==================== design 1
**Design 1: a small window of the routed layout**

Region (71, 253) to (111, 293) um. Cells in grey, sequential cells in the stronger grey; small squares are vias.
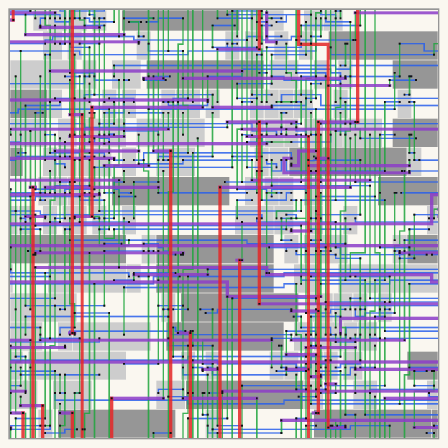

<file path="config.mk">
export PLATFORM = sky130hd
export DESIGN_NAME = wb_regfile_flat
export DESIGN_NICKNAME = d
export VERILOG_FILES = /design/src/rtl/cpu_pkg.sv /design/src/rtl/wb_regfile_if.sv /design/src/rtl/wb_regfile_wb_select.sv /design/src/rtl/wb_regfile.sv /design/src/flat_wrapper.sv
export SDC_FILE = /design/constraint.sdc
export NUM_CORES = 2
export LEC_CHECK = 0
export ABC_AREA = 1
export CORE_UTILIZATION = 45
export CTS_CLUSTER_SIZE = 8
export DETAILED_ROUTE_END_ITERATION = 7
export PLACE_DENSITY = 0.63
export RECOVER_POWER = 100
export SETUP_SLACK_MARGIN = 0.15
export SLEW_MARGIN = 20
export SYNTH_ARGS = -nofsm -noshare
export SYNTH_HDL_FRONTEND = slang
export SYNTH_HIERARCHICAL = 1
export SYNTH_SLANG_ARGS = --single-unit
export TNS_END_PERCENT = 1
</file>
<file path="constraint.sdc">
create_clock -name clk_i -period 2.5 [get_ports clk_i]
set_input_delay 0.5 -clock clk_i [delete_from_list [all_inputs] [get_ports clk_i]]
set_output_delay 0.5 -clock clk_i [all_outputs]
set_load 0.01 [all_outputs]
</file>
<file path="src/rtl/cpu_pkg.sv">
//------------------------------------------------------------------------------
// Module  : cpu_pkg
// Brief   : Shared CPU widths and types for the register file slice.
// Revision: 1.0
//------------------------------------------------------------------------------
`default_nettype none

package cpu_pkg;
   localparam int XLEN       = 32;
   localparam int NUM_REGS   = 32;
   localparam int REG_ADDR_W = $clog2(NUM_REGS);

   typedef logic [XLEN-1:0]       xlen_t;
   typedef logic [REG_ADDR_W-1:0] reg_addr_t;
endpackage

`default_nettype wire

</file>
<file path="src/rtl/wb_regfile_if.sv">
//------------------------------------------------------------------------------
// Module  : wb_regfile_if
// Brief   : MEM/WB write-back, decode read ports and forwarding taps.
// Revision: 1.0
//------------------------------------------------------------------------------
`default_nettype none

interface wb_regfile_if
   import cpu_pkg::*;
#(
   parameter int XLEN = cpu_pkg::XLEN
);
   logic            RegWrite_i;
   logic            MemReg_i;
   reg_addr_t       rd_addr_i;
   logic [XLEN-1:0] data1_i;
   logic [XLEN-1:0] data2_i;
   reg_addr_t       rs1_addr_i;
   reg_addr_t       rs2_addr_i;
   logic [XLEN-1:0] rs1_data_o;
   logic [XLEN-1:0] rs2_data_o;
   logic [XLEN-1:0] wb_data_o;
   logic            wb_valid_o;
   logic [31:0]     retire_cnt_o;

   modport master (
      output RegWrite_i, MemReg_i, rd_addr_i, data1_i, data2_i,
             rs1_addr_i, rs2_addr_i,
      input  rs1_data_o, rs2_data_o, wb_data_o, wb_valid_o, retire_cnt_o
   );

   modport slave (
      input  RegWrite_i, MemReg_i, rd_addr_i, data1_i, data2_i,
             rs1_addr_i, rs2_addr_i,
      output rs1_data_o, rs2_data_o, wb_data_o, wb_valid_o, retire_cnt_o
   );
endinterface

`default_nettype wire

</file>
<file path="src/rtl/wb_regfile_wb_select.sv">
//------------------------------------------------------------------------------
// Module  : wb_select
// Brief   : Write-back value mux and write-valid qualification (x0 dropped).
// Revision: 1.0
//------------------------------------------------------------------------------
`default_nettype none

module wb_select
   import cpu_pkg::*;
#(
   parameter int XLEN = cpu_pkg::XLEN
) (
   input  logic            RegWrite_i,
   input  logic            MemReg_i,
   input  reg_addr_t       rd_addr_i,
   input  logic [XLEN-1:0] data1_i,
   input  logic [XLEN-1:0] data2_i,
   output logic [XLEN-1:0] wb_data_o,
   output logic            wb_valid_o
);
   assign wb_data_o  = MemReg_i ? data2_i : data1_i;
   assign wb_valid_o = RegWrite_i && (rd_addr_i != '0);
endmodule

`default_nettype wire

</file>
<file path="src/rtl/wb_regfile.sv">
//------------------------------------------------------------------------------
// Module  : wb_regfile
// Brief   : Write-back stage, 2R1W architectural register file, retire count.
//           Optional macro WB_BYPASS_EN enables same-cycle write-through reads.
// Revision: 1.0
//------------------------------------------------------------------------------
`default_nettype none

module wb_regfile
   import cpu_pkg::*;
#(
   parameter int XLEN     = cpu_pkg::XLEN,
   parameter int NUM_REGS = cpu_pkg::NUM_REGS
) (
   input  logic       clk_i,
   input  logic       rst_i,
   wb_regfile_if.slave bus
);
   logic [XLEN-1:0] regs_q [NUM_REGS];
   logic [31:0]     retire_cnt_q;
   logic [31:0]     retire_cnt_d;
   logic [XLEN-1:0] wb_data;
   logic            wb_valid;

   wb_select #(.XLEN(XLEN)) u_wb_select (
      .RegWrite_i (bus.RegWrite_i),
      .MemReg_i   (bus.MemReg_i),
      .rd_addr_i  (bus.rd_addr_i),
      .data1_i    (bus.data1_i),
      .data2_i    (bus.data2_i),
      .wb_data_o  (wb_data),
      .wb_valid_o (wb_valid)
   );

   function automatic logic [XLEN-1:0] read_port(input reg_addr_t addr);
      logic [XLEN-1:0] val;
      val = '0;
      if (addr != '0) begin
         val = regs_q[addr];
`ifdef WB_BYPASS_EN
         // Reset must hide the in-flight write, since it will never commit.
         if (!rst_i && wb_valid && (addr == bus.rd_addr_i))
            val = wb_data;
`endif
      end
      return val;
   endfunction

   always_comb begin
      retire_cnt_d = retire_cnt_q;
      if (wb_valid)
         retire_cnt_d = retire_cnt_q + 32'd1;
   end

   always_ff @(posedge clk_i) begin
      if (rst_i) begin
         for (int i = 0; i < NUM_REGS; i++)
            regs_q[i] <= '0;
         retire_cnt_q <= '0;
      end else begin
         if (wb_valid)
            regs_q[bus.rd_addr_i] <= wb_data;
         retire_cnt_q <= retire_cnt_d;
      end
   end

   assign bus.rs1_data_o   = read_port(bus.rs1_addr_i);
   assign bus.rs2_data_o   = read_port(bus.rs2_addr_i);
   assign bus.wb_data_o    = wb_data;
   assign bus.wb_valid_o   = wb_valid;
   assign bus.retire_cnt_o = retire_cnt_q;
endmodule

`default_nettype wire

</file>
<file path="src/flat_wrapper.sv">
// flat-port wrapper written by rule: the top's interface ports become plain ports
module wb_regfile_flat import cpu_pkg::*;
#(
   parameter int XLEN     = cpu_pkg::XLEN,
   parameter int NUM_REGS = cpu_pkg::NUM_REGS
)
  (clk_i, rst_i, bus_RegWrite_i, bus_MemReg_i, bus_rd_addr_i, bus_data1_i, bus_data2_i, bus_rs1_addr_i, bus_rs2_addr_i, bus_rs1_data_o, bus_rs2_data_o, bus_wb_data_o, bus_wb_valid_o, bus_retire_cnt_o);
  wb_regfile_if #(.XLEN(XLEN)) bus_i ();
  input  logic clk_i;
  input  logic rst_i;
  input wire logic [$bits(bus_i.RegWrite_i)-1:0] bus_RegWrite_i;
  input wire logic [$bits(bus_i.MemReg_i)-1:0] bus_MemReg_i;
  input wire logic [$bits(bus_i.rd_addr_i)-1:0] bus_rd_addr_i;
  input wire logic [$bits(bus_i.data1_i)-1:0] bus_data1_i;
  input wire logic [$bits(bus_i.data2_i)-1:0] bus_data2_i;
  input wire logic [$bits(bus_i.rs1_addr_i)-1:0] bus_rs1_addr_i;
  input wire logic [$bits(bus_i.rs2_addr_i)-1:0] bus_rs2_addr_i;
  output wire logic [$bits(bus_i.rs1_data_o)-1:0] bus_rs1_data_o;
  output wire logic [$bits(bus_i.rs2_data_o)-1:0] bus_rs2_data_o;
  output wire logic [$bits(bus_i.wb_data_o)-1:0] bus_wb_data_o;
  output wire logic [$bits(bus_i.wb_valid_o)-1:0] bus_wb_valid_o;
  output wire logic [$bits(bus_i.retire_cnt_o)-1:0] bus_retire_cnt_o;
  assign bus_i.RegWrite_i = bus_RegWrite_i;
  assign bus_i.MemReg_i = bus_MemReg_i;
  assign bus_i.rd_addr_i = bus_rd_addr_i;
  assign bus_i.data1_i = bus_data1_i;
  assign bus_i.data2_i = bus_data2_i;
  assign bus_i.rs1_addr_i = bus_rs1_addr_i;
  assign bus_i.rs2_addr_i = bus_rs2_addr_i;
  assign bus_rs1_data_o = bus_i.rs1_data_o;
  assign bus_rs2_data_o = bus_i.rs2_data_o;
  assign bus_wb_data_o = bus_i.wb_data_o;
  assign bus_wb_valid_o = bus_i.wb_valid_o;
  assign bus_retire_cnt_o = bus_i.retire_cnt_o;
  wb_regfile #(.XLEN(XLEN), .NUM_REGS(NUM_REGS)) u_core (.clk_i(clk_i), .rst_i(rst_i), .bus(bus_i));
endmodule
</file>
==================== design 2
File: src/rtl/pwm_multi_channel_if.sv
`default_nettype none
// +----------------------------------------------------------------------------+
// | Module      : pwm_multi_channel_if                                         |
// | Description : Register-bus and output bundle for pwm_multi_channel.        |
// |               master = register-bank side, slave = PWM generator side.     |
// | Signals     : ena          design enable (low freezes the generator)       |
// |               wr_en        single-cycle register write strobe              |
// |               wr_addr      register write address                          |
// |               wr_data      register write data                             |
// |               rd_addr      readback address                                |
// |               rd_data      registered readback of the shadow register      |
// |               pwm_out      registered PWM outputs                          |
// |               period_start one-cycle pulse on every update event           |
// | Revision    : 1.0  initial release                                         |
// +----------------------------------------------------------------------------+
interface pwm_multi_channel_if #(
  parameter int CHANNELS = 8,
  parameter int WIDTH    = 8,
  parameter int ADDR_W   = 4
);
  logic                ena;
  logic                wr_en;
  logic [ADDR_W-1:0]   wr_addr;
  logic [WIDTH-1:0]    wr_data;
  logic [ADDR_W-1:0]   rd_addr;
  logic [WIDTH-1:0]    rd_data;
  logic [CHANNELS-1:0] pwm_out;
  logic                period_start;

  modport master (
    output ena, wr_en, wr_addr, wr_data, rd_addr,
    input  rd_data, pwm_out, period_start
  );

  modport slave (
    input  ena, wr_en, wr_addr, wr_data, rd_addr,
    output rd_data, pwm_out, period_start
  );
endinterface
`default_nettype wire

File: src/rtl/pwm_multi_channel.sv
`default_nettype none
// +----------------------------------------------------------------------------+
// | Module      : pwm_multi_channel                                            |
// | Description : N-channel PWM generator with programmable period, prescaler  |
// |               and enable mask. Duty/period/prescale/mask are written to    |
// |               shadow registers and copied to the active set only on an     |
// |               update event (period wrap) or while ena is low, so outputs   |
// |               never glitch mid-period.                                     |
// | Ports       : clk    system clock                                          |
// |               rst_n  asynchronous active-low reset                         |
// |               bus    pwm_multi_channel_if.slave (register bus + outputs)   |
// | Reg map     : 0..CHANNELS-1 duty, CHANNELS period, CHANNELS+1 prescale,    |
// |               CHANNELS+2 enable mask, CHANNELS+3 mode (optional)           |
// | Option      : PWM_CENTER_ALIGNED_EN adds the center-aligned mode register  |
// | Revision    : 1.0  initial release                                         |
// +----------------------------------------------------------------------------+
module pwm_multi_channel #(
  parameter int CHANNELS   = 8,
  parameter int WIDTH      = 8,
  parameter int PRESCALE_W = 4,
  parameter int ADDR_W     = 4
) (
  input  wire logic            clk,
  input  wire logic            rst_n,
  pwm_multi_channel_if.slave   bus
);

  localparam logic [ADDR_W-1:0] ADDR_PERIOD   = ADDR_W'(CHANNELS);
  localparam logic [ADDR_W-1:0] ADDR_PRESCALE = ADDR_W'(CHANNELS + 1);
  localparam logic [ADDR_W-1:0] ADDR_MASK     = ADDR_W'(CHANNELS + 2);
`ifdef PWM_CENTER_ALIGNED_EN
  localparam logic [ADDR_W-1:0] ADDR_MODE     = ADDR_W'(CHANNELS + 3);
`endif

  // shadow (bus-visible) and active (generator-visible) register sets
  logic [CHANNELS-1:0][WIDTH-1:0] duty_q, duty_act_q;
  logic [WIDTH-1:0]               period_q, period_act_q;
  logic [PRESCALE_W-1:0]          prescale_q, prescale_act_q;
  logic [CHANNELS-1:0]            mask_q, mask_act_q;
`ifdef PWM_CENTER_ALIGNED_EN
  logic                           mode_q, mode_act_q;
  logic                           dir_q, dir_d;   // 0 = counting up
`endif

  logic [PRESCALE_W-1:0]          pre_cnt_q, pre_cnt_d;
  logic [WIDTH-1:0]               cnt_q, cnt_d;
  logic [CHANNELS-1:0]            pwm_q, pwm_d;
  logic [WIDTH-1:0]               rd_q, rd_d;
  logic                           tick;
  logic                           update;
  logic                           load_act;

  // prescaler and main counter
  always_comb begin
    tick      = bus.ena && (pre_cnt_q == prescale_act_q);
    pre_cnt_d = (!bus.ena || tick) ? '0 : pre_cnt_q + PRESCALE_W'(1);
    cnt_d     = cnt_q;
    update    = 1'b0;
`ifdef PWM_CENTER_ALIGNED_EN
    dir_d     = dir_q;
`endif
    if (!bus.ena) begin
      cnt_d = '0;
`ifdef PWM_CENTER_ALIGNED_EN
      dir_d = 1'b0;
`endif
    end else if (tick) begin
`ifdef PWM_CENTER_ALIGNED_EN
      // center mode: 0..P up, P-1..1 down, update on the step back to 0
      if (mode_act_q && (period_act_q != '0)) begin
        if (!dir_q) begin
          if (cnt_q == period_act_q) begin
            if (period_act_q == WIDTH'(1)) begin
              cnt_d  = '0;
              update = 1'b1;
            end else begin
              cnt_d = cnt_q - WIDTH'(1);
              dir_d = 1'b1;
            end
          end else begin
            cnt_d = cnt_q + WIDTH'(1);
          end
        end else if (cnt_q == WIDTH'(1)) begin
          cnt_d  = '0;
          dir_d  = 1'b0;
          update = 1'b1;
        end else begin
          cnt_d = cnt_q - WIDTH'(1);
        end
      end else
`endif
      if (cnt_q == period_act_q) begin
        cnt_d  = '0;
        update = 1'b1;
      end else begin
        cnt_d = cnt_q + WIDTH'(1);
      end
    end
  end

  // while disabled the active set tracks the shadows so ena rising starts clean
  assign load_act = !bus.ena || update;

  always_comb begin
    for (int i = 0; i < CHANNELS; i++) begin
      pwm_d[i] = bus.ena && mask_act_q[i] && (cnt_q < duty_act_q[i]);
    end
  end

  // readback reflects the shadow value before any write on the same edge
  always_comb begin
    rd_d = '0;
    for (int i = 0; i < CHANNELS; i++) begin
      if (bus.rd_addr == ADDR_W'(i)) rd_d = duty_q[i];
    end
    if (bus.rd_addr == ADDR_PERIOD)   rd_d = period_q;
    if (bus.rd_addr == ADDR_PRESCALE) rd_d = WIDTH'(prescale_q);
    if (bus.rd_addr == ADDR_MASK)     rd_d = WIDTH'(mask_q);
`ifdef PWM_CENTER_ALIGNED_EN
    if (bus.rd_addr == ADDR_MODE)     rd_d = WIDTH'(mode_q);
`endif
  end

  always_ff @(posedge clk or negedge rst_n) begin
    if (!rst_n) begin
      duty_q         <= '0;
      duty_act_q     <= '0;
      period_q       <= '1;
      period_act_q   <= '1;
      prescale_q     <= '0;
      prescale_act_q <= '0;
      mask_q         <= '0;
      mask_act_q     <= '0;
`ifdef PWM_CENTER_ALIGNED_EN
      mode_q         <= 1'b0;
      mode_act_q     <= 1'b0;
      dir_q          <= 1'b0;
`endif
      pre_cnt_q      <= '0;
      cnt_q          <= '0;
      pwm_q          <= '0;
      rd_q           <= '0;
    end else begin
      // active load samples the pre-write shadow, so a write colliding with
      // an update event takes effect from the following period
      if (load_act) begin
        duty_act_q     <= duty_q;
        period_act_q   <= period_q;
        prescale_act_q <= prescale_q;
        mask_act_q     <= mask_q;
`ifdef PWM_CENTER_ALIGNED_EN
        mode_act_q     <= mode_q;
`endif
      end
      for (int i = 0; i < CHANNELS; i++) begin
        if (bus.wr_en && (bus.wr_addr == ADDR_W'(i))) duty_q[i] <= bus.wr_data;
      end
      if (bus.wr_en && (bus.wr_addr == ADDR_PERIOD))   period_q   <= bus.wr_data;
      if (bus.wr_en && (bus.wr_addr == ADDR_PRESCALE)) prescale_q <= bus.wr_data[PRESCALE_W-1:0];
      if (bus.wr_en && (bus.wr_addr == ADDR_MASK))     mask_q     <= bus.wr_data[CHANNELS-1:0];
`ifdef PWM_CENTER_ALIGNED_EN
      if (bus.wr_en && (bus.wr_addr == ADDR_MODE))     mode_q     <= bus.wr_data[0];
      dir_q          <= dir_d;
`endif
      pre_cnt_q      <= pre_cnt_d;
      cnt_q          <= cnt_d;
      pwm_q          <= pwm_d;
      rd_q           <= rd_d;
    end
  end

  assign bus.pwm_out      = pwm_q;
  assign bus.period_start = update;
  assign bus.rd_data      = rd_q;

endmodule
`default_nettype wire
File: src/flat_wrapper.sv
// flat-port wrapper written by rule: the top's interface ports become plain ports
module pwm_multi_channel_flat 
#(
  parameter int CHANNELS   = 8,
  parameter int WIDTH      = 8,
  parameter int PRESCALE_W = 4,
  parameter int ADDR_W     = 4
)
  (clk, rst_n, bus_ena, bus_wr_en, bus_wr_addr, bus_wr_data, bus_rd_addr, bus_rd_data, bus_pwm_out, bus_period_start);
  pwm_multi_channel_if #(.CHANNELS(CHANNELS), .WIDTH(WIDTH), .ADDR_W(ADDR_W)) bus_i ();
  input  wire logic clk;
  input  wire logic rst_n;
  input wire logic [$bits(bus_i.ena)-1:0] bus_ena;
  input wire logic [$bits(bus_i.wr_en)-1:0] bus_wr_en;
  input wire logic [$bits(bus_i.wr_addr)-1:0] bus_wr_addr;
  input wire logic [$bits(bus_i.wr_data)-1:0] bus_wr_data;
  input wire logic [$bits(bus_i.rd_addr)-1:0] bus_rd_addr;
  output wire logic [$bits(bus_i.rd_data)-1:0] bus_rd_data;
  output wire logic [$bits(bus_i.pwm_out)-1:0] bus_pwm_out;
  output wire logic [$bits(bus_i.period_start)-1:0] bus_period_start;
  assign bus_i.ena = bus_ena;
  assign bus_i.wr_en = bus_wr_en;
  assign bus_i.wr_addr = bus_wr_addr;
  assign bus_i.wr_data = bus_wr_data;
  assign bus_i.rd_addr = bus_rd_addr;
  assign bus_rd_data = bus_i.rd_data;
  assign bus_pwm_out = bus_i.pwm_out;
  assign bus_period_start = bus_i.period_start;
  pwm_multi_channel #(.CHANNELS(CHANNELS), .WIDTH(WIDTH), .PRESCALE_W(PRESCALE_W), .ADDR_W(ADDR_W)) u_core (.clk(clk), .rst_n(rst_n), .bus(bus_i));
endmodule
File: config.mk
export PLATFORM = sky130hd
export DESIGN_NAME = pwm_multi_channel_flat
export DESIGN_NICKNAME = d
export VERILOG_FILES = /design/src/rtl/pwm_multi_channel_if.sv /design/src/rtl/pwm_multi_channel.sv /design/src/flat_wrapper.sv
export SDC_FILE = /design/constraint.sdc
export NUM_CORES = 1
export LEC_CHECK = 0
export CAP_MARGIN = 5
export CORE_MARGIN = 3
export CORE_UTILIZATION = 30
export DETAILED_ROUTE_END_ITERATION = 8
export GPL_ROUTABILITY_DRIVEN = 0
export PLACE_DENSITY = 0.42
export SYNTH_ARGS = -nofsm -noshare
export SYNTH_HDL_FRONTEND = slang
export SYNTH_SLANG_ARGS = --single-unit
File: constraint.sdc
create_clock -name clk -period 6.6 [get_ports clk]
set_clock_uncertainty 0.05 [all_clocks]
set_input_delay 1.98 -clock clk [delete_from_list [all_inputs] [get_ports clk]]
set_output_delay 1.98 -clock clk [all_outputs]
set_load 0.03 [all_outputs]
**Design 2: wires at chosen ports, followed through buffers**

Scale bar: 50 um.
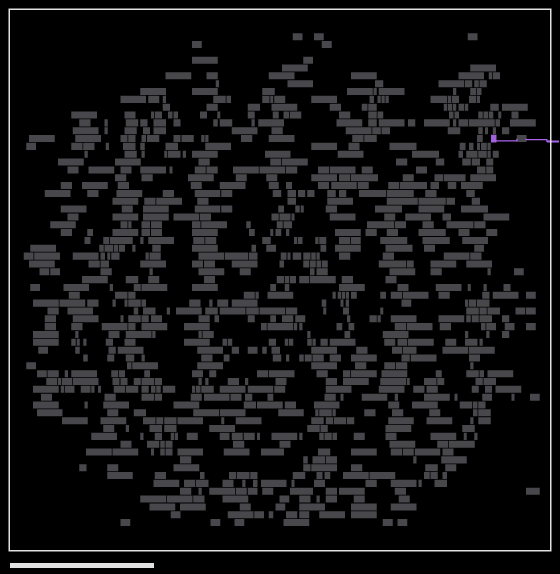
bus_period_start: shown in purple, bits 1, direction output, edge right, end cells 1, buffers 1, wire 18.3 um.

==> summary.txt, design 2 <==
impl run done, here's what came out: CP Launch Point bus_ena, Max VDD drop 0.000178 V, sequential fraction of the synthesis area 0.499, H-tree Lvls 4, Max FO, Critical Path 8, dominant register cell dfrtp_1, Final Hold Vio Count 0, root buffer cell clkbuf_16, Clk Latency, worst-skew pair 0.44 ns, logic area ~4500 um2, leak pwr 5.09 nW, Seq/total area 0.440, total power 3.64 mW, final slew viol count 0, largest cell class by area registers, Clock buf/inv share 0.0509, number of buffers created by CTS 17, slowest cell on the critical path clkdlybuf4s50_1, final net count roughly 910, WP buf/inv 3, global routing usage on met2 0.255, synthesized instance count 797, fmax approximately 180 MHz, PostCTS Resize Cnt 0, die width 187 um, CTS max path bufs 2, crit path capture bus_period_start, Most Crowded Layer GR met2, largest net degree at the start of global routing 109, Area Overhead vs Synth 13.4%, most frequent cells after synthesis 180 x dfrtp_1, 110 x mux2_2, 63 x inv_1, 58 x ha_1, 56 x mux2_1, setup ws final 1.03 ns, All-Layer GR Usage 0.159, met3 GRT Util 0.0255, Complex Gates by Area 0.0869, XORs/XNORs by Area 0.0124, Internal 2.48 mW, Post-synth ARST share 1.00, worst reg2reg startpoint u_core.cnt_q[3]$_DFFE_PN0N_, hold endpoint u_core.duty_act_q[41]$_DFFE_PN0P_, max-cap violation count 0, RSZ-0062 raised after global routing false, # Taps 435, Logic pwr share 0.236, drt pass-1 iters 4, Unique masters post-synth 50, Crit Path Class input port to output pin, most frequent logic cell in the layout dfrtp_1, DRC 0, status finished, final reports clean, NetSw 1.15 mW, dpl ws 1.01 ns, input/output buffers 36, Worst setup EP type output pin
**Design 1: wires at chosen ports, followed through buffers**

Scale bar: 100 um.
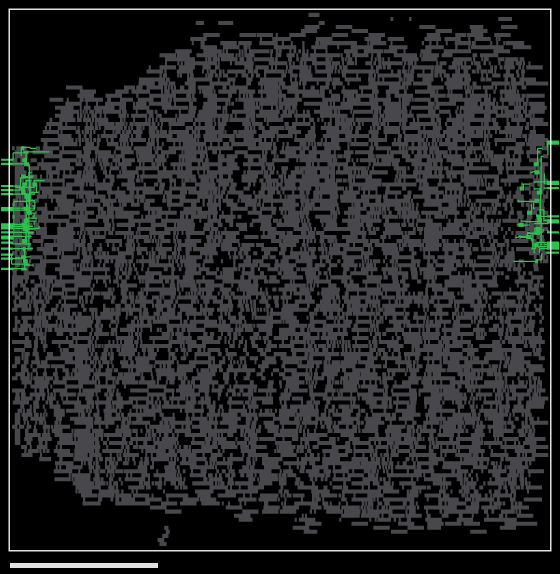
bus_wb_data_o: shown in green, bits 32, direction output, edge 18 left, 14 right, end cells 32, buffers 32, wire 921 um.

**Design 1: routed metal, one colour a layer**

Two of the layers only.
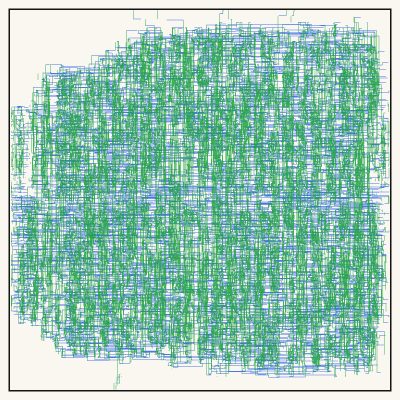
met2: shown in green, wire length 107 mm. met1: shown in blue, wire length 89.1 mm.
All-Layer GR Usage: 0.364
final WL: 244 mm
routed len/inst: 25.0 um
Vias: 59300

About 'a small window of the routed layout' of design 1:
met2: shown in green. met1: shown in blue. met4: shown in red. met3: shown in purple.
Most frequent: nand2_1 (47), nand3_1 (25), nor2_1 (16). Netlist names of flops here include u_core/regs_q (14). Sequential cells in the window: 14. 126 logic cells have their middle in the window.

==> summary.txt, design 1 <==
impl run done, here's what came out: crit path DRT approximately 2.0 ns, worst reg2reg startpoint u_core/bus.retire_cnt_o[0]$_SDFFE_PP0P_, Hold Path Cell Cnt 2, leak pwr around 31 nW, global routing usage on met1 0.473, max reg flops 1024, root buffer cell clkbuf_16, Yosys chip area 58900 um2, Worst-path clk slew 0.05 ns, Internal around 34 mW, crit path cell chain dlygate4sd3_1 > nor2_1 > nand3_1 > nand2_1 > inv_1 > clkbuf_1 > dlygate4sd2_1, Power Clock 18.9 mW, dominant register cell edfxtp_1, failing checks design-rule violations, negative setup slack, H-tree Lvls 4, Logic pwr share 0.168, most frequent logic cell in the layout nand2_1, RSZ-0062 raised after global routing true, worst-margin pin slew approximately 0.82 ns, P_comb 8.07 mW, antenna violations before repair 1, Post-synth ARST share 0, Final Setup Violations around 550, pwr dens 652 nW/um2, worst hold-check path type flip-flop to flip-flop, dpl ws -0.763 ns, Unique masters post-synth 33, Synth top cell by count nand2_1, DRC 2, total power around 48 mW, most instantiated logic cells after routing 2556 x nand2_1, 1336 x nand3_1, 1301 x nor2_1, 1024 x edfxtp_1, 377 x buf_4, Clk network pwr share 0.395, wire length on met2 107 mm, status finished, violations left, CTS tree done, synth warn 6, NetSw around 13 mW, Seq/total area 0.427, setup ws final -0.333 ns, Top area cell types edfxtp_1 52%, nand2_1 17%, nand3_1 12%, nor2_1 8.8%, buf_2 2.7%, Area Overhead vs Synth 24.8%, period utilisation layout 1.13, Non-Clock Buffer Area Fraction 0.139, Synth Cell Area 58900 um2

==> screenshots <==
Sequential cells grouped by signal name.
picture 1
Scale bar: 100 um. Other cells in grey.
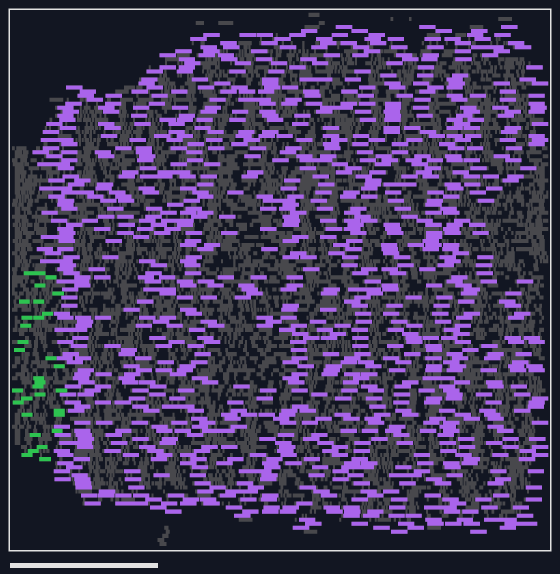
picture 2
Scale bar: 50 um. Other sequential cells in the stronger grey, the rest of the logic in the fainter grey.
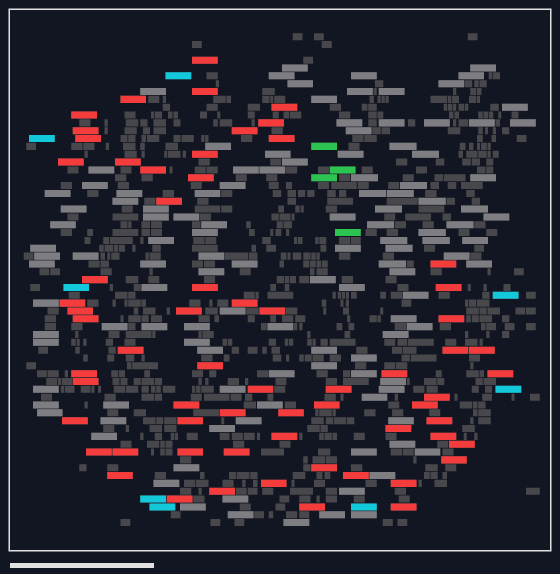
Of these, most sequential cells: picture 1
Of these, most cells: picture 1
design 2 -> picture 2
design 1 -> picture 1


==================== design 3
**Design 3: sequential cells grouped by signal name**

Scale bar: 50 um. Other sequential cells in the stronger grey, the rest of the logic in the fainter grey.
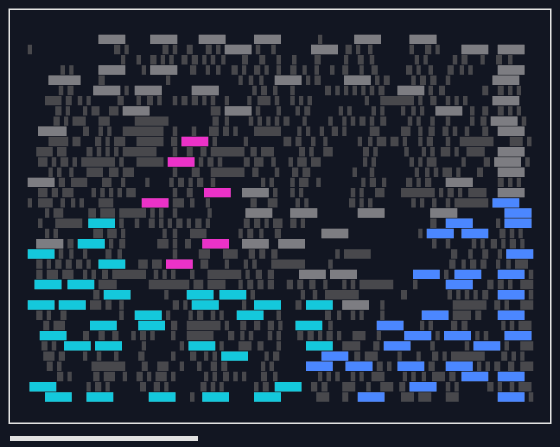

**src/rtl/mem_lsu_if.sv**
```systemverilog
// Data-memory bus seen by the MEM-stage load/store unit: one request channel
// (valid/ready) and one load-response channel (valid only).
interface mem_lsu_if;
    logic        mem_req_valid;
    logic        mem_req_ready;
    logic        mem_req_we;
    logic [31:0] mem_req_addr;
    logic [31:0] mem_req_wdata;
    logic [3:0]  mem_req_be;
    logic        mem_resp_valid;
    logic [31:0] mem_resp_rdata;

    modport master (
        output mem_req_valid, mem_req_we, mem_req_addr, mem_req_wdata, mem_req_be,
        input  mem_req_ready, mem_resp_valid, mem_resp_rdata
    );

    modport slave (
        input  mem_req_valid, mem_req_we, mem_req_addr, mem_req_wdata, mem_req_be,
        output mem_req_ready, mem_resp_valid, mem_resp_rdata
    );
endinterface

```
**src/rtl/mem_lsu.sv**
```systemverilog
// MEM-stage load/store unit: turns an EX/MEM access into one bus transaction,
// stalls the pipeline while it is outstanding and returns extended load data.
module mem_lsu #(
    parameter int TIMEOUT_CYCLES = 64
) (
    input  logic        clk,
    input  logic        reset,
    input  logic        MemReadM,
    input  logic        MemWriteM,
    input  logic [2:0]  Funct3M,
    input  logic [31:0] ALUResultM,
    input  logic [31:0] WriteDataM,
    output logic [31:0] ReadDataM,
    output logic        StallM,
    output logic        MisalignM,
    output logic        BusErrM,
    mem_lsu_if.master   bus
);
    localparam int CW = (TIMEOUT_CYCLES > 1) ? $clog2(TIMEOUT_CYCLES) : 1;

    typedef enum logic [1:0] {IDLE, REQ, RESP, DONE} state_t;

    state_t      r_state;
    logic [CW-1:0] r_cnt;
    logic        r_req_valid;
    logic        r_we;
    logic [31:0] r_addr;
    logic [31:0] r_wdata;
    logic [3:0]  r_be;
    logic [1:0]  r_off;
    logic [1:0]  r_size;
    logic        r_uns;
    logic [31:0] r_rdata;
    logic        r_buserr;

    logic        w_acc;
    logic        w_aligned;
    logic [3:0]  w_be;
    logic [31:0] w_wdata;
    logic        w_tmo;
    logic [7:0]  w_byte;
    logic [15:0] w_half;
    logic [31:0] w_ext;

    assign w_acc = MemReadM | MemWriteM;

    always_comb begin
        w_aligned = 1'b0;
        w_be      = 4'b0000;
        w_wdata   = 32'h0;
        case (Funct3M[1:0])
            2'b00: begin
                w_aligned = 1'b1;
                w_be      = 4'b0001 << ALUResultM[1:0];
                w_wdata   = {4{WriteDataM[7:0]}};
            end
            2'b01: begin
                w_aligned = ~ALUResultM[0];
                w_be      = ALUResultM[1] ? 4'b1100 : 4'b0011;
                w_wdata   = {2{WriteDataM[15:0]}};
            end
            2'b10: begin
                w_aligned = (ALUResultM[1:0] == 2'b00);
                w_be      = 4'b1111;
                w_wdata   = WriteDataM;
            end
            default: ;
        endcase
        // Loads still carry lane enables but never put data on the bus.
        if (!MemWriteM) w_wdata = 32'h0;
    end

    always_comb begin
        w_byte = 8'h0;
        case (r_off)
            2'd0: w_byte = bus.mem_resp_rdata[7:0];
            2'd1: w_byte = bus.mem_resp_rdata[15:8];
            2'd2: w_byte = bus.mem_resp_rdata[23:16];
            2'd3: w_byte = bus.mem_resp_rdata[31:24];
            default: ;
        endcase
        w_half = r_off[1] ? bus.mem_resp_rdata[31:16] : bus.mem_resp_rdata[15:0];
        case (r_size)
            2'b00:   w_ext = {{24{~r_uns & w_byte[7]}}, w_byte};
            2'b01:   w_ext = {{16{~r_uns & w_half[15]}}, w_half};
            default: w_ext = bus.mem_resp_rdata;
        endcase
    end

    assign w_tmo = (r_cnt == CW'(TIMEOUT_CYCLES - 1));

    always_ff @(posedge clk) begin
        if (!reset) begin
            r_state     <= IDLE;
            r_cnt       <= '0;
            r_req_valid <= 1'b0;
            r_we        <= 1'b0;
            r_addr      <= 32'h0;
            r_wdata     <= 32'h0;
            r_be        <= 4'b0000;
            r_off       <= 2'b00;
            r_size      <= 2'b00;
            r_uns       <= 1'b0;
            r_rdata     <= 32'h0;
            r_buserr    <= 1'b0;
        end else begin
            r_buserr <= 1'b0;
            case (r_state)
                IDLE: if (w_acc && w_aligned) begin
                    r_state     <= REQ;
                    r_cnt       <= '0;
                    r_req_valid <= 1'b1;
                    r_we        <= MemWriteM;
                    r_addr      <= {ALUResultM[31:2], 2'b00};
                    r_wdata     <= w_wdata;
                    r_be        <= w_be;
                    r_off       <= ALUResultM[1:0];
                    r_size      <= Funct3M[1:0];
                    r_uns       <= Funct3M[2];
                end
                REQ: begin
                    if (bus.mem_req_ready) begin
                        r_req_valid <= 1'b0;
                        r_state     <= r_we ? DONE : RESP;
                    end else if (w_tmo) begin
                        r_req_valid <= 1'b0;
                        r_rdata     <= 32'h0;
                        r_buserr    <= 1'b1;
                        r_state     <= DONE;
                    end
                    r_cnt <= r_cnt + CW'(1);
                end
                RESP: begin
                    if (bus.mem_resp_valid) begin
                        r_rdata <= w_ext;
                        r_state <= DONE;
                    end else if (w_tmo) begin
                        r_rdata  <= 32'h0;
                        r_buserr <= 1'b1;
                        r_state  <= DONE;
                    end
                    r_cnt <= r_cnt + CW'(1);
                end
                default: r_state <= IDLE;
            endcase
        end
    end

    // Gated with reset so a held access never stalls or flags while in reset.
    assign StallM    = reset & (((r_state == IDLE) & w_acc & w_aligned) |
                                (r_state == REQ) | (r_state == RESP));
    assign MisalignM = reset & (r_state == IDLE) & w_acc & ~w_aligned;
    assign ReadDataM = r_rdata;
    assign BusErrM   = r_buserr;

    assign bus.mem_req_valid = r_req_valid;
    assign bus.mem_req_we    = r_we;
    assign bus.mem_req_addr  = r_addr;
    assign bus.mem_req_wdata = r_wdata;
    assign bus.mem_req_be    = r_be;
endmodule

```
**src/flat_wrapper.sv**
```systemverilog
// flat-port wrapper written by rule: the top's interface ports become plain ports
module mem_lsu_flat 
#(
    parameter int TIMEOUT_CYCLES = 64
)
  (clk, reset, MemReadM, MemWriteM, Funct3M, ALUResultM, WriteDataM, ReadDataM, StallM, MisalignM, BusErrM, bus_mem_req_valid, bus_mem_req_we, bus_mem_req_addr, bus_mem_req_wdata, bus_mem_req_be, bus_mem_req_ready, bus_mem_resp_valid, bus_mem_resp_rdata);
  mem_lsu_if bus_i ();
  input  logic clk;
  input  logic reset;
  input  logic MemReadM;
  input  logic MemWriteM;
  input  logic [2:0] Funct3M;
  input  logic [31:0] ALUResultM;
  input  logic [31:0] WriteDataM;
  output logic [31:0] ReadDataM;
  output logic StallM;
  output logic MisalignM;
  output logic BusErrM;
  output wire logic [$bits(bus_i.mem_req_valid)-1:0] bus_mem_req_valid;
  output wire logic [$bits(bus_i.mem_req_we)-1:0] bus_mem_req_we;
  output wire logic [$bits(bus_i.mem_req_addr)-1:0] bus_mem_req_addr;
  output wire logic [$bits(bus_i.mem_req_wdata)-1:0] bus_mem_req_wdata;
  output wire logic [$bits(bus_i.mem_req_be)-1:0] bus_mem_req_be;
  input wire logic [$bits(bus_i.mem_req_ready)-1:0] bus_mem_req_ready;
  input wire logic [$bits(bus_i.mem_resp_valid)-1:0] bus_mem_resp_valid;
  input wire logic [$bits(bus_i.mem_resp_rdata)-1:0] bus_mem_resp_rdata;
  assign bus_mem_req_valid = bus_i.mem_req_valid;
  assign bus_mem_req_we = bus_i.mem_req_we;
  assign bus_mem_req_addr = bus_i.mem_req_addr;
  assign bus_mem_req_wdata = bus_i.mem_req_wdata;
  assign bus_mem_req_be = bus_i.mem_req_be;
  assign bus_i.mem_req_ready = bus_mem_req_ready;
  assign bus_i.mem_resp_valid = bus_mem_resp_valid;
  assign bus_i.mem_resp_rdata = bus_mem_resp_rdata;
  mem_lsu #(.TIMEOUT_CYCLES(TIMEOUT_CYCLES)) u_core (.clk(clk), .reset(reset), .MemReadM(MemReadM), .MemWriteM(MemWriteM), .Funct3M(Funct3M), .ALUResultM(ALUResultM), .WriteDataM(WriteDataM), .ReadDataM(ReadDataM), .StallM(StallM), .MisalignM(MisalignM), .BusErrM(BusErrM), .bus(bus_i));
endmodule
```
**config.mk**
```make
export PLATFORM = sky130hd
export DESIGN_NAME = mem_lsu_flat
export DESIGN_NICKNAME = d
export VERILOG_FILES = /design/src/rtl/mem_lsu_if.sv /design/src/rtl/mem_lsu.sv /design/src/flat_wrapper.sv
export SDC_FILE = /design/constraint.sdc
export NUM_CORES = 1
export LEC_CHECK = 0
export ABC_AREA = 1
export CAP_MARGIN = 20
export CELL_PAD_IN_SITES_DETAIL_PLACEMENT = 1
export CELL_PAD_IN_SITES_GLOBAL_PLACEMENT = 1
export CORE_ASPECT_RATIO = 0.75
export CORE_MARGIN = 4
export CORE_UTILIZATION = 38
export DETAILED_ROUTE_END_ITERATION = 16
export DONT_BUFFER_PORTS = 1
export PLACE_DENSITY_LB_ADDON = 0.1
export SLEW_MARGIN = 20
export SYNTH_ARGS = -nofsm -noshare
export SYNTH_HDL_FRONTEND = slang
export SYNTH_SLANG_ARGS = --single-unit
```
**constraint.sdc**
```tcl
create_clock -name clk -period 2.2 [get_ports clk]
set_clock_uncertainty 0.2 [all_clocks]
set_input_delay 0.44 -clock clk [delete_from_list [all_inputs] [get_ports clk]]
set_output_delay 0.44 -clock clk [all_outputs]
set_load 0.02 [all_outputs]
```
==================== design 4
## config.mk

```make
export PLATFORM = sky130hd
export DESIGN_NAME = vmem_slot_sched
export DESIGN_NICKNAME = d
export VERILOG_FILES = /design/src/rtl/vmem_pkg.sv /design/src/rtl/vmem_slot_table.sv /design/src/rtl/vmem_slot_sched.sv
export SDC_FILE = /design/constraint.sdc
export NUM_CORES = 1
export LEC_CHECK = 0
export CAP_MARGIN = 20
export CORE_ASPECT_RATIO = 1.1
export CORE_UTILIZATION = 40
export DETAILED_ROUTE_END_ITERATION = 10
export PLACE_DENSITY = 0.69
export SYNTH_ARGS = -nofsm -noshare
export SYNTH_HDL_FRONTEND = slang
export SYNTH_HIERARCHICAL = 1
export SYNTH_SLANG_ARGS = --single-unit
```

## constraint.sdc

```tcl
create_clock -name MemClk -period 4.1 [get_ports MemClk]
set_input_delay 0.82 -clock MemClk [delete_from_list [all_inputs] [get_ports MemClk]]
set_output_delay 0.82 -clock MemClk [all_outputs]
set_load 0.005 [all_outputs]
```

## src/rtl/vmem_pkg.sv

```systemverilog
// rtl/vmem_pkg.sv - slot word layout and requester ids for the video SRAM slot scheduler
package vmem_pkg;

   localparam int SLOT_OP    = 0;
   localparam int SLOT_ID_LO = 2;
   localparam int SLOT_ID_HI = 3;
   localparam int SLOT_NOP   = 7;

   localparam logic [7:0] SLOT_IDLE = 8'h80;

   localparam logic [1:0] REQ_VID0 = 2'd0;
   localparam logic [1:0] REQ_VID1 = 2'd1;
   localparam logic [1:0] REQ_CPU  = 2'd2;
   localparam logic [1:0] REQ_BLIT = 2'd3;

   typedef logic [7:0] slot_word_t;

   function automatic logic [1:0] slot_id(input slot_word_t s);
      return s[SLOT_ID_HI:SLOT_ID_LO];
   endfunction

endpackage

```

## src/rtl/vmem_slot_table.sv

```systemverilog
// rtl/vmem_slot_table.sv - double-buffered slot table; shadow is copied to active only on table wrap
module vmem_slot_table
   import vmem_pkg::*;
#(
   parameter int TSSIZE = 8,
   parameter int TSIDX  = $clog2(TSSIZE)
) (
   input  logic             i_clk,
   input  logic             i_rst_n,
   input  logic             i_cfg_we,
   input  logic [TSIDX-1:0] i_cfg_idx,
   input  logic [7:0]       i_cfg_slot,
   input  logic             i_cfg_commit,
   input  logic             i_wrap,
   input  logic [TSIDX-1:0] i_rd_idx,
   output slot_word_t       o_rd_slot,
   output logic             o_pending
);

   logic [TSSIZE-1:0][7:0] r_shadow;
   logic [TSSIZE-1:0][7:0] r_active;
   logic                   r_pending;

   // Swap copies the pre-edge shadow; a commit on the wrap edge re-arms for the next wrap.
   always_ff @(posedge i_clk or negedge i_rst_n) begin
      if (!i_rst_n) begin
         r_shadow  <= {TSSIZE{SLOT_IDLE}};
         r_active  <= {TSSIZE{SLOT_IDLE}};
         r_pending <= 1'b0;
      end else begin
         if (i_cfg_we)
            r_shadow[i_cfg_idx] <= i_cfg_slot;
         if (i_wrap && r_pending)
            r_active <= r_shadow;
         if (i_cfg_commit)
            r_pending <= 1'b1;
         else if (i_wrap)
            r_pending <= 1'b0;
      end
   end

   assign o_rd_slot = r_active[i_rd_idx];
   assign o_pending = r_pending;

endmodule

```

## src/rtl/vmem_slot_sched.sv

```systemverilog
// rtl/vmem_slot_sched.sv - two-clock-per-slot TDM scheduler for the shared single-port video SRAM
module vmem_slot_sched
   import vmem_pkg::*;
#(
   parameter int AWIDTH = 19,
   parameter int DWIDTH = 8,
   parameter int TSSIZE = 8,
   parameter int TSIDX  = $clog2(TSSIZE)
) (
   input  logic                MemClk,
   input  logic                MemRstN,
   input  logic [3:0]          i_ReqValid,
   input  logic [3:0]          i_ReqWrite,
   input  logic [4*AWIDTH-1:0] i_ReqAddr,
   input  logic [4*DWIDTH-1:0] i_ReqWData,
   output logic [3:0]          o_ReqAck,
   output logic [DWIDTH-1:0]   o_RspData,
   output logic [3:0]          o_RspValid,
   input  logic                i_CfgWe,
   input  logic [TSIDX-1:0]    i_CfgIdx,
   input  logic [7:0]          i_CfgSlot,
   input  logic                i_CfgCommit,
   output logic                o_CfgPending,
   output logic [AWIDTH-1:0]   o_MemAddrPort,
   output logic [DWIDTH-1:0]   o_MemDataOut,
   output logic                o_MemDataOe,
   input  logic [DWIDTH-1:0]   i_MemDataIn,
   output logic                o_MemWriteEnable,
   output logic                o_MemOutputEnable
);

   logic              r_phase;
   logic [TSIDX-1:0]  r_slot_idx;
   logic [1:0]        r_cur_id;
   logic              r_cur_op;
   logic              r_cur_active;
   logic [3:0]        r_ack;
   logic [3:0]        r_rsp_valid;
   logic [DWIDTH-1:0] r_rsp_data;
   logic [AWIDTH-1:0] r_addr;
   logic [DWIDTH-1:0] r_dout;
   logic              r_data_oe;
   logic              r_we_n;
   logic              r_oe_n;

   slot_word_t        w_slot;
   logic [1:0]        w_id;
   logic              w_op;
   logic              w_eligible;
   logic              w_wrap;
   logic [AWIDTH-1:0] w_req_addr;
   logic [DWIDTH-1:0] w_req_wdata;
   logic              w_unused;

   assign w_wrap = r_phase && (r_slot_idx == TSIDX'(TSSIZE - 1));

   vmem_slot_table #(
      .TSSIZE (TSSIZE),
      .TSIDX  (TSIDX)
   ) u_table (
      .i_clk        (MemClk),
      .i_rst_n      (MemRstN),
      .i_cfg_we     (i_CfgWe),
      .i_cfg_idx    (i_CfgIdx),
      .i_cfg_slot   (i_CfgSlot),
      .i_cfg_commit (i_CfgCommit),
      .i_wrap       (w_wrap),
      .i_rd_idx     (r_slot_idx),
      .o_rd_slot    (w_slot),
      .o_pending    (o_CfgPending)
   );

   assign w_id        = slot_id(w_slot);
   assign w_op        = w_slot[SLOT_OP];
   assign w_req_addr  = i_ReqAddr[w_id*AWIDTH +: AWIDTH];
   assign w_req_wdata = i_ReqWData[w_id*DWIDTH +: DWIDTH];
   // A request whose direction differs from the slot's op is left waiting, never converted.
   assign w_eligible  = !w_slot[SLOT_NOP] && i_ReqValid[w_id] && (i_ReqWrite[w_id] == w_op);
   assign w_unused    = ^{w_slot[6:4], w_slot[1]};

   always_ff @(posedge MemClk or negedge MemRstN) begin
      if (!MemRstN) begin
         r_phase      <= 1'b0;
         r_slot_idx   <= '0;
         r_cur_id     <= 2'd0;
         r_cur_op     <= 1'b0;
         r_cur_active <= 1'b0;
         r_ack        <= 4'b0000;
         r_rsp_valid  <= 4'b0000;
         r_rsp_data   <= '0;
         r_addr       <= '0;
         r_dout       <= '0;
         r_data_oe    <= 1'b0;
         r_we_n       <= 1'b1;
         r_oe_n       <= 1'b1;
      end else if (!r_phase) begin
         r_phase     <= 1'b1;
         r_rsp_valid <= 4'b0000;
         if (w_eligible) begin
            r_addr       <= w_req_addr;
            r_ack        <= 4'b0001 << w_id;
            r_cur_id     <= w_id;
            r_cur_op     <= w_op;
            r_cur_active <= 1'b1;
            if (w_op) begin
               r_dout    <= w_req_wdata;
               r_data_oe <= 1'b1;
               r_we_n    <= 1'b0;
            end else begin
               r_oe_n    <= 1'b0;
               r_data_oe <= 1'b0;
            end
         end else begin
            r_cur_active <= 1'b0;
            r_data_oe    <= 1'b0;
         end
      end else begin
         // Data bus drive is kept until the next setup edge so write data holds past WE rise.
         r_phase    <= 1'b0;
         r_ack      <= 4'b0000;
         r_we_n     <= 1'b1;
         r_oe_n     <= 1'b1;
         r_slot_idx <= r_slot_idx + 1'b1;
         if (r_cur_active && !r_cur_op) begin
            r_rsp_data  <= i_MemDataIn;
            r_rsp_valid <= 4'b0001 << r_cur_id;
         end
      end
   end

   assign o_ReqAck          = r_ack;
   assign o_RspData         = r_rsp_data;
   assign o_RspValid        = r_rsp_valid;
   assign o_MemAddrPort     = r_addr;
   assign o_MemDataOut      = r_dout;
   assign o_MemDataOe       = r_data_oe;
   assign o_MemWriteEnable  = r_we_n;
   assign o_MemOutputEnable = r_oe_n;

endmodule

```

==================== design 5
$ cat src/rtl/bcd_pkg.sv
// Shared definitions for the BCD counter: digit width, digit constants, the digit
// type and the per-digit increment function.
package bcd_pkg;

  localparam int unsigned BCD_W = 4;

  typedef logic [BCD_W-1:0] bcd_digit_t;

  localparam bcd_digit_t BCD_MAX  = 4'd9;
  localparam bcd_digit_t BCD_ZERO = 4'd0;

  // Next value of an enabled digit. Codes 10..15 cannot arise after a clear, but if
  // one does appear it is treated like 9 and wraps to zero.
  function automatic bcd_digit_t bcd_inc(input bcd_digit_t d);
    bcd_digit_t r;
    if (d >= BCD_MAX) begin
      r = BCD_ZERO;
    end else begin
      r = d + 4'd1;
    end
    return r;
  endfunction

endpackage

$ cat src/rtl/bcd_digit.sv
// One BCD digit of the cascaded counter.
//   clock     : system clock, state updates on the rising edge
//   clear     : synchronous active-high clear, wins over counting
//   en        : advance this digit on the next edge
//   digit     : registered digit value
//   carry_out : this digit wraps on the next edge; enables the next digit
module bcd_digit
  import bcd_pkg::*;
(
  input  logic             clock,
  input  logic             clear,
  input  logic             en,
  output logic [BCD_W-1:0] digit,
  output logic             carry_out
);

  bcd_digit_t digit_q, digit_d;

  always_comb begin
    digit_d = digit_q;
    if (en) begin
      digit_d = bcd_inc(digit_q);
    end
  end

  always_ff @(posedge clock) begin
    if (clear) begin
      digit_q <= BCD_ZERO;
    end else begin
      digit_q <= digit_d;
    end
  end

  assign digit = digit_q;

  // Only a true 9 carries; an illegal code wraps locally without disturbing the
  // higher digits.
  assign carry_out = en && (digit_q == BCD_MAX);

endmodule

$ cat src/rtl/bcd_counter.sv
// Synchronous cascaded BCD up-counter. Advances by one every rising edge and wraps
// from all-nines to zero.
//   DIGITS : number of cascaded BCD digits (1..8)
//   clock  : system clock
//   clear  : synchronous active-high clear, forces every digit to zero
//   count  : registered count, digit k in bits [4k+3:4k]
module bcd_counter
  import bcd_pkg::*;
#(
  parameter int unsigned DIGITS = 1
) (
  input  logic                      clock,
  input  logic                      clear,
  output logic [BCD_W*DIGITS-1:0]   count
);

  // carry[k] enables digit k; it is the AND of "digit j == 9" over all j < k.
  logic [DIGITS:0] carry;
  logic            unused_carry;

  assign carry[0]     = 1'b1;
  assign unused_carry = carry[DIGITS];

  for (genvar g = 0; g < DIGITS; g++) begin : g_digit
    bcd_digit u_digit (
      .clock     (clock),
      .clear     (clear),
      .en        (carry[g]),
      .digit     (count[BCD_W*g +: BCD_W]),
      .carry_out (carry[g+1])
    );
  end

endmodule

$ cat config.mk
export PLATFORM = sky130hd
export DESIGN_NAME = bcd_counter
export DESIGN_NICKNAME = d
export VERILOG_FILES = /design/src/rtl/bcd_pkg.sv /design/src/rtl/bcd_digit.sv /design/src/rtl/bcd_counter.sv
export SDC_FILE = /design/constraint.sdc
export NUM_CORES = 1
export LEC_CHECK = 0
export CORE_AREA = 2 2 39 41
export DETAILED_ROUTE_END_ITERATION = 8
export DIE_AREA = 0 0 41 43
export SLEW_MARGIN = 25
export SYNTH_ARGS = -nofsm -noshare
export SYNTH_HDL_FRONTEND = slang
export SYNTH_SLANG_ARGS = --single-unit
$ cat constraint.sdc
create_clock -name clock -period 1.3 [get_ports clock]
set_input_delay 0.13 -clock clock [delete_from_list [all_inputs] [get_ports clock]]
set_output_delay 0.13 -clock clock [all_outputs]
set_load 0.01 [all_outputs]
==================== design 6
<file path="src/rtl/fade_buffer_pkg.sv">
// Shared sizes, coefficient record and controller states for the fade double buffer.
package fade_pack;
  localparam int N_CHAN = 32;
  localparam int W_CHAN = 5;
  localparam int W_T    = 25;
  localparam int W_Z    = 16;

  typedef struct packed {
    logic signed [W_Z-1:0] im;
    logic signed [W_Z-1:0] re;
  } fade_t;

  typedef enum logic [1:0] {IDLE, COLLECT, SWAP} state_e;
endpackage

</file>
<file path="src/rtl/fade_buffer_dpram.sv">
// Coefficient store for both banks (address = {bank, chan}); one write port, registered read.
// One-cycle read latency, no flow control.
module fade_dpram
  import fade_pack::*;
(
  input  logic            clk,
  input  logic            wr_en,
  input  logic [W_CHAN:0] wr_addr,
  input  fade_t           wr_dat,
  input  logic [W_CHAN:0] rd_addr,
  output fade_t           rd_dat
);
  fade_t mem [2*N_CHAN];
  fade_t rd_dat_q;

  always_ff @(posedge clk) begin
    if (wr_en) mem[wr_addr] <= wr_dat;
    rd_dat_q <= mem[rd_addr];
  end

  assign rd_dat = rd_dat_q;
endmodule

</file>
<file path="src/rtl/fade_buffer.sv">
// Paces fader frames, collects N coefficients into a back bank and swaps it to the reader.
// Reads have 1-cycle latency; the fader is never stalled, a late frame only raises overrun.
module fade_buffer
  import fade_pack::*;
#(
  parameter int DIV = 512,
  parameter int N   = N_CHAN
) (
  input  logic                  clk,
  input  logic                  reset,
  input  logic                  enable,
  output logic                  fade_start,
  output logic [W_T-1:0]        fade_t_index,
  input  logic                  fade_dv,
  input  logic [W_CHAN-1:0]     fade_chan,
  input  logic signed [W_Z-1:0] fade_imag,
  input  logic signed [W_Z-1:0] fade_real,
  input  logic [W_CHAN-1:0]     rd_chan,
  output logic signed [W_Z-1:0] rd_imag,
  output logic signed [W_Z-1:0] rd_real,
  output logic                  frame_valid,
  output logic [15:0]           frame_count,
  output logic                  overrun
);
  localparam logic [15:0]     TMAX  = 16'(DIV - 1);
  localparam logic [W_CHAN:0] LAST  = (W_CHAN+1)'(N - 1);
  localparam logic [W_CHAN:0] CLR_N = (W_CHAN+1)'(N);
  localparam logic [W_CHAN:0] ONE_C = (W_CHAN+1)'(1);

  state_e             state_q, state_d;
  logic [15:0]        timer_q, timer_d;
  logic [W_T-1:0]     t_cnt_q, t_cnt_d;
  logic [W_T-1:0]     fade_t_index_q, fade_t_index_d;
  logic               fade_start_q, fade_start_d;
  logic               bank_q, bank_d;
  logic [W_CHAN:0]    rx_cnt_q, rx_cnt_d;
  logic               frame_valid_q, frame_valid_d;
  logic [15:0]        frame_count_q, frame_count_d;
  logic               overrun_q, overrun_d;
  logic [W_CHAN:0]    clr_cnt_q, clr_cnt_d;
  logic [2*N_CHAN-1:0] wr_mask_q, wr_mask_d;
  logic               rd_ok_q, rd_ok_d;

  logic               tick, clr_done, ram_we;
  logic [W_CHAN:0]    ram_waddr;
  fade_t              ram_wdat, ram_rdat;

  assign tick     = enable && (timer_q == '0);
  assign clr_done = (clr_cnt_q == CLR_N);

  // wr_mask marks entries written since reset; unmarked entries read as the cleared value 0
  always_comb begin
    state_d        = state_q;
    timer_d        = timer_q;
    t_cnt_d        = t_cnt_q;
    fade_t_index_d = fade_t_index_q;
    fade_start_d   = 1'b0;
    bank_d         = bank_q;
    rx_cnt_d       = rx_cnt_q;
    frame_valid_d  = frame_valid_q;
    frame_count_d  = frame_count_q;
    overrun_d      = overrun_q;
    clr_cnt_d      = clr_cnt_q;
    wr_mask_d      = wr_mask_q;
    ram_we         = 1'b0;
    ram_waddr      = {~bank_q, fade_chan};
    ram_wdat       = '{im: fade_imag, re: fade_real};

    if (enable) timer_d = tick ? TMAX : timer_q - 16'd1;
    if (!clr_done) clr_cnt_d = clr_cnt_q + ONE_C;

    case (state_q)
      IDLE: begin
        if (tick && clr_done) begin
          fade_start_d   = 1'b1;
          fade_t_index_d = t_cnt_q;
          t_cnt_d        = t_cnt_q + W_T'(1);
          state_d        = COLLECT;
        end
      end
      COLLECT: begin
        if (tick) overrun_d = 1'b1;
        if (fade_dv) begin
          ram_we               = 1'b1;
          wr_mask_d[ram_waddr] = 1'b1;
          rx_cnt_d             = rx_cnt_q + ONE_C;
          if (rx_cnt_q == LAST) state_d = SWAP;
        end
      end
      SWAP: begin
        if (tick) overrun_d = 1'b1;
        bank_d        = ~bank_q;
        frame_valid_d = 1'b1;
        frame_count_d = frame_count_q + 16'd1;
        rx_cnt_d      = '0;
        state_d       = IDLE;
      end
      default: state_d = IDLE;
    endcase

    rd_ok_d = frame_valid_q && wr_mask_q[{bank_q, rd_chan}];
  end

  always_ff @(posedge clk) begin
    if (reset) begin
      state_q        <= IDLE;
      timer_q        <= TMAX;
      t_cnt_q        <= '0;
      fade_t_index_q <= '0;
      fade_start_q   <= 1'b0;
      bank_q         <= 1'b0;
      rx_cnt_q       <= '0;
      frame_valid_q  <= 1'b0;
      frame_count_q  <= '0;
      overrun_q      <= 1'b0;
      clr_cnt_q      <= '0;
      wr_mask_q      <= '0;
      rd_ok_q        <= 1'b0;
    end else begin
      state_q        <= state_d;
      timer_q        <= timer_d;
      t_cnt_q        <= t_cnt_d;
      fade_t_index_q <= fade_t_index_d;
      fade_start_q   <= fade_start_d;
      bank_q         <= bank_d;
      rx_cnt_q       <= rx_cnt_d;
      frame_valid_q  <= frame_valid_d;
      frame_count_q  <= frame_count_d;
      overrun_q      <= overrun_d;
      clr_cnt_q      <= clr_cnt_d;
      wr_mask_q      <= wr_mask_d;
      rd_ok_q        <= rd_ok_d;
    end
  end

  fade_dpram u_ram (
    .clk     (clk),
    .wr_en   (ram_we),
    .wr_addr (ram_waddr),
    .wr_dat  (ram_wdat),
    .rd_addr ({bank_q, rd_chan}),
    .rd_dat  (ram_rdat)
  );

  assign fade_start   = fade_start_q;
  assign fade_t_index = fade_t_index_q;
  assign frame_valid  = frame_valid_q;
  assign frame_count  = frame_count_q;
  assign overrun      = overrun_q;
  assign rd_imag      = rd_ok_q ? ram_rdat.im : '0;
  assign rd_real      = rd_ok_q ? ram_rdat.re : '0;
endmodule
</file>
<file path="config.mk">
export PLATFORM = sky130hd
export DESIGN_NAME = fade_buffer
export DESIGN_NICKNAME = d
export VERILOG_FILES = /design/src/rtl/fade_buffer_pkg.sv /design/src/rtl/fade_buffer_dpram.sv /design/src/rtl/fade_buffer.sv
export SDC_FILE = /design/constraint.sdc
export NUM_CORES = 2
export LEC_CHECK = 0
export CORE_MARGIN = 2
export CORE_UTILIZATION = 57
export DETAILED_ROUTE_END_ITERATION = 8
export PLACE_DENSITY = 0.84
export SLEW_MARGIN = 20
export SYNTH_ARGS = -nofsm -noshare
export SYNTH_HDL_FRONTEND = slang
export SYNTH_SLANG_ARGS = --single-unit
</file>
<file path="constraint.sdc">
create_clock -name clk -period 3.6 [get_ports clk]
set_input_delay 0.54 -clock clk [delete_from_list [all_inputs] [get_ports clk]]
set_output_delay 0.54 -clock clk [all_outputs]
set_load 0.1 [all_outputs]
</file>

==> gallery <==
Clock routing.
Plate I
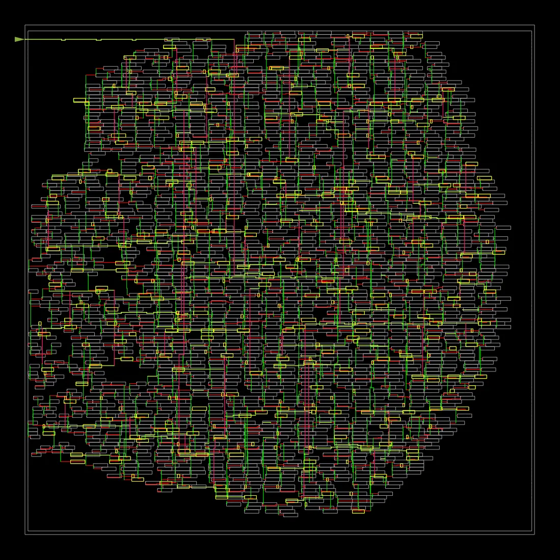
Plate II
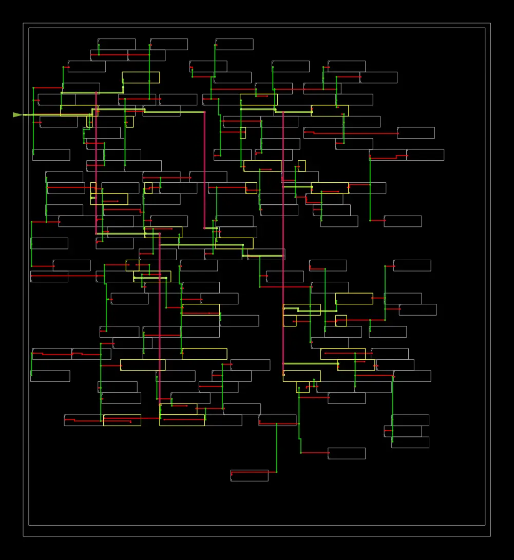
Plate III
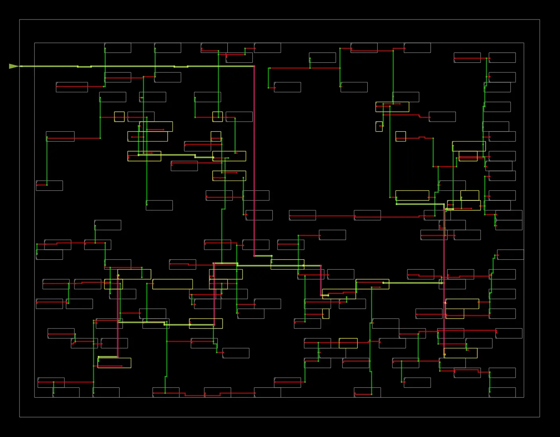
design 4 -> Plate II
design 3 -> Plate III
design 6 -> Plate I

**Design 3: a small window of the routed layout**

Region (16, 62) to (56, 102) um. Cells in grey, sequential cells in the stronger grey; small squares are vias.
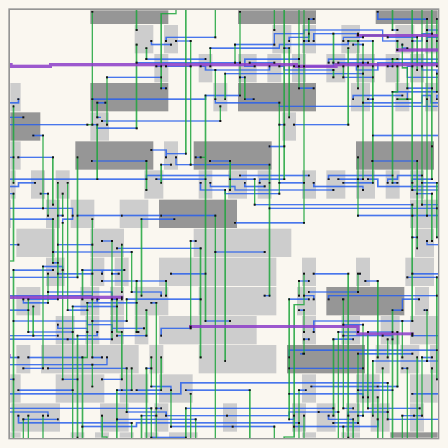
met3: shown in purple. met2: shown in green. met1: shown in blue.
Sequential cells in the window: 8. Most frequent: nand2_1 (30), a21oi_1 (12), nand3_1 (10). 96 logic cells have their middle in the window. Netlist names of flops here include u_core.ReadDataM (5), u_core.r_cnt (2).

**Design 3: wires at chosen ports, followed through buffers**

Scale bar: 50 um.
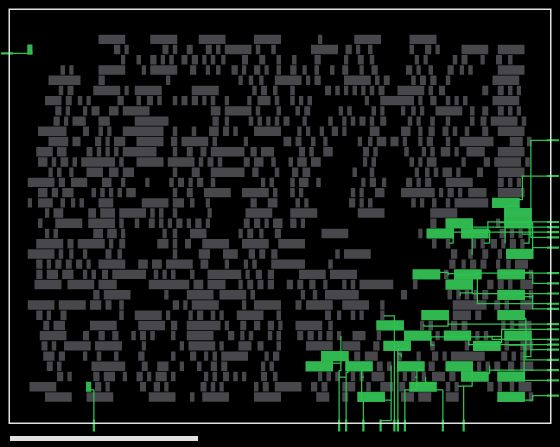
bus_mem_req_addr: shown in green, bits 32, direction output, edge 21 right, 10 bottom, 1 left, end cells 32, buffers 0, wire 667 um.

## Picture notes: 'sequential cells grouped by signal name' of design 3
u_core.bus.mem_req_addr: shown in blue, placed flops 30. u_core.bus.mem_req_wdata: shown in cyan, placed flops 32. u_core.r_cnt: shown in magenta, placed flops 6.
Another 46 sequential cells are not coloured.

==> summary.txt, design 3 <==
impl run done, here's what came out: status finished, final reports clean, Crit Path Class flip-flop to output pin, Internal around 4.6 mW, routability congestion estimate ~0.81, most frequent cells after synthesis 243 x nand2_1, 114 x dfxtp_1, 97 x nor2_1, 71 x o21ai_0, 64 x a21oi_1, synthesized instance count around 770, IO Count 210, Tool Warnings 31, Dominant combinational family simple AND/OR/NAND/NOR gates, Post-synth EDFFs 0, NetSw about 2.2 mW, largest cell class by area logic gates, Complex Gates by Area 0.170, P_comb 1.38 mW, Crit path largest cell delay ~0.37 ns, hpwl dp approximately 13 mm, PostCTS Resize Cnt 9, global routing usage on met2 0.367, final net count 896, Seq/total area 0.361, input/output buffers 0, worst-margin pin slew 0.546 ns, Final Hold Vio Count 0, max-cap violation count 0, Clk Latency, worst-skew pair 0.41 ns, synth warn 0, num rows 36, number of buffers created by CTS 17, CTS tree done, Top Family by Delay on Critical Path flip-flops, final slew viol count 0, # Taps 171, reg2reg path depth 11, Vias between 5000 and 6000, Area after DPL about 5400 um2, Inverters 40, H-tree Lvls 4, multi-input gates 569, met3 wire length between 1.5 and 2 mm, CP startpoint kind flip-flop, final WL 17.9 mm, RSZ-0062 raised after global routing true, Yosys top cell by area dfxtp_1, DR vias/cell about 5.3
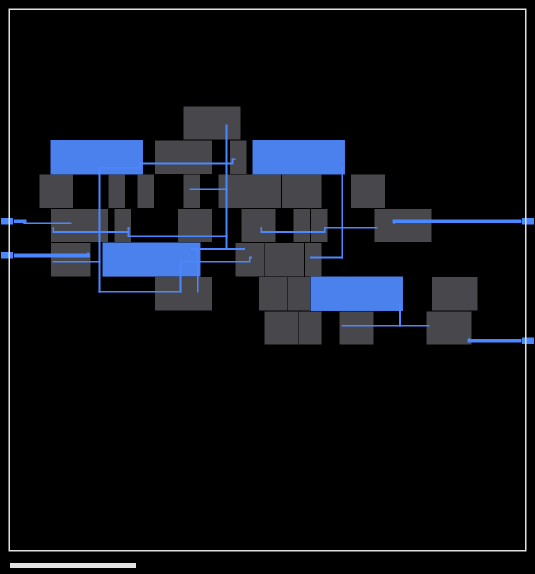
**Above:** design 5 (wires at chosen ports, followed through buffers).
Scale bar: 10 um.
count: shown in blue, bits 4, direction output, edge 2 left, 2 right, end cells 4, buffers 4, wire 128 um.
input/output buffers: 5
IO Count: 6

**Design 5: routed metal, one colour a layer**

Two of the layers only.
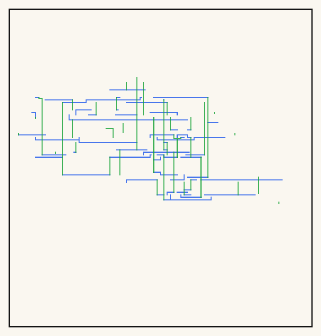
met2: shown in green, wire length 124 um. met1: shown in blue, wire length 189 um.
Vias: 183
routed len/inst: 7.73 um
final WL: 379 um
All-Layer GR Usage: 0.0603

==> summary.txt, design 5 <==
impl run done, here's what came out: overall chip area around 1800 um2, num rows 14, Slew HR 0.889, Crit Path Class flip-flop to output pin, most instantiated logic cells after routing 4 x inv_1, 4 x nor2_1, 3 x ha_1, 3 x clkbuf_4, 3 x dfxtp_1, DRC 0, wl on met1 188 um, H-tree Lvls 1, global routing usage on met2 0.0563, worst-margin pin slew 0.166 ns, Internal slightly below 0.4 mW, Worst setup EP type output pin, Layout Cells excl Fill 49, Top area cell types dfxtp_1 37%, ha_1 17%, a21oi_2 8.1%, inv_1 6.9%, nand3b_1 6.9%, Inverters 4, Initial DRC Count 0, reg2reg path depth 5, root buffer cell clkbuf_4, fmax 824 MHz, final slew viol count 0, Clk Latency, worst-skew pair 0.24 ns, sequential share of power 0.330, Core Box Area 1380 um2, NetSw 0.202 mW, clk sinks 4, number of buffers created by CTS 3, setup slack, reg-to-reg 0.23 ns, Unique masters post-synth 11, Mapped Nets 29, DR vias/cell approximately 3.7, hold endpoint g_digit[0].u_digit.digit[0]$_SDFF_PP0_, Leading power group combinational logic, worst hold slack 0.461 ns, FA/HA/MAJ Cells, Area Fraction 0.173, pwr dens 1860 nW/um2, global routing usage on met1 0.0677, status finished, final reports clean, number of global-route vias before repair 142, Yosys chip area roughly 220 um2, hpwl dp 283 um, slowest cell on the critical path clkdlybuf4s50_1, max reg flops 4, Clk network pwr share 0.261, CLK BUF 3, Area leader share 0.370, CP Launch Point g_digit[0].u_digit.digit[2]$_SDFF_PP0_, synth warn 0, total gr overflow 0, RSZ-0062 raised after global routing false, worst reg2reg startpoint g_digit[0].u_digit.digit[1]$_SDFF_PP0_, CTS max path bufs 2
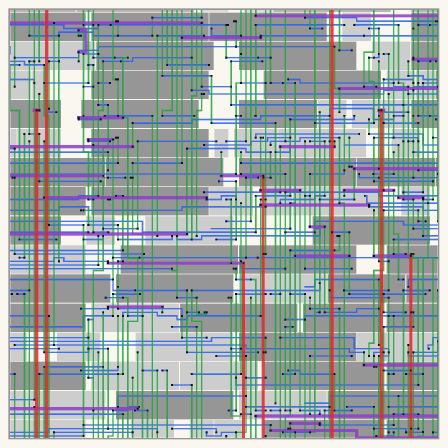
**Above:** design 6 (a small window of the routed layout).
Region (78, 273) to (118, 313) um. Cells in grey, sequential cells in the stronger grey; small squares are vias.
met1: shown in blue. met4: shown in red. met3: shown in purple. met2: shown in green.
Most frequent: edfxtp_1 (27), mux4_2 (9), o21a_1 (6). Netlist names of flops here include u_ram.mem (27), wr_mask_q (4). 66 logic cells have their middle in the window. Sequential cells in the window: 31.

**Design 6: sequential cells grouped by signal name**

Scale bar: 100 um. Other sequential cells in the stronger grey, the rest of the logic in the fainter grey.
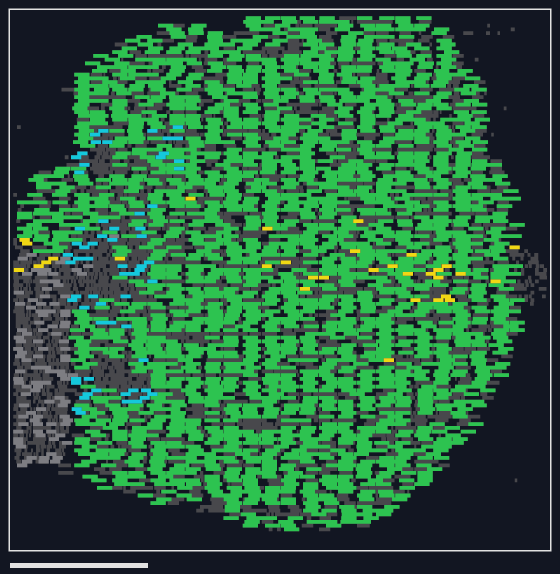
u_ram.mem: shown in green, placed flops 2048. wr_mask_q: shown in cyan, placed flops 64. u_ram.rd_dat: shown in yellow, placed flops 32, where a horizontal strip, middle.

==> summary.txt, design 6 <==
impl run done, here's what came out: sequential group power ~29 mW, Mean Syn Cell Area 20.8 um2, sequential share of power 0.540, Complex Gates by Area 0.0355, CP Launch Point frame_count[0]$_SDFFE_PP0P_, total power 52.8 mW, Crit path largest cell delay between 1 and 1.5 ns, drt pass-1 iters 8, overall chip area ~150000 um2, final slew viol count 0, Vias between 40000 and 50000, Worst-path clk slew around 0.060 ns, Initial DRC Count about 7000, worst hold slack 0.115 ns, setup TNS 0 ns, Hold Startpoint fade_real[7], Core Box Area 148000 um2, largest cell class by area registers, crit path cell chain clkdlybuf4s50_1, input/output buffers approximately 120, leak pwr 30.8 nW, Dominant combinational family multiplexers, Seq/total area 0.672, worst hold-check path type input port to flip-flop, synth warn 0, H-tree Lvls 4, ys flops 2245, total gr overflow 0, Slew HR 0.224, critical path depth in cells 1, # Taps 1930, WP buf/inv 1, Setup Skew between 0.02 and 0.025 ns, status finished, final reports clean, most instantiated logic cells after routing 2048 x edfxtp_1, 526 x mux4_2, 212 x clkbuf_16, 197 x dfxtp_1, 170 x buf_4
**Design 4: routed metal, one colour a layer**

Two of the layers only.
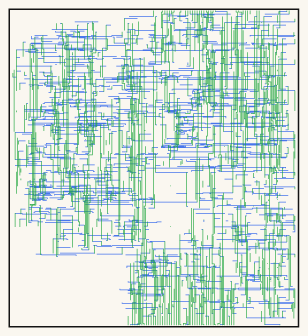
met2: shown in green, wire length 7360 um. met1: shown in blue, wire length 5210 um.

==> summary.txt, design 4 <==
impl run done, here's what came out: All-Layer GR Usage 0.204, Sw Ratio 0.242, first-pass GRT wire length 21.8 mm, antenna violations before repair 0, Setup Skew 0.00601 ns, Internal 3.37 mW, max-cap violation count 0, num rows 45, min Tclk post-route 3.46 ns, crit path capture o_MemDataOut[6]$_DFFE_PN0P_, slowest cell on the critical path dfrtp_1, H-tree Lvls 4, cts-stage hold buffer count 0, # fillers 1134, setup slack, reg-to-reg between 0.6 and 0.7 ns, Worst-path clk slew ~0.050 ns, wl on met1 between 5 and 6 mm, Top Metal Used met4, overall chip area 14500 um2, Mean Syn Cell Area 16.2 um2, Hold Path Cell Cnt 2, total power approximately 4.5 mW, share of cells above drive strength 1 0.365, Top Family by Delay on Critical Path multiplexers, synth warn 6, Ant. Diodes 0, status finished, final reports clean, multi-input gates ~190, period utilisation layout 0.843, Inverters 5, Mapped Nets around 500, Final Setup Violations 0, Finished Core Util 0.596, Initial DRC Count 164, total gr overflow 0, dpl ws 0.637 ns, # Taps 188, final net count 668, largest cell class by area registers, global routing usage on met2 0.365, post-CTS setup buffer count 0, Clk Latency, worst-skew pair 0.41 ns, number of buffers created by CTS 17, Crit Path Class flip-flop to flip-flop, Final Hold Vio Count 0, fmax 289 MHz, die width 115 um, logic area 2420 um2, Max FO, Critical Path 12, PostCTS Resize Cnt 0, pwr dens around 540 nW/um2, largest net degree at the start of global routing 75, CTS max path bufs 2, Synth Cell Area 5620 um2, Hold Startpoint o_MemOutputEnable$_DFFE_PN1P_

==================== design 7
**Design 7: wires at chosen ports, followed through buffers**

Scale bar: 20 um.
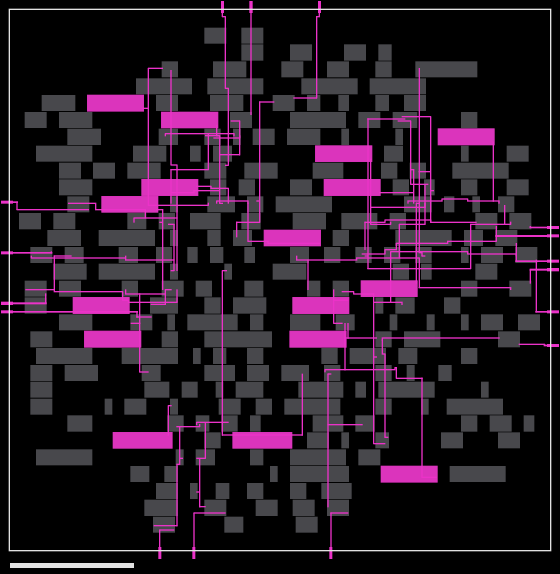

===== src/rtl/counting_element_if.sv =====
// counting_element_if: control/read-logic side bundle of one 8254 counting element.
// The master is the channel control/read logic; the slave is the counting element.
interface counting_element_if #(
    parameter int WIDTH = 16
);
    logic [WIDTH-1:0] initial_count;
    logic             cr_write;
    logic             load_new_count;
    logic             count_enable;
    logic [2:0]       mode;
    logic             bcd;
    logic             latch_cmd;
    logic             ol_release;
    logic [WIDTH-1:0] current_count;
    logic [WIDTH-1:0] ol_value;
    logic             ol_latched;
    logic             null_count;
    logic             tc_pulse;

    modport master (
        output initial_count, cr_write, load_new_count, count_enable, mode, bcd,
               latch_cmd, ol_release,
        input  current_count, ol_value, ol_latched, null_count, tc_pulse
    );

    modport slave (
        input  initial_count, cr_write, load_new_count, count_enable, mode, bcd,
               latch_cmd, ol_release,
        output current_count, ol_value, ol_latched, null_count, tc_pulse
    );
endinterface


===== src/rtl/counting_element.sv =====
// counting_element: 8254 channel down-counter with binary/BCD step, mode 2/3 reload and output latch.
// Optional BCD arithmetic is built only when BCD_COUNT_EN is defined; otherwise bcd is ignored.
module counting_element #(
    parameter int               WIDTH       = 16,
    parameter logic [WIDTH-1:0] RESET_COUNT = '0
) (
    input logic                clk,
    input logic                rst_n,
    counting_element_if.slave  bus
);
    logic             mode2;
    logic             mode3;
    logic [1:0]       step;
    logic [WIDTH-1:0] ce;
    logic [WIDTH-1:0] load_val;
    logic [WIDTH-1:0] dec_val;
    logic [WIDTH-1:0] next_ce;
    logic             reload;
    logic             hit_zero;
    logic             ol_hold;
    logic [WIDTH-1:0] ol_value;
    logic             ol_latched;
    logic             null_count;
    logic             tc_pulse;

    // Modes 6/7 alias to 2/3, so only the low two mode bits matter.
    assign mode2    = bus.mode[1:0] == 2'b10;
    assign mode3    = bus.mode[1:0] == 2'b11;
    assign step     = mode3 ? 2'd2 : 2'd1;
    assign load_val = mode3 ? {bus.initial_count[WIDTH-1:1], 1'b0} : bus.initial_count;
    assign reload   = bus.count_enable & ((mode2 & ce == WIDTH'(1)) | (mode3 & ce == WIDTH'(2)));
    assign hit_zero = bus.count_enable & ~mode2 & ~mode3 & ce == WIDTH'(1);

`ifdef BCD_COUNT_EN
    localparam int DIGITS = WIDTH / 4;

    // Digit-serial borrow chain; non-BCD digits just wrap within 4 bits.
    function automatic logic [WIDTH-1:0] bcd_dec(input logic [WIDTH-1:0] v, input logic [1:0] s);
        logic [3:0] dig;
        logic [3:0] sub;
        logic       brw;
        bcd_dec = v;
        sub     = {2'b00, s};
        for (int i = 0; i < DIGITS; i++) begin
            dig = v[4*i +: 4];
            brw = dig < sub;
            bcd_dec[4*i +: 4] = brw ? dig + 4'd10 - sub : dig - sub;
            sub = {3'b000, brw};
        end
    endfunction

    assign dec_val = bus.bcd ? bcd_dec(ce, step) : ce - WIDTH'(step);
`else
    logic unused_bcd;
    assign unused_bcd = bus.bcd;
    assign dec_val    = ce - WIDTH'(step);
`endif

    assign next_ce = bus.load_new_count ? load_val :
                     reload             ? load_val :
                     bus.count_enable   ? dec_val  : ce;
    // A release this edge lets the latch track (and possibly re-latch) the new count.
    assign ol_hold = ol_latched & ~bus.ol_release;

    always_ff @(posedge clk or negedge rst_n) begin
        if (!rst_n) begin
            ce         <= RESET_COUNT;
            ol_value   <= RESET_COUNT;
            ol_latched <= 1'b0;
            null_count <= 1'b1;
            tc_pulse   <= 1'b0;
        end else begin
            ce         <= next_ce;
            tc_pulse   <= ~bus.load_new_count & (reload | hit_zero);
            null_count <= bus.cr_write ? 1'b1 : bus.load_new_count ? 1'b0 : null_count;
            ol_latched <= ol_hold | bus.latch_cmd;
            if (!ol_hold) ol_value <= next_ce;
        end
    end

    assign bus.current_count = ce;
    assign bus.ol_value      = ol_value;
    assign bus.ol_latched    = ol_latched;
    assign bus.null_count    = null_count;
    assign bus.tc_pulse      = tc_pulse;
endmodule


===== src/flat_wrapper.sv =====
// flat-port wrapper written by rule: the top's interface ports become plain ports
module counting_element_flat 
#(
    parameter int               WIDTH       = 16,
    parameter logic [WIDTH-1:0] RESET_COUNT = '0
)
  (clk, rst_n, bus_initial_count, bus_cr_write, bus_load_new_count, bus_count_enable, bus_mode, bus_bcd, bus_latch_cmd, bus_ol_release, bus_current_count, bus_ol_value, bus_ol_latched, bus_null_count, bus_tc_pulse);
  counting_element_if #(.WIDTH(WIDTH)) bus_i ();
  input logic clk;
  input logic rst_n;
  input wire logic [$bits(bus_i.initial_count)-1:0] bus_initial_count;
  input wire logic [$bits(bus_i.cr_write)-1:0] bus_cr_write;
  input wire logic [$bits(bus_i.load_new_count)-1:0] bus_load_new_count;
  input wire logic [$bits(bus_i.count_enable)-1:0] bus_count_enable;
  input wire logic [$bits(bus_i.mode)-1:0] bus_mode;
  input wire logic [$bits(bus_i.bcd)-1:0] bus_bcd;
  input wire logic [$bits(bus_i.latch_cmd)-1:0] bus_latch_cmd;
  input wire logic [$bits(bus_i.ol_release)-1:0] bus_ol_release;
  output wire logic [$bits(bus_i.current_count)-1:0] bus_current_count;
  output wire logic [$bits(bus_i.ol_value)-1:0] bus_ol_value;
  output wire logic [$bits(bus_i.ol_latched)-1:0] bus_ol_latched;
  output wire logic [$bits(bus_i.null_count)-1:0] bus_null_count;
  output wire logic [$bits(bus_i.tc_pulse)-1:0] bus_tc_pulse;
  assign bus_i.initial_count = bus_initial_count;
  assign bus_i.cr_write = bus_cr_write;
  assign bus_i.load_new_count = bus_load_new_count;
  assign bus_i.count_enable = bus_count_enable;
  assign bus_i.mode = bus_mode;
  assign bus_i.bcd = bus_bcd;
  assign bus_i.latch_cmd = bus_latch_cmd;
  assign bus_i.ol_release = bus_ol_release;
  assign bus_current_count = bus_i.current_count;
  assign bus_ol_value = bus_i.ol_value;
  assign bus_ol_latched = bus_i.ol_latched;
  assign bus_null_count = bus_i.null_count;
  assign bus_tc_pulse = bus_i.tc_pulse;
  counting_element #(.WIDTH(WIDTH), .RESET_COUNT(RESET_COUNT)) u_core (.clk(clk), .rst_n(rst_n), .bus(bus_i));
endmodule

===== config.mk =====
export PLATFORM = sky130hd
export DESIGN_NAME = counting_element_flat
export DESIGN_NICKNAME = d
export VERILOG_FILES = /design/src/rtl/counting_element_if.sv /design/src/rtl/counting_element.sv /design/src/flat_wrapper.sv
export SDC_FILE = /design/constraint.sdc
export NUM_CORES = 1
export LEC_CHECK = 0
export CELL_PAD_IN_SITES_DETAIL_PLACEMENT = 2
export CELL_PAD_IN_SITES_GLOBAL_PLACEMENT = 2
export CORE_UTILIZATION = 25
export DETAILED_ROUTE_END_ITERATION = 6
export PLACE_DENSITY = 0.85
export SYNTH_ARGS = -nofsm -noshare
export SYNTH_HDL_FRONTEND = slang
export SYNTH_SLANG_ARGS = --single-unit

===== constraint.sdc =====
create_clock -name clk -period 2.05 [get_ports clk]
set_input_delay 0.205 -clock clk [delete_from_list [all_inputs] [get_ports clk]]
set_output_delay 0.205 -clock clk [all_outputs]
set_load 0.02 [all_outputs]

==================== design 8
==> src/rtl/imem_loader_pkg.sv <==
// Shared encodings and FSM state constants for the instruction-memory loader.
package imem_loader_pkg;

    localparam int REG_W = 5;
    localparam int IMM_W = 16;
    localparam int TGT_W = 26;

    typedef enum logic [5:0] {
        OP_RTYPE = 6'b000000,
        OP_J     = 6'b000010,
        OP_BEQ   = 6'b000100,
        OP_ADDI  = 6'b001000,
        OP_LW    = 6'b100011,
        OP_SW    = 6'b101011
    } opecode_t;

    typedef enum logic [5:0] {
        FN_ADD = 6'b100000,
        FN_SUB = 6'b100010,
        FN_AND = 6'b100100,
        FN_OR  = 6'b100101,
        FN_SLT = 6'b101010
    } funct_t;

    typedef logic [1:0] loader_state_t;
    localparam loader_state_t ST_IDLE = 2'd0;
    localparam loader_state_t ST_LOAD = 2'd1;
    localparam loader_state_t ST_DONE = 2'd2;
    localparam loader_state_t ST_ERR  = 2'd3;

    function automatic logic funct_legal(input logic [5:0] f);
        return (f == FN_ADD) || (f == FN_SUB) || (f == FN_AND) ||
               (f == FN_OR)  || (f == FN_SLT);
    endfunction

endpackage

==> src/rtl/imem_loader_instr_pack.sv <==
// Combinational encoder: field tuple -> 32-bit MIPS word plus a legality flag.
module instr_pack
    import imem_loader_pkg::*;
(
    input  logic [5:0]       op,
    input  logic [5:0]       funct,
    input  logic [REG_W-1:0] rs,
    input  logic [REG_W-1:0] rt,
    input  logic [REG_W-1:0] rd,
    input  logic [IMM_W-1:0] imm,
    input  logic [TGT_W-1:0] target,
    output logic [31:0]      word,
    output logic             legal
);

    always_comb begin
        word  = '0;
        legal = 1'b0;
        case (op)
            OP_RTYPE: begin
                word  = {op, rs, rt, rd, 5'b00000, funct};
                legal = funct_legal(funct);
            end
            OP_LW, OP_SW, OP_BEQ, OP_ADDI: begin
                word  = {op, rs, rt, imm};
                legal = 1'b1;
            end
            OP_J: begin
                word  = {op, target};
                legal = 1'b1;
            end
            default: begin
                word  = '0;
                legal = 1'b0;
            end
        endcase
    end

endmodule

==> src/rtl/imem_loader.sv <==
// Streams encoded instructions into instruction memory, one word per accepted tuple.
// Optional running XOR of written words via IMEM_LOADER_CHECKSUM_EN.
//
// state   | meaning
// IDLE    | after reset, waiting for start
// LOAD    | accepting tuples and writing words
// DONE    | last tuple written, done sticky
// ERR     | illegal tuple or overflow, err sticky
module imem_loader
    import imem_loader_pkg::*;
#(
    parameter int          DEPTH     = 64,
    parameter logic [31:0] BASE_ADDR = 32'h0000_0000
) (
    input  logic                   clk,
    input  logic                   reset,
    input  logic                   start,
    input  logic                   in_valid,
    output logic                   in_ready,
    input  logic [5:0]             in_op,
    input  logic [5:0]             in_funct,
    input  logic [REG_W-1:0]       in_rs,
    input  logic [REG_W-1:0]       in_rt,
    input  logic [REG_W-1:0]       in_rd,
    input  logic [IMM_W-1:0]       in_imm,
    input  logic [TGT_W-1:0]       in_target,
    input  logic                   in_last,
    output logic                   imem_we,
    output logic [31:0]            imem_addr,
    output logic [31:0]            imem_wd,
    output logic [$clog2(DEPTH):0] count,
    output logic                   busy,
    output logic                   done,
    output logic                   err
`ifdef IMEM_LOADER_CHECKSUM_EN
    ,
    output logic [31:0]            checksum
`endif
);

    localparam int CW = $clog2(DEPTH) + 1;

    loader_state_t state;
    logic [31:0]   word;
    logic          legal;
    logic          accept;

    instr_pack u_pack (
        .op     (in_op),
        .funct  (in_funct),
        .rs     (in_rs),
        .rt     (in_rt),
        .rd     (in_rd),
        .imm    (in_imm),
        .target (in_target),
        .word   (word),
        .legal  (legal)
    );

    assign in_ready = (state == ST_LOAD) && (count < CW'(DEPTH));
    assign busy     = (state == ST_LOAD);
    assign accept   = in_valid && in_ready;

    always_ff @(posedge clk) begin
        if (reset) begin
            state     <= ST_IDLE;
            count     <= '0;
            imem_we   <= 1'b0;
            imem_addr <= BASE_ADDR;
            imem_wd   <= '0;
            done      <= 1'b0;
            err       <= 1'b0;
`ifdef IMEM_LOADER_CHECKSUM_EN
            checksum  <= '0;
`endif
        end else begin
            imem_we <= 1'b0;
            case (state)
                ST_LOAD: begin
                    if (accept) begin
                        if (legal) begin
                            imem_we   <= 1'b1;
                            imem_wd   <= word;
                            imem_addr <= BASE_ADDR + (32'(count) << 2);
                            count     <= count + 1'b1;
`ifdef IMEM_LOADER_CHECKSUM_EN
                            checksum  <= checksum ^ word;
`endif
                            // last wins over full: the DEPTH-th word may close the session
                            if (in_last) begin
                                state <= ST_DONE;
                                done  <= 1'b1;
                            end
                        end else begin
                            state <= ST_ERR;
                            err   <= 1'b1;
                        end
                    end else if (count == CW'(DEPTH)) begin
                        state <= ST_ERR;
                        err   <= 1'b1;
                    end
                end
                default: begin
                    if (start) begin
                        state    <= ST_LOAD;
                        count    <= '0;
                        done     <= 1'b0;
                        err      <= 1'b0;
`ifdef IMEM_LOADER_CHECKSUM_EN
                        checksum <= '0;
`endif
                    end
                end
            endcase
        end
    end

endmodule
==> config.mk <==
export PLATFORM = sky130hd
export DESIGN_NAME = imem_loader
export DESIGN_NICKNAME = d
export VERILOG_FILES = /design/src/rtl/imem_loader_pkg.sv /design/src/rtl/imem_loader_instr_pack.sv /design/src/rtl/imem_loader.sv
export SDC_FILE = /design/constraint.sdc
export NUM_CORES = 1
export LEC_CHECK = 0
export ABC_AREA = 1
export CAP_MARGIN = 20
export CORE_ASPECT_RATIO = 0.5
export CORE_UTILIZATION = 35
export CTS_CLUSTER_DIAMETER = 120
export DETAILED_ROUTE_END_ITERATION = 8
export PLACE_DENSITY = 0.74
export SYNTH_ARGS = -nofsm -noshare
export SYNTH_HDL_FRONTEND = slang
export SYNTH_SLANG_ARGS = --single-unit
export TNS_END_PERCENT = 50
==> constraint.sdc <==
create_clock -name clk -period 1.6 [get_ports clk]
set_input_delay 0.32 -clock clk [delete_from_list [all_inputs] [get_ports clk]]
set_output_delay 0.32 -clock clk [all_outputs]
set_load 0.05 [all_outputs]
==================== design 9
[src/rtl/uvma_clknrst_rst_seq_pkg.sv]
// Shared encodings for the clock/reset sequencer: command opcodes, FSM states
// and the saturation limit of the reset-release counter.
package uvma_clknrst_rst_seq_pkg;

    typedef enum logic [2:0] {
        OP_NOP       = 3'd0,
        OP_ASSERT    = 3'd1,
        OP_DEASSERT  = 3'd2,
        OP_PULSE     = 3'd3,
        OP_CLK_STOP  = 3'd4,
        OP_CLK_START = 3'd5
    } cmd_op_e;

    typedef enum logic [1:0] {
        ST_IDLE      = 2'd0,
        ST_PULSE_LOW = 2'd1,
        ST_SETTLE    = 2'd2,
        ST_CLK_OFF   = 2'd3
    } seq_state_e;

    localparam int RST_CNT_MAX = 255;

endpackage

[src/rtl/uvma_clknrst_cycle_cnt.sv]
// Loadable down-counter that parks at zero; load has priority over counting.
module uvma_clknrst_cycle_cnt #(
    parameter int CNT_W = 16
) (
    input  logic             clk,
    input  logic             i_srst,
    input  logic             i_load,
    input  logic [CNT_W-1:0] i_load_val,
    input  logic             i_en,
    output logic [CNT_W-1:0] o_count,
    output logic             o_expired
);

    logic [CNT_W-1:0] r_count;

    always_ff @(posedge clk) begin
        if (i_srst) begin
            r_count <= '0;
        end else if (i_load) begin
            r_count <= i_load_val;
        end else if (i_en && (r_count != '0)) begin
            r_count <= r_count - CNT_W'(1);
        end
    end

    assign o_count   = r_count;
    assign o_expired = (r_count == '0);

endmodule

[src/rtl/uvma_clknrst_rst_seq.sv]
// Reset / clock-gate sequencer: turns timed commands into a DUT active-low reset
// and clock enable with cycle-exact pulse widths and a post-release settle window.
module uvma_clknrst_rst_seq
    import uvma_clknrst_rst_seq_pkg::*;
#(
    parameter int CNT_W         = 16,
    parameter int SETTLE_CYCLES = 4
) (
    input  logic             clk,
    input  logic             reset,
    input  logic             cmd_valid,
    output logic             cmd_ready,
    input  logic [2:0]       cmd_op,
    input  logic [CNT_W-1:0] cmd_cycles,
    output logic             dut_reset_n,
    output logic             clk_en,
    output logic             busy,
    output logic             done,
    output logic             err,
    output logic [7:0]       rst_count
);

    localparam logic [CNT_W-1:0] SETTLE_LOAD = CNT_W'(SETTLE_CYCLES - 1);
    localparam bit               SETTLE_ONE  = (SETTLE_CYCLES == 1);

    seq_state_e       r_state, w_state_next;
    logic             r_dut_reset_n, w_dut_reset_n_next;
    logic             r_clk_en, w_clk_en_next;
    logic             r_busy, w_busy_next;
    logic             r_done, w_done_next;
    logic             r_err, w_err_next;
    logic [7:0]       r_rst_count, w_rst_count_next;
    logic             w_accept, w_release;
    logic             w_cnt_load;
    logic [CNT_W-1:0] w_cnt_load_val, w_cnt_count, w_pulse_load;
    logic             w_cnt_expired, w_cnt_one;

    uvma_clknrst_cycle_cnt #(.CNT_W(CNT_W)) u_cycle_cnt (
        .clk        (clk),
        .i_srst     (reset),
        .i_load     (w_cnt_load),
        .i_load_val (w_cnt_load_val),
        .i_en       (1'b1),
        .o_count    (w_cnt_count),
        .o_expired  (w_cnt_expired)
    );

    assign cmd_ready    = (r_state == ST_IDLE) && !reset;
    assign w_accept     = cmd_valid && cmd_ready;
    assign w_cnt_one    = (w_cnt_count == CNT_W'(1));
    assign w_pulse_load = (cmd_cycles == '0) ? '0 : cmd_cycles - CNT_W'(1);

    // done is registered, so it is raised on the edge entering the final busy
    // cycle: counter==1 now means counter==0 (expiry) next cycle.
    always_comb begin
        w_state_next       = r_state;
        w_dut_reset_n_next = r_dut_reset_n;
        w_clk_en_next      = r_clk_en;
        w_busy_next        = r_busy;
        w_done_next        = 1'b0;
        w_err_next         = 1'b0;
        w_release          = 1'b0;
        w_cnt_load         = 1'b0;
        w_cnt_load_val     = '0;
        case (r_state)
            ST_IDLE: begin
                if (w_accept) begin
                    case (cmd_op)
                        OP_NOP: w_done_next = 1'b1;
                        OP_ASSERT: begin
                            w_dut_reset_n_next = 1'b0;
                            w_done_next        = 1'b1;
                        end
                        OP_DEASSERT: begin
                            w_clk_en_next = 1'b1;
                            if (!r_dut_reset_n) begin
                                w_state_next       = ST_SETTLE;
                                w_dut_reset_n_next = 1'b1;
                                w_busy_next        = 1'b1;
                                w_cnt_load         = 1'b1;
                                w_cnt_load_val     = SETTLE_LOAD;
                                w_done_next        = SETTLE_ONE;
                                w_release          = SETTLE_ONE;
                            end else begin
                                w_done_next = 1'b1;
                            end
                        end
                        OP_PULSE: begin
                            w_state_next       = ST_PULSE_LOW;
                            w_dut_reset_n_next = 1'b0;
                            w_clk_en_next      = 1'b1;
                            w_busy_next        = 1'b1;
                            w_cnt_load         = 1'b1;
                            w_cnt_load_val     = w_pulse_load;
                        end
                        OP_CLK_STOP: begin
                            w_clk_en_next = 1'b0;
                            if (cmd_cycles == '0) begin
                                w_done_next = 1'b1;
                            end else begin
                                w_state_next   = ST_CLK_OFF;
                                w_busy_next    = 1'b1;
                                w_cnt_load     = 1'b1;
                                w_cnt_load_val = cmd_cycles - CNT_W'(1);
                                w_done_next    = (cmd_cycles == CNT_W'(1));
                            end
                        end
                        OP_CLK_START: begin
                            w_clk_en_next = 1'b1;
                            w_done_next   = 1'b1;
                        end
                        default: w_err_next = 1'b1;
                    endcase
                end
            end
            ST_PULSE_LOW: begin
                if (w_cnt_expired) begin
                    w_state_next       = ST_SETTLE;
                    w_dut_reset_n_next = 1'b1;
                    w_cnt_load         = 1'b1;
                    w_cnt_load_val     = SETTLE_LOAD;
                    w_done_next        = SETTLE_ONE;
                    w_release          = SETTLE_ONE;
                end
            end
            ST_SETTLE: begin
                if (w_cnt_expired) begin
                    w_state_next = ST_IDLE;
                    w_busy_next  = 1'b0;
                end else if (w_cnt_one) begin
                    w_done_next = 1'b1;
                    w_release   = 1'b1;
                end
            end
            ST_CLK_OFF: begin
                if (w_cnt_expired) begin
                    w_state_next  = ST_IDLE;
                    w_busy_next   = 1'b0;
                    w_clk_en_next = 1'b1;
                end else if (w_cnt_one) begin
                    w_done_next = 1'b1;
                end
            end
            default: w_state_next = ST_IDLE;
        endcase
        w_rst_count_next = r_rst_count;
        if (w_release && (r_rst_count != 8'(RST_CNT_MAX))) begin
            w_rst_count_next = r_rst_count + 8'd1;
        end
    end

    always_ff @(posedge clk) begin
        if (reset) begin
            r_state       <= ST_IDLE;
            r_dut_reset_n <= 1'b0;
            r_clk_en      <= 1'b1;
            r_busy        <= 1'b0;
            r_done        <= 1'b0;
            r_err         <= 1'b0;
            r_rst_count   <= 8'd0;
        end else begin
            r_state       <= w_state_next;
            r_dut_reset_n <= w_dut_reset_n_next;
            r_clk_en      <= w_clk_en_next;
            r_busy        <= w_busy_next;
            r_done        <= w_done_next;
            r_err         <= w_err_next;
            r_rst_count   <= w_rst_count_next;
        end
    end

    assign dut_reset_n = r_dut_reset_n;
    assign clk_en      = r_clk_en;
    assign busy        = r_busy;
    assign done        = r_done;
    assign err         = r_err;
    assign rst_count   = r_rst_count;

endmodule

[config.mk]
export PLATFORM = sky130hd
export DESIGN_NAME = uvma_clknrst_rst_seq
export DESIGN_NICKNAME = d
export VERILOG_FILES = /design/src/rtl/uvma_clknrst_rst_seq_pkg.sv /design/src/rtl/uvma_clknrst_cycle_cnt.sv /design/src/rtl/uvma_clknrst_rst_seq.sv
export SDC_FILE = /design/constraint.sdc
export NUM_CORES = 1
export LEC_CHECK = 0
export ABC_AREA = 1
export CAP_MARGIN = 20
export CORE_ASPECT_RATIO = 1.1
export CORE_MARGIN = 3
export CORE_UTILIZATION = 50
export CTS_CLUSTER_SIZE = 30
export DETAILED_ROUTE_END_ITERATION = 7
export GPL_TIMING_DRIVEN = 0
export HOLD_SLACK_MARGIN = 0.12
export PLACE_DENSITY = 0.75
export REMOVE_ABC_BUFFERS = 1
export SLEW_MARGIN = 15
export SYNTH_ARGS = -nofsm -noshare
export SYNTH_HDL_FRONTEND = slang
export SYNTH_HIERARCHICAL = 1
export SYNTH_SLANG_ARGS = --single-unit
export TNS_END_PERCENT = 20
[constraint.sdc]
create_clock -name clk -period 5.8 [get_ports clk]
set_clock_uncertainty 0.05 [all_clocks]
set_input_delay 1.16 -clock clk [delete_from_list [all_inputs] [get_ports clk]]
set_output_delay 1.16 -clock clk [all_outputs]
set_load 0.01 [all_outputs]
**Design 7: a small window of the routed layout**

Region (2, 45) to (42, 85) um. Cells in grey, sequential cells in the stronger grey; small squares are vias.
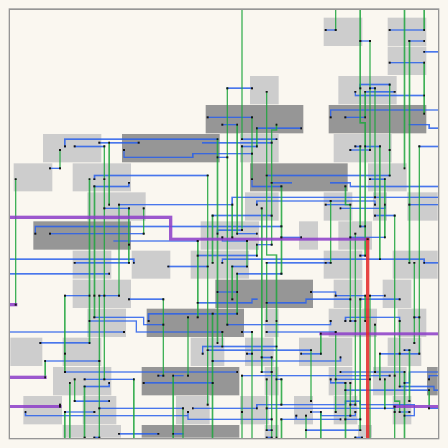
met3: shown in purple. met1: shown in blue. met4: shown in red. met2: shown in green.
Most frequent: clkdlybuf4s50_1 (14), mux2_4 (10), dfrtp_1 (8). Sequential cells in the window: 8. 56 logic cells have their middle in the window. Netlist names of flops here include u_core.bus.current_count (4), u_core.bus.ol_value (4).

## Picture notes: 'wires at chosen ports, followed through buffers' of design 7
bus_current_count: shown in magenta, bits 16, direction output, edge 6 right, 4 left, 3 bottom, 3 top, end cells 16, buffers 30, wire 1110 um.

==> summary.txt, design 7 <==
impl run done, here's what came out: largest net degree at the start of global routing 36, final net count 274, NetSw 0.748 mW, placed cell count 331, failing checks negative setup slack, P_comb between 0.8 and 0.9 mW, worst hold slack 0.00484 ns, status finished, violations left, FA/HA/MAJ Cells, Area Fraction 0.0249, Layout Cells excl Fill 341, Final Setup Violations 5, RSZ-0062 raised after global routing true, Area leader share 0.470, wl on met1 2.56 mm, leak pwr 1.24 nW, reg2reg path depth 8, Vias 1557, num rows 30, logic area 982 um2, CP Launch Point u_core.bus.current_count[0]$_DFF_PN0_, antenna violation net count after detailed routing 0, Die Height 87.1 um, input/output buffers 59, sequential group power 0.864 mW, mux share 0.167, # fillers about 740, Synth Cell Area roughly 1800 um2, Seq/total area 0.300, Core Box Area about 6900 um2, met3 wire length roughly 270 um, Area after DPL 2730 um2, Non-clock buffers about 88, Setup Skew 0.00788 ns, routability congestion estimate 0.762, dominant register cell dfrtp_1, H-tree Lvls 2, setup ws final -0.0530 ns, Flop Count 35, PostCTS Resize Cnt 15, Max VDD drop 0.000390 V, worst-margin pin slew 0.850 ns, wire length on met2 3.13 mm, Yosys chip area roughly 1800 um2, largest cell class by area logic gates, post-CTS setup buffer count 3
**Design 9: sequential cells grouped by signal name**

Scale bar: 20 um. Other sequential cells in the stronger grey, the rest of the logic in the fainter grey.
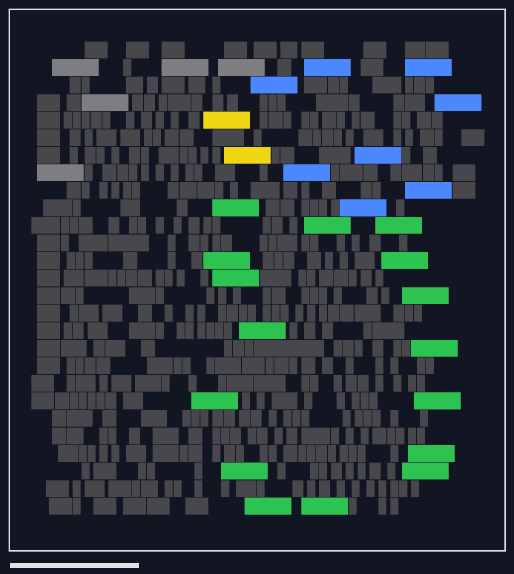
rst_count: shown in blue, placed flops 8. r_state: shown in yellow, placed flops 2. u_cycle_cnt/o_count: shown in green, placed flops 16.
Another 5 sequential cells are not coloured.
sequential group power: 0.275 mW
Seq/total area: 0.190
Finished Core Util: 0.632
Reg area: 621 um2

**Design 9: routed metal, one colour a layer**

Two of the layers only.
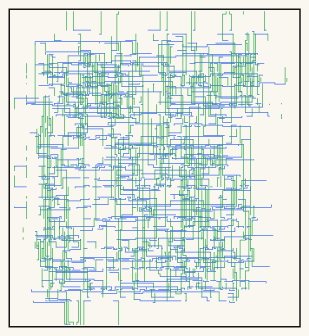
met2: shown in green, wire length 2990 um. met1: shown in blue, wire length 2970 um.
routed len/inst: 11.1 um
final WL: 6.23 mm
All-Layer GR Usage: 0.197
Vias: 2849

==> summary.txt, design 9 <==
impl run done, here's what came out: status finished, final reports clean, hold endpoint busy$_SDFFE_PP0P_, hpwl dp 4.96 mm, setup slack, reg-to-reg between 1.5 and 2 ns, root buffer cell clkbuf_8, Area Overhead vs Synth 18.9%, clk sinks 31, cts-stage hold buffer count 0, # Cells Yosys about 450, Logic pwr share 0.398, largest cell class by area logic gates, # Taps 72, total gr overflow 0, critical path data arrival time 4.44 ns, Layout Cells excl Fill 563, Flop Count 31, sequential fraction of the synthesis area 0.226, final instance area 3260 um2, setup TNS 0 ns, number of buffers created by CTS 5, antenna violation net count after detailed routing 0
**Design 8: routed metal, one colour a layer**

Two of the layers only.
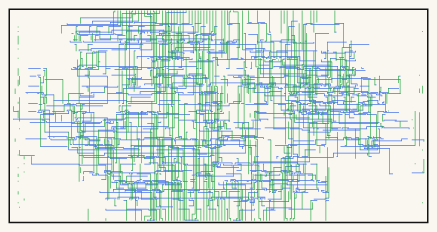
met1: shown in blue, wire length 3850 um. met2: shown in green, wire length 4160 um.
Vias: 2992
routed len/inst: 12.8 um

==> summary.txt, design 8 <==
impl run done, here's what came out: mux share 0, Core Box Area 7570 um2, Complex Gates by Area 0.143, Area leader share 0.361, largest net degree at the start of global routing 28, Final Setup Violations 0, multi-input gates roughly 300, slowest cell on the critical path clkdlybuf4s15_1, Final Hold Vio Count 0, Tool Warnings 28, routability congestion estimate 0.810, IO Count 150, dominant register cell dfxtp_1, share of cells above drive strength 1 0.272, Largest regs imem_wd (32), count (7), imem_addr (7), antenna violations before repair 0, worst reg2reg startpoint state[0]$_SDFFE_PP0P_, # fillers 688, met3 GRT Util 0.0326, wire length on met2 4.16 mm, Post-synth EDFFs 0, ys flops 51, leak pwr around 2.0 nW, first-pass GRT wire length 13.4 mm, final slew viol count 0, most frequent logic cell in the layout nand2_1, Sw Ratio 0.298, Worst-path clk slew 0.07 ns, sequential fraction of the synthesis area 0.361, reg2reg path depth 9, NetSw 0.921 mW, Worst setup EP type flip-flop, Hold Startpoint in_op[3], CP Launch Point in_op[0], clk sinks 51, Leading power group registers, post-CTS setup buffer count 4, CTS max path bufs 2, Layout Cells excl Fill 660, Basic Gates by Area 0.322, hpwl dp 6.18 mm, dpl ws -0.447 ns, antenna violation net count after detailed routing 0, final WL 8.42 mm, CTS tree done, largest cell class by area buffers, Area after DPL 4260 um2, status finished, final reports clean, Inverters 29, Top Family by Delay on Critical Path simple AND/OR/NAND/NOR gates, max-cap violation count 0, Post-synth ARST share 0, wl on met1 3.85 mm, Reg area 1020 um2, worst hold-check path type input port to flip-flop, sequential share of power 0.425, setup slack, reg-to-reg approximately 0.12 ns

## Gallery

Clock routing.
panel A
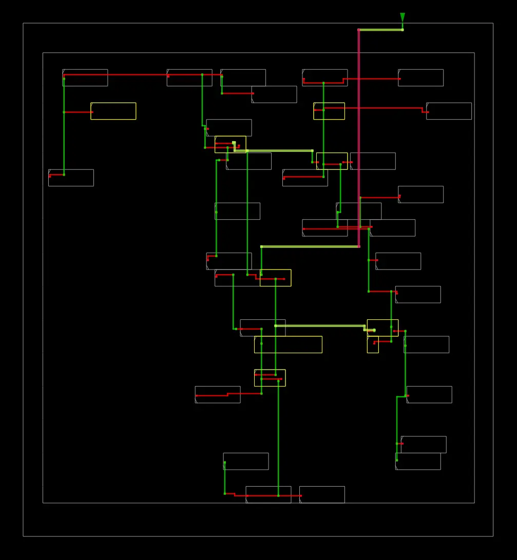
panel B
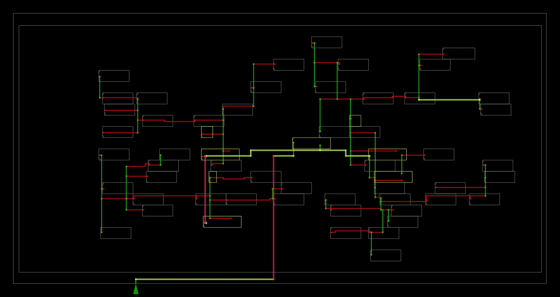
panel C
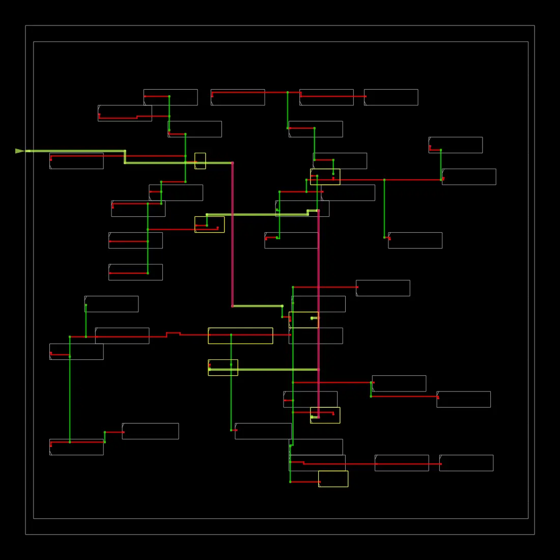
- most sequential cells: panel B
panel A -> design 9
panel B -> design 8
panel C -> design 7


==================== design 10
**Design 10: a small window of the routed layout**

Region (11, 73) to (51, 113) um. Cells in grey, sequential cells in the stronger grey; small squares are vias.
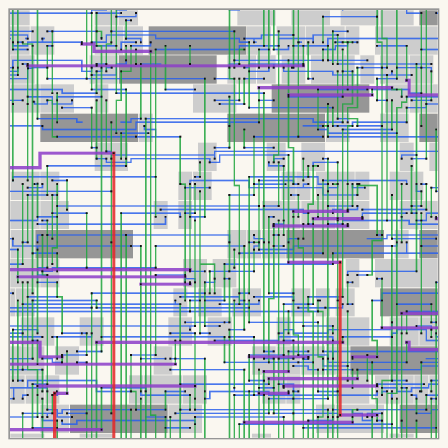
<file path="config.mk">
export PLATFORM = sky130hd
export DESIGN_NAME = pipe_ir_chain
export DESIGN_NICKNAME = d
export VERILOG_FILES = /design/src/rtl/pipe_ir_chain.sv
export SDC_FILE = /design/constraint.sdc
export NUM_CORES = 1
export LEC_CHECK = 0
export CORE_MARGIN = 3
export CORE_UTILIZATION = 48
export DETAILED_ROUTE_END_ITERATION = 8
export PLACE_DENSITY = 0.82
export SYNTH_ARGS = -nofsm -noshare
export SYNTH_HDL_FRONTEND = slang
export SYNTH_SLANG_ARGS = --single-unit
</file>
<file path="constraint.sdc">
create_clock -name clk -period 4.9 [get_ports clk]
set_input_delay 0.98 -clock clk [delete_from_list [all_inputs] [get_ports clk]]
set_output_delay 0.98 -clock clk [all_outputs]
set_load 0.1 [all_outputs]
</file>
<file path="src/rtl/pipe_ir_chain.sv">
`default_nettype none
// ============================================================================
// Module   : pipe_ir_chain
// Purpose  : Five-stage instruction-register chain (IF -> ID -> EX -> MEM ->
//            WB) with PC generation, stall bubbles, branch flush, per-stage
//            R/I-type flags and a sticky over-long-stall error flag.
// Revision : 1.0 - initial release
//
// Optional feature macro : PIPE_PERF_CNT_EN
//   When defined, adds stall_cycles / flush_cycles performance counters.
//
// Ports
//   clk            in   1   rising-edge clock
//   reset          in   1   asynchronous, active-low reset
//   stall          in   1   1 = advance, 0 = stall (hold PC/ID, bubble EX)
//   branch_taken   in   1   redirect request (honoured only on advance)
//   branch_target  in  32   redirect PC
//   instr_if       in  32   instruction fetched at pc
//   pc             out 32   fetch address register
//   IRD..IRWB      out 32   ID / EX / MEM / WB instruction registers
//   is_r_type_*    out  1   registered R-type flag per stage
//   is_i_type_*    out  1   registered I-type flag per stage
//   hazard_err     out  1   sticky: stall run exceeded MAX_STALL
//   stall_cycles   out 32   (PIPE_PERF_CNT_EN) count of stall edges
//   flush_cycles   out 32   (PIPE_PERF_CNT_EN) count of honoured branches
// ============================================================================
module pipe_ir_chain #(
    parameter logic [31:0] RESET_PC  = 32'h0000_0000,
    parameter int unsigned MAX_STALL = 3
) (
    input  logic        clk,
    input  logic        reset,
    input  logic        stall,
    input  logic        branch_taken,
    input  logic [31:0] branch_target,
    input  logic [31:0] instr_if,
    output logic [31:0] pc,
    output logic [31:0] IRD,
    output logic [31:0] IREX,
    output logic [31:0] IRMEM,
    output logic [31:0] IRWB,
    output logic        is_r_type_ID,
    output logic        is_r_type_EXE,
    output logic        is_r_type_MEM,
    output logic        is_r_type_WB,
    output logic        is_i_type_ID,
    output logic        is_i_type_EXE,
    output logic        is_i_type_MEM,
    output logic        is_i_type_WB,
`ifdef PIPE_PERF_CNT_EN
    output logic [31:0] stall_cycles,
    output logic [31:0] flush_cycles,
`endif
    output logic        hazard_err
);

    // ------------------------------------------------------------------------
    // Constants
    // ------------------------------------------------------------------------
    localparam logic [31:0] c_PC_STEP   = 32'd4;
    localparam logic [2:0]  c_CNT_MAX   = 3'd7;
    localparam logic [5:0]  c_OP_RTYPE  = 6'h00;
    localparam logic [5:0]  c_OP_J      = 6'h02;
    localparam logic [5:0]  c_OP_JAL    = 6'h03;

    // ------------------------------------------------------------------------
    // Registered state
    // ------------------------------------------------------------------------
    logic [31:0] r_pc;
    logic [31:0] r_ird;
    logic [31:0] r_irex;
    logic [31:0] r_irmem;
    logic [31:0] r_irwb;
    logic        r_rt_id, r_rt_ex, r_rt_mem, r_rt_wb;
    logic        r_it_id, r_it_ex, r_it_mem, r_it_wb;
    logic [2:0]  r_stall_cnt;
    logic        r_hazard_err;

    // ------------------------------------------------------------------------
    // Combinational helpers
    // ------------------------------------------------------------------------
    logic        w_advance;     // this edge shifts the whole chain
    logic        w_redirect;    // branch honoured on this edge
    logic        w_dec_r;       // decode of the fetched instruction
    logic        w_dec_i;
    logic [31:0] w_run_next;    // stall-run length after this stall edge
    logic        w_run_exceed;  // this stall edge makes the run too long

    // Type decode of the instruction entering ID. The all-zero NOP is neither
    // type; J/JAL opcodes are excluded from I-type.
    function automatic logic f_is_r_type(input logic [31:0] ins);
        return (ins != 32'd0) && (ins[31:26] == c_OP_RTYPE);
    endfunction

    function automatic logic f_is_i_type(input logic [31:0] ins);
        return (ins != 32'd0) &&
               (ins[31:26] != c_OP_RTYPE) &&
               (ins[31:26] != c_OP_J) &&
               (ins[31:26] != c_OP_JAL);
    endfunction

    always_comb begin
        w_advance    = stall;
        // Branches seen during a stall are dropped; the held ID instruction
        // presents its branch again on the edge where it finally advances.
        w_redirect   = stall & branch_taken;
        w_dec_r      = f_is_r_type(instr_if);
        w_dec_i      = f_is_i_type(instr_if);
        w_run_next   = {29'd0, r_stall_cnt} + 32'd1;
        w_run_exceed = (w_run_next > MAX_STALL);
    end

    // ------------------------------------------------------------------------
    // Fetch PC
    // ------------------------------------------------------------------------
    always_ff @(posedge clk or negedge reset) begin
        if (!reset) begin
            r_pc <= RESET_PC;
        end else if (w_advance) begin
            if (w_redirect) begin
                r_pc <= branch_target;
            end else begin
                r_pc <= r_pc + c_PC_STEP;   // wraps naturally at 2^32
            end
        end
    end

    // ------------------------------------------------------------------------
    // ID stage: load fetched instruction (or flush on redirect), hold on stall
    // ------------------------------------------------------------------------
    always_ff @(posedge clk or negedge reset) begin
        if (!reset) begin
            r_ird   <= 32'd0;
            r_rt_id <= 1'b0;
            r_it_id <= 1'b0;
        end else if (w_advance) begin
            if (w_redirect) begin
                // Wrong-path fetch is discarded.
                r_ird   <= 32'd0;
                r_rt_id <= 1'b0;
                r_it_id <= 1'b0;
            end else begin
                r_ird   <= instr_if;
                r_rt_id <= w_dec_r;
                r_it_id <= w_dec_i;
            end
        end
    end

    // ------------------------------------------------------------------------
    // EX stage: takes ID on advance, receives a bubble on stall
    // ------------------------------------------------------------------------
    always_ff @(posedge clk or negedge reset) begin
        if (!reset) begin
            r_irex  <= 32'd0;
            r_rt_ex <= 1'b0;
            r_it_ex <= 1'b0;
        end else if (w_advance) begin
            r_irex  <= r_ird;
            r_rt_ex <= r_rt_id;
            r_it_ex <= r_it_id;
        end else begin
            r_irex  <= 32'd0;
            r_rt_ex <= 1'b0;
            r_it_ex <= 1'b0;
        end
    end

    // ------------------------------------------------------------------------
    // MEM and WB stages: always shift, stalls only affect the front end
    // ------------------------------------------------------------------------
    always_ff @(posedge clk or negedge reset) begin
        if (!reset) begin
            r_irmem  <= 32'd0;
            r_rt_mem <= 1'b0;
            r_it_mem <= 1'b0;
            r_irwb   <= 32'd0;
            r_rt_wb  <= 1'b0;
            r_it_wb  <= 1'b0;
        end else begin
            r_irmem  <= r_irex;
            r_rt_mem <= r_rt_ex;
            r_it_mem <= r_it_ex;
            r_irwb   <= r_irmem;
            r_rt_wb  <= r_rt_mem;
            r_it_wb  <= r_it_mem;
        end
    end

    // ------------------------------------------------------------------------
    // Stall-run monitor: saturating run counter and sticky error flag
    // ------------------------------------------------------------------------
    always_ff @(posedge clk or negedge reset) begin
        if (!reset) begin
            r_stall_cnt  <= 3'd0;
            r_hazard_err <= 1'b0;
        end else if (w_advance) begin
            r_stall_cnt <= 3'd0;
        end else begin
            if (r_stall_cnt != c_CNT_MAX) begin
                r_stall_cnt <= r_stall_cnt + 3'd1;
            end
            if (w_run_exceed) begin
                r_hazard_err <= 1'b1;
            end
        end
    end

    // ------------------------------------------------------------------------
    // Optional performance counters
    // ------------------------------------------------------------------------
`ifdef PIPE_PERF_CNT_EN
    logic [31:0] r_stall_cycles;
    logic [31:0] r_flush_cycles;

    always_ff @(posedge clk or negedge reset) begin
        if (!reset) begin
            r_stall_cycles <= 32'd0;
            r_flush_cycles <= 32'd0;
        end else begin
            if (!w_advance) begin
                r_stall_cycles <= r_stall_cycles + 32'd1;
            end
            if (w_redirect) begin
                r_flush_cycles <= r_flush_cycles + 32'd1;
            end
        end
    end

    assign stall_cycles = r_stall_cycles;
    assign flush_cycles = r_flush_cycles;
`endif

    // ------------------------------------------------------------------------
    // Outputs: straight from registers
    // ------------------------------------------------------------------------
    assign pc            = r_pc;
    assign IRD           = r_ird;
    assign IREX          = r_irex;
    assign IRMEM         = r_irmem;
    assign IRWB          = r_irwb;
    assign is_r_type_ID  = r_rt_id;
    assign is_r_type_EXE = r_rt_ex;
    assign is_r_type_MEM = r_rt_mem;
    assign is_r_type_WB  = r_rt_wb;
    assign is_i_type_ID  = r_it_id;
    assign is_i_type_EXE = r_it_ex;
    assign is_i_type_MEM = r_it_mem;
    assign is_i_type_WB  = r_it_wb;
    assign hazard_err    = r_hazard_err;

endmodule
`default_nettype wire

</file>
==> summary.txt <==
impl run done, here's what came out: All-Layer GR Usage 0.268, Worst setup EP type output pin, RSZ-0062 raised after global routing false, first-pass GRT wire length 30.9 mm, H-tree Lvls 4, routed len/inst between 20 and 25 um, reg2reg path depth 5, status finished, final reports clean, share of cells above drive strength 1 0.0631, Final Hold Vio Count 0, WP buf/inv 1, Area leader share 0.650, Top Metal Used met4, Initial DRC Count 584, final instance area approximately 9700 um2, Worst-path clk slew 0.07 ns, # Taps around 180, most frequent logic cell in the layout clkdlybuf4s50_1, synth warn 0, Non-Clock Buffer Area Fraction 0.248, clk sinks 172, Leading power group registers
About 'a small window of the routed layout' of design 10:
met2: shown in green. met4: shown in red. met3: shown in purple. met1: shown in blue.
118 logic cells have their middle in the window. Sequential cells in the window: 10. Netlist names of flops here include pc (10). Most frequent: nand2_1 (10), nand3_1 (10), dfrtp_1 (10).



## Gallery

Routed metal, one colour a layer.
Two of the layers only.
image #1
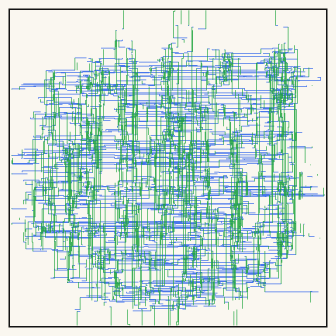
image #2
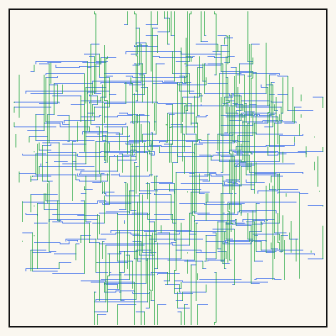
image #3
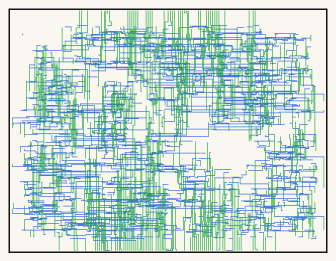
image #4
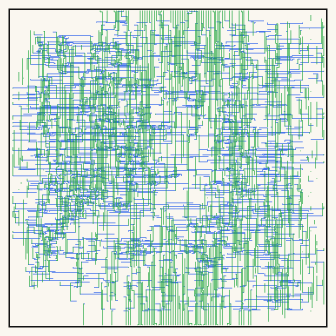
image #5
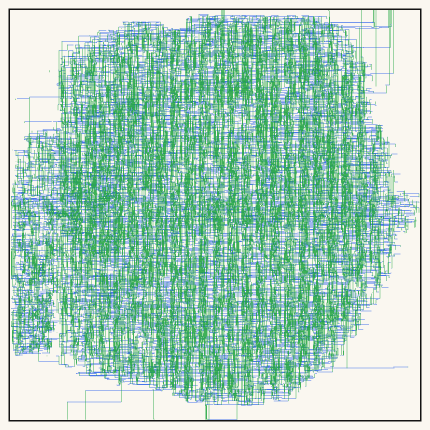
design 2 -> image #1
design 3 -> image #3
design 10 -> image #4
design 7 -> image #2
design 6 -> image #5
- least wire: image #2
- most wire: image #5

Key to image #3:
met2: shown in green, wire length 8190 um. met1: shown in blue, wire length 8010 um.


## Gallery

A small window of the routed layout.
shot_01.png
Region (12, 26) to (52, 66) um. Cells in grey, sequential cells in the stronger grey; small squares are vias.
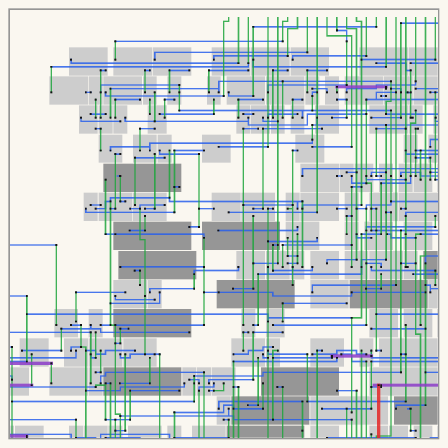
shot_02.png
Region (0, 43) to (40, 83) um. Cells in grey, sequential cells in the stronger grey; small squares are vias.
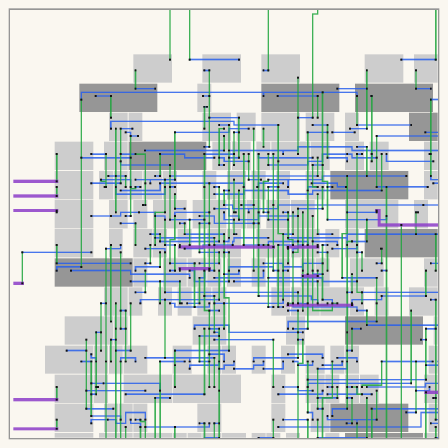
shot_03.png
Region (27, 121) to (67, 161) um. Cells in grey, sequential cells in the stronger grey; small squares are vias.
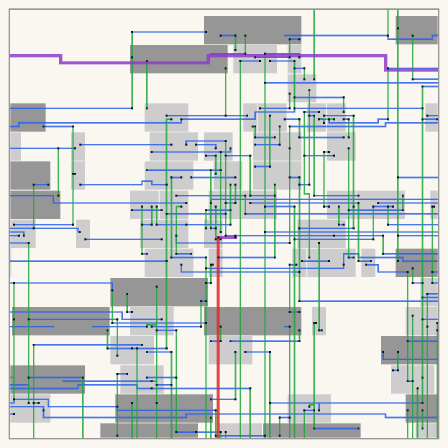
shot_04.png
Region (9, 75) to (49, 115) um. Cells in grey, sequential cells in the stronger grey; small squares are vias.
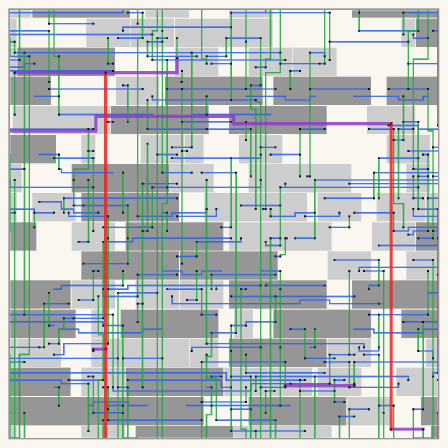
design 8: shot_01.png
design 9: shot_02.png
design 4: shot_04.png
design 2: shot_03.png

Key to shot_01.png:
met2: shown in green. met3: shown in purple. met4: shown in red. met1: shown in blue.
Sequential cells in the window: 11. Netlist names of flops here include imem_wd (11). 104 logic cells have their middle in the window. Most frequent: nand2_1 (31), clkdlybuf4s50_1 (17), dfxtp_1 (11).

Power and IR drop assume default switching activity.
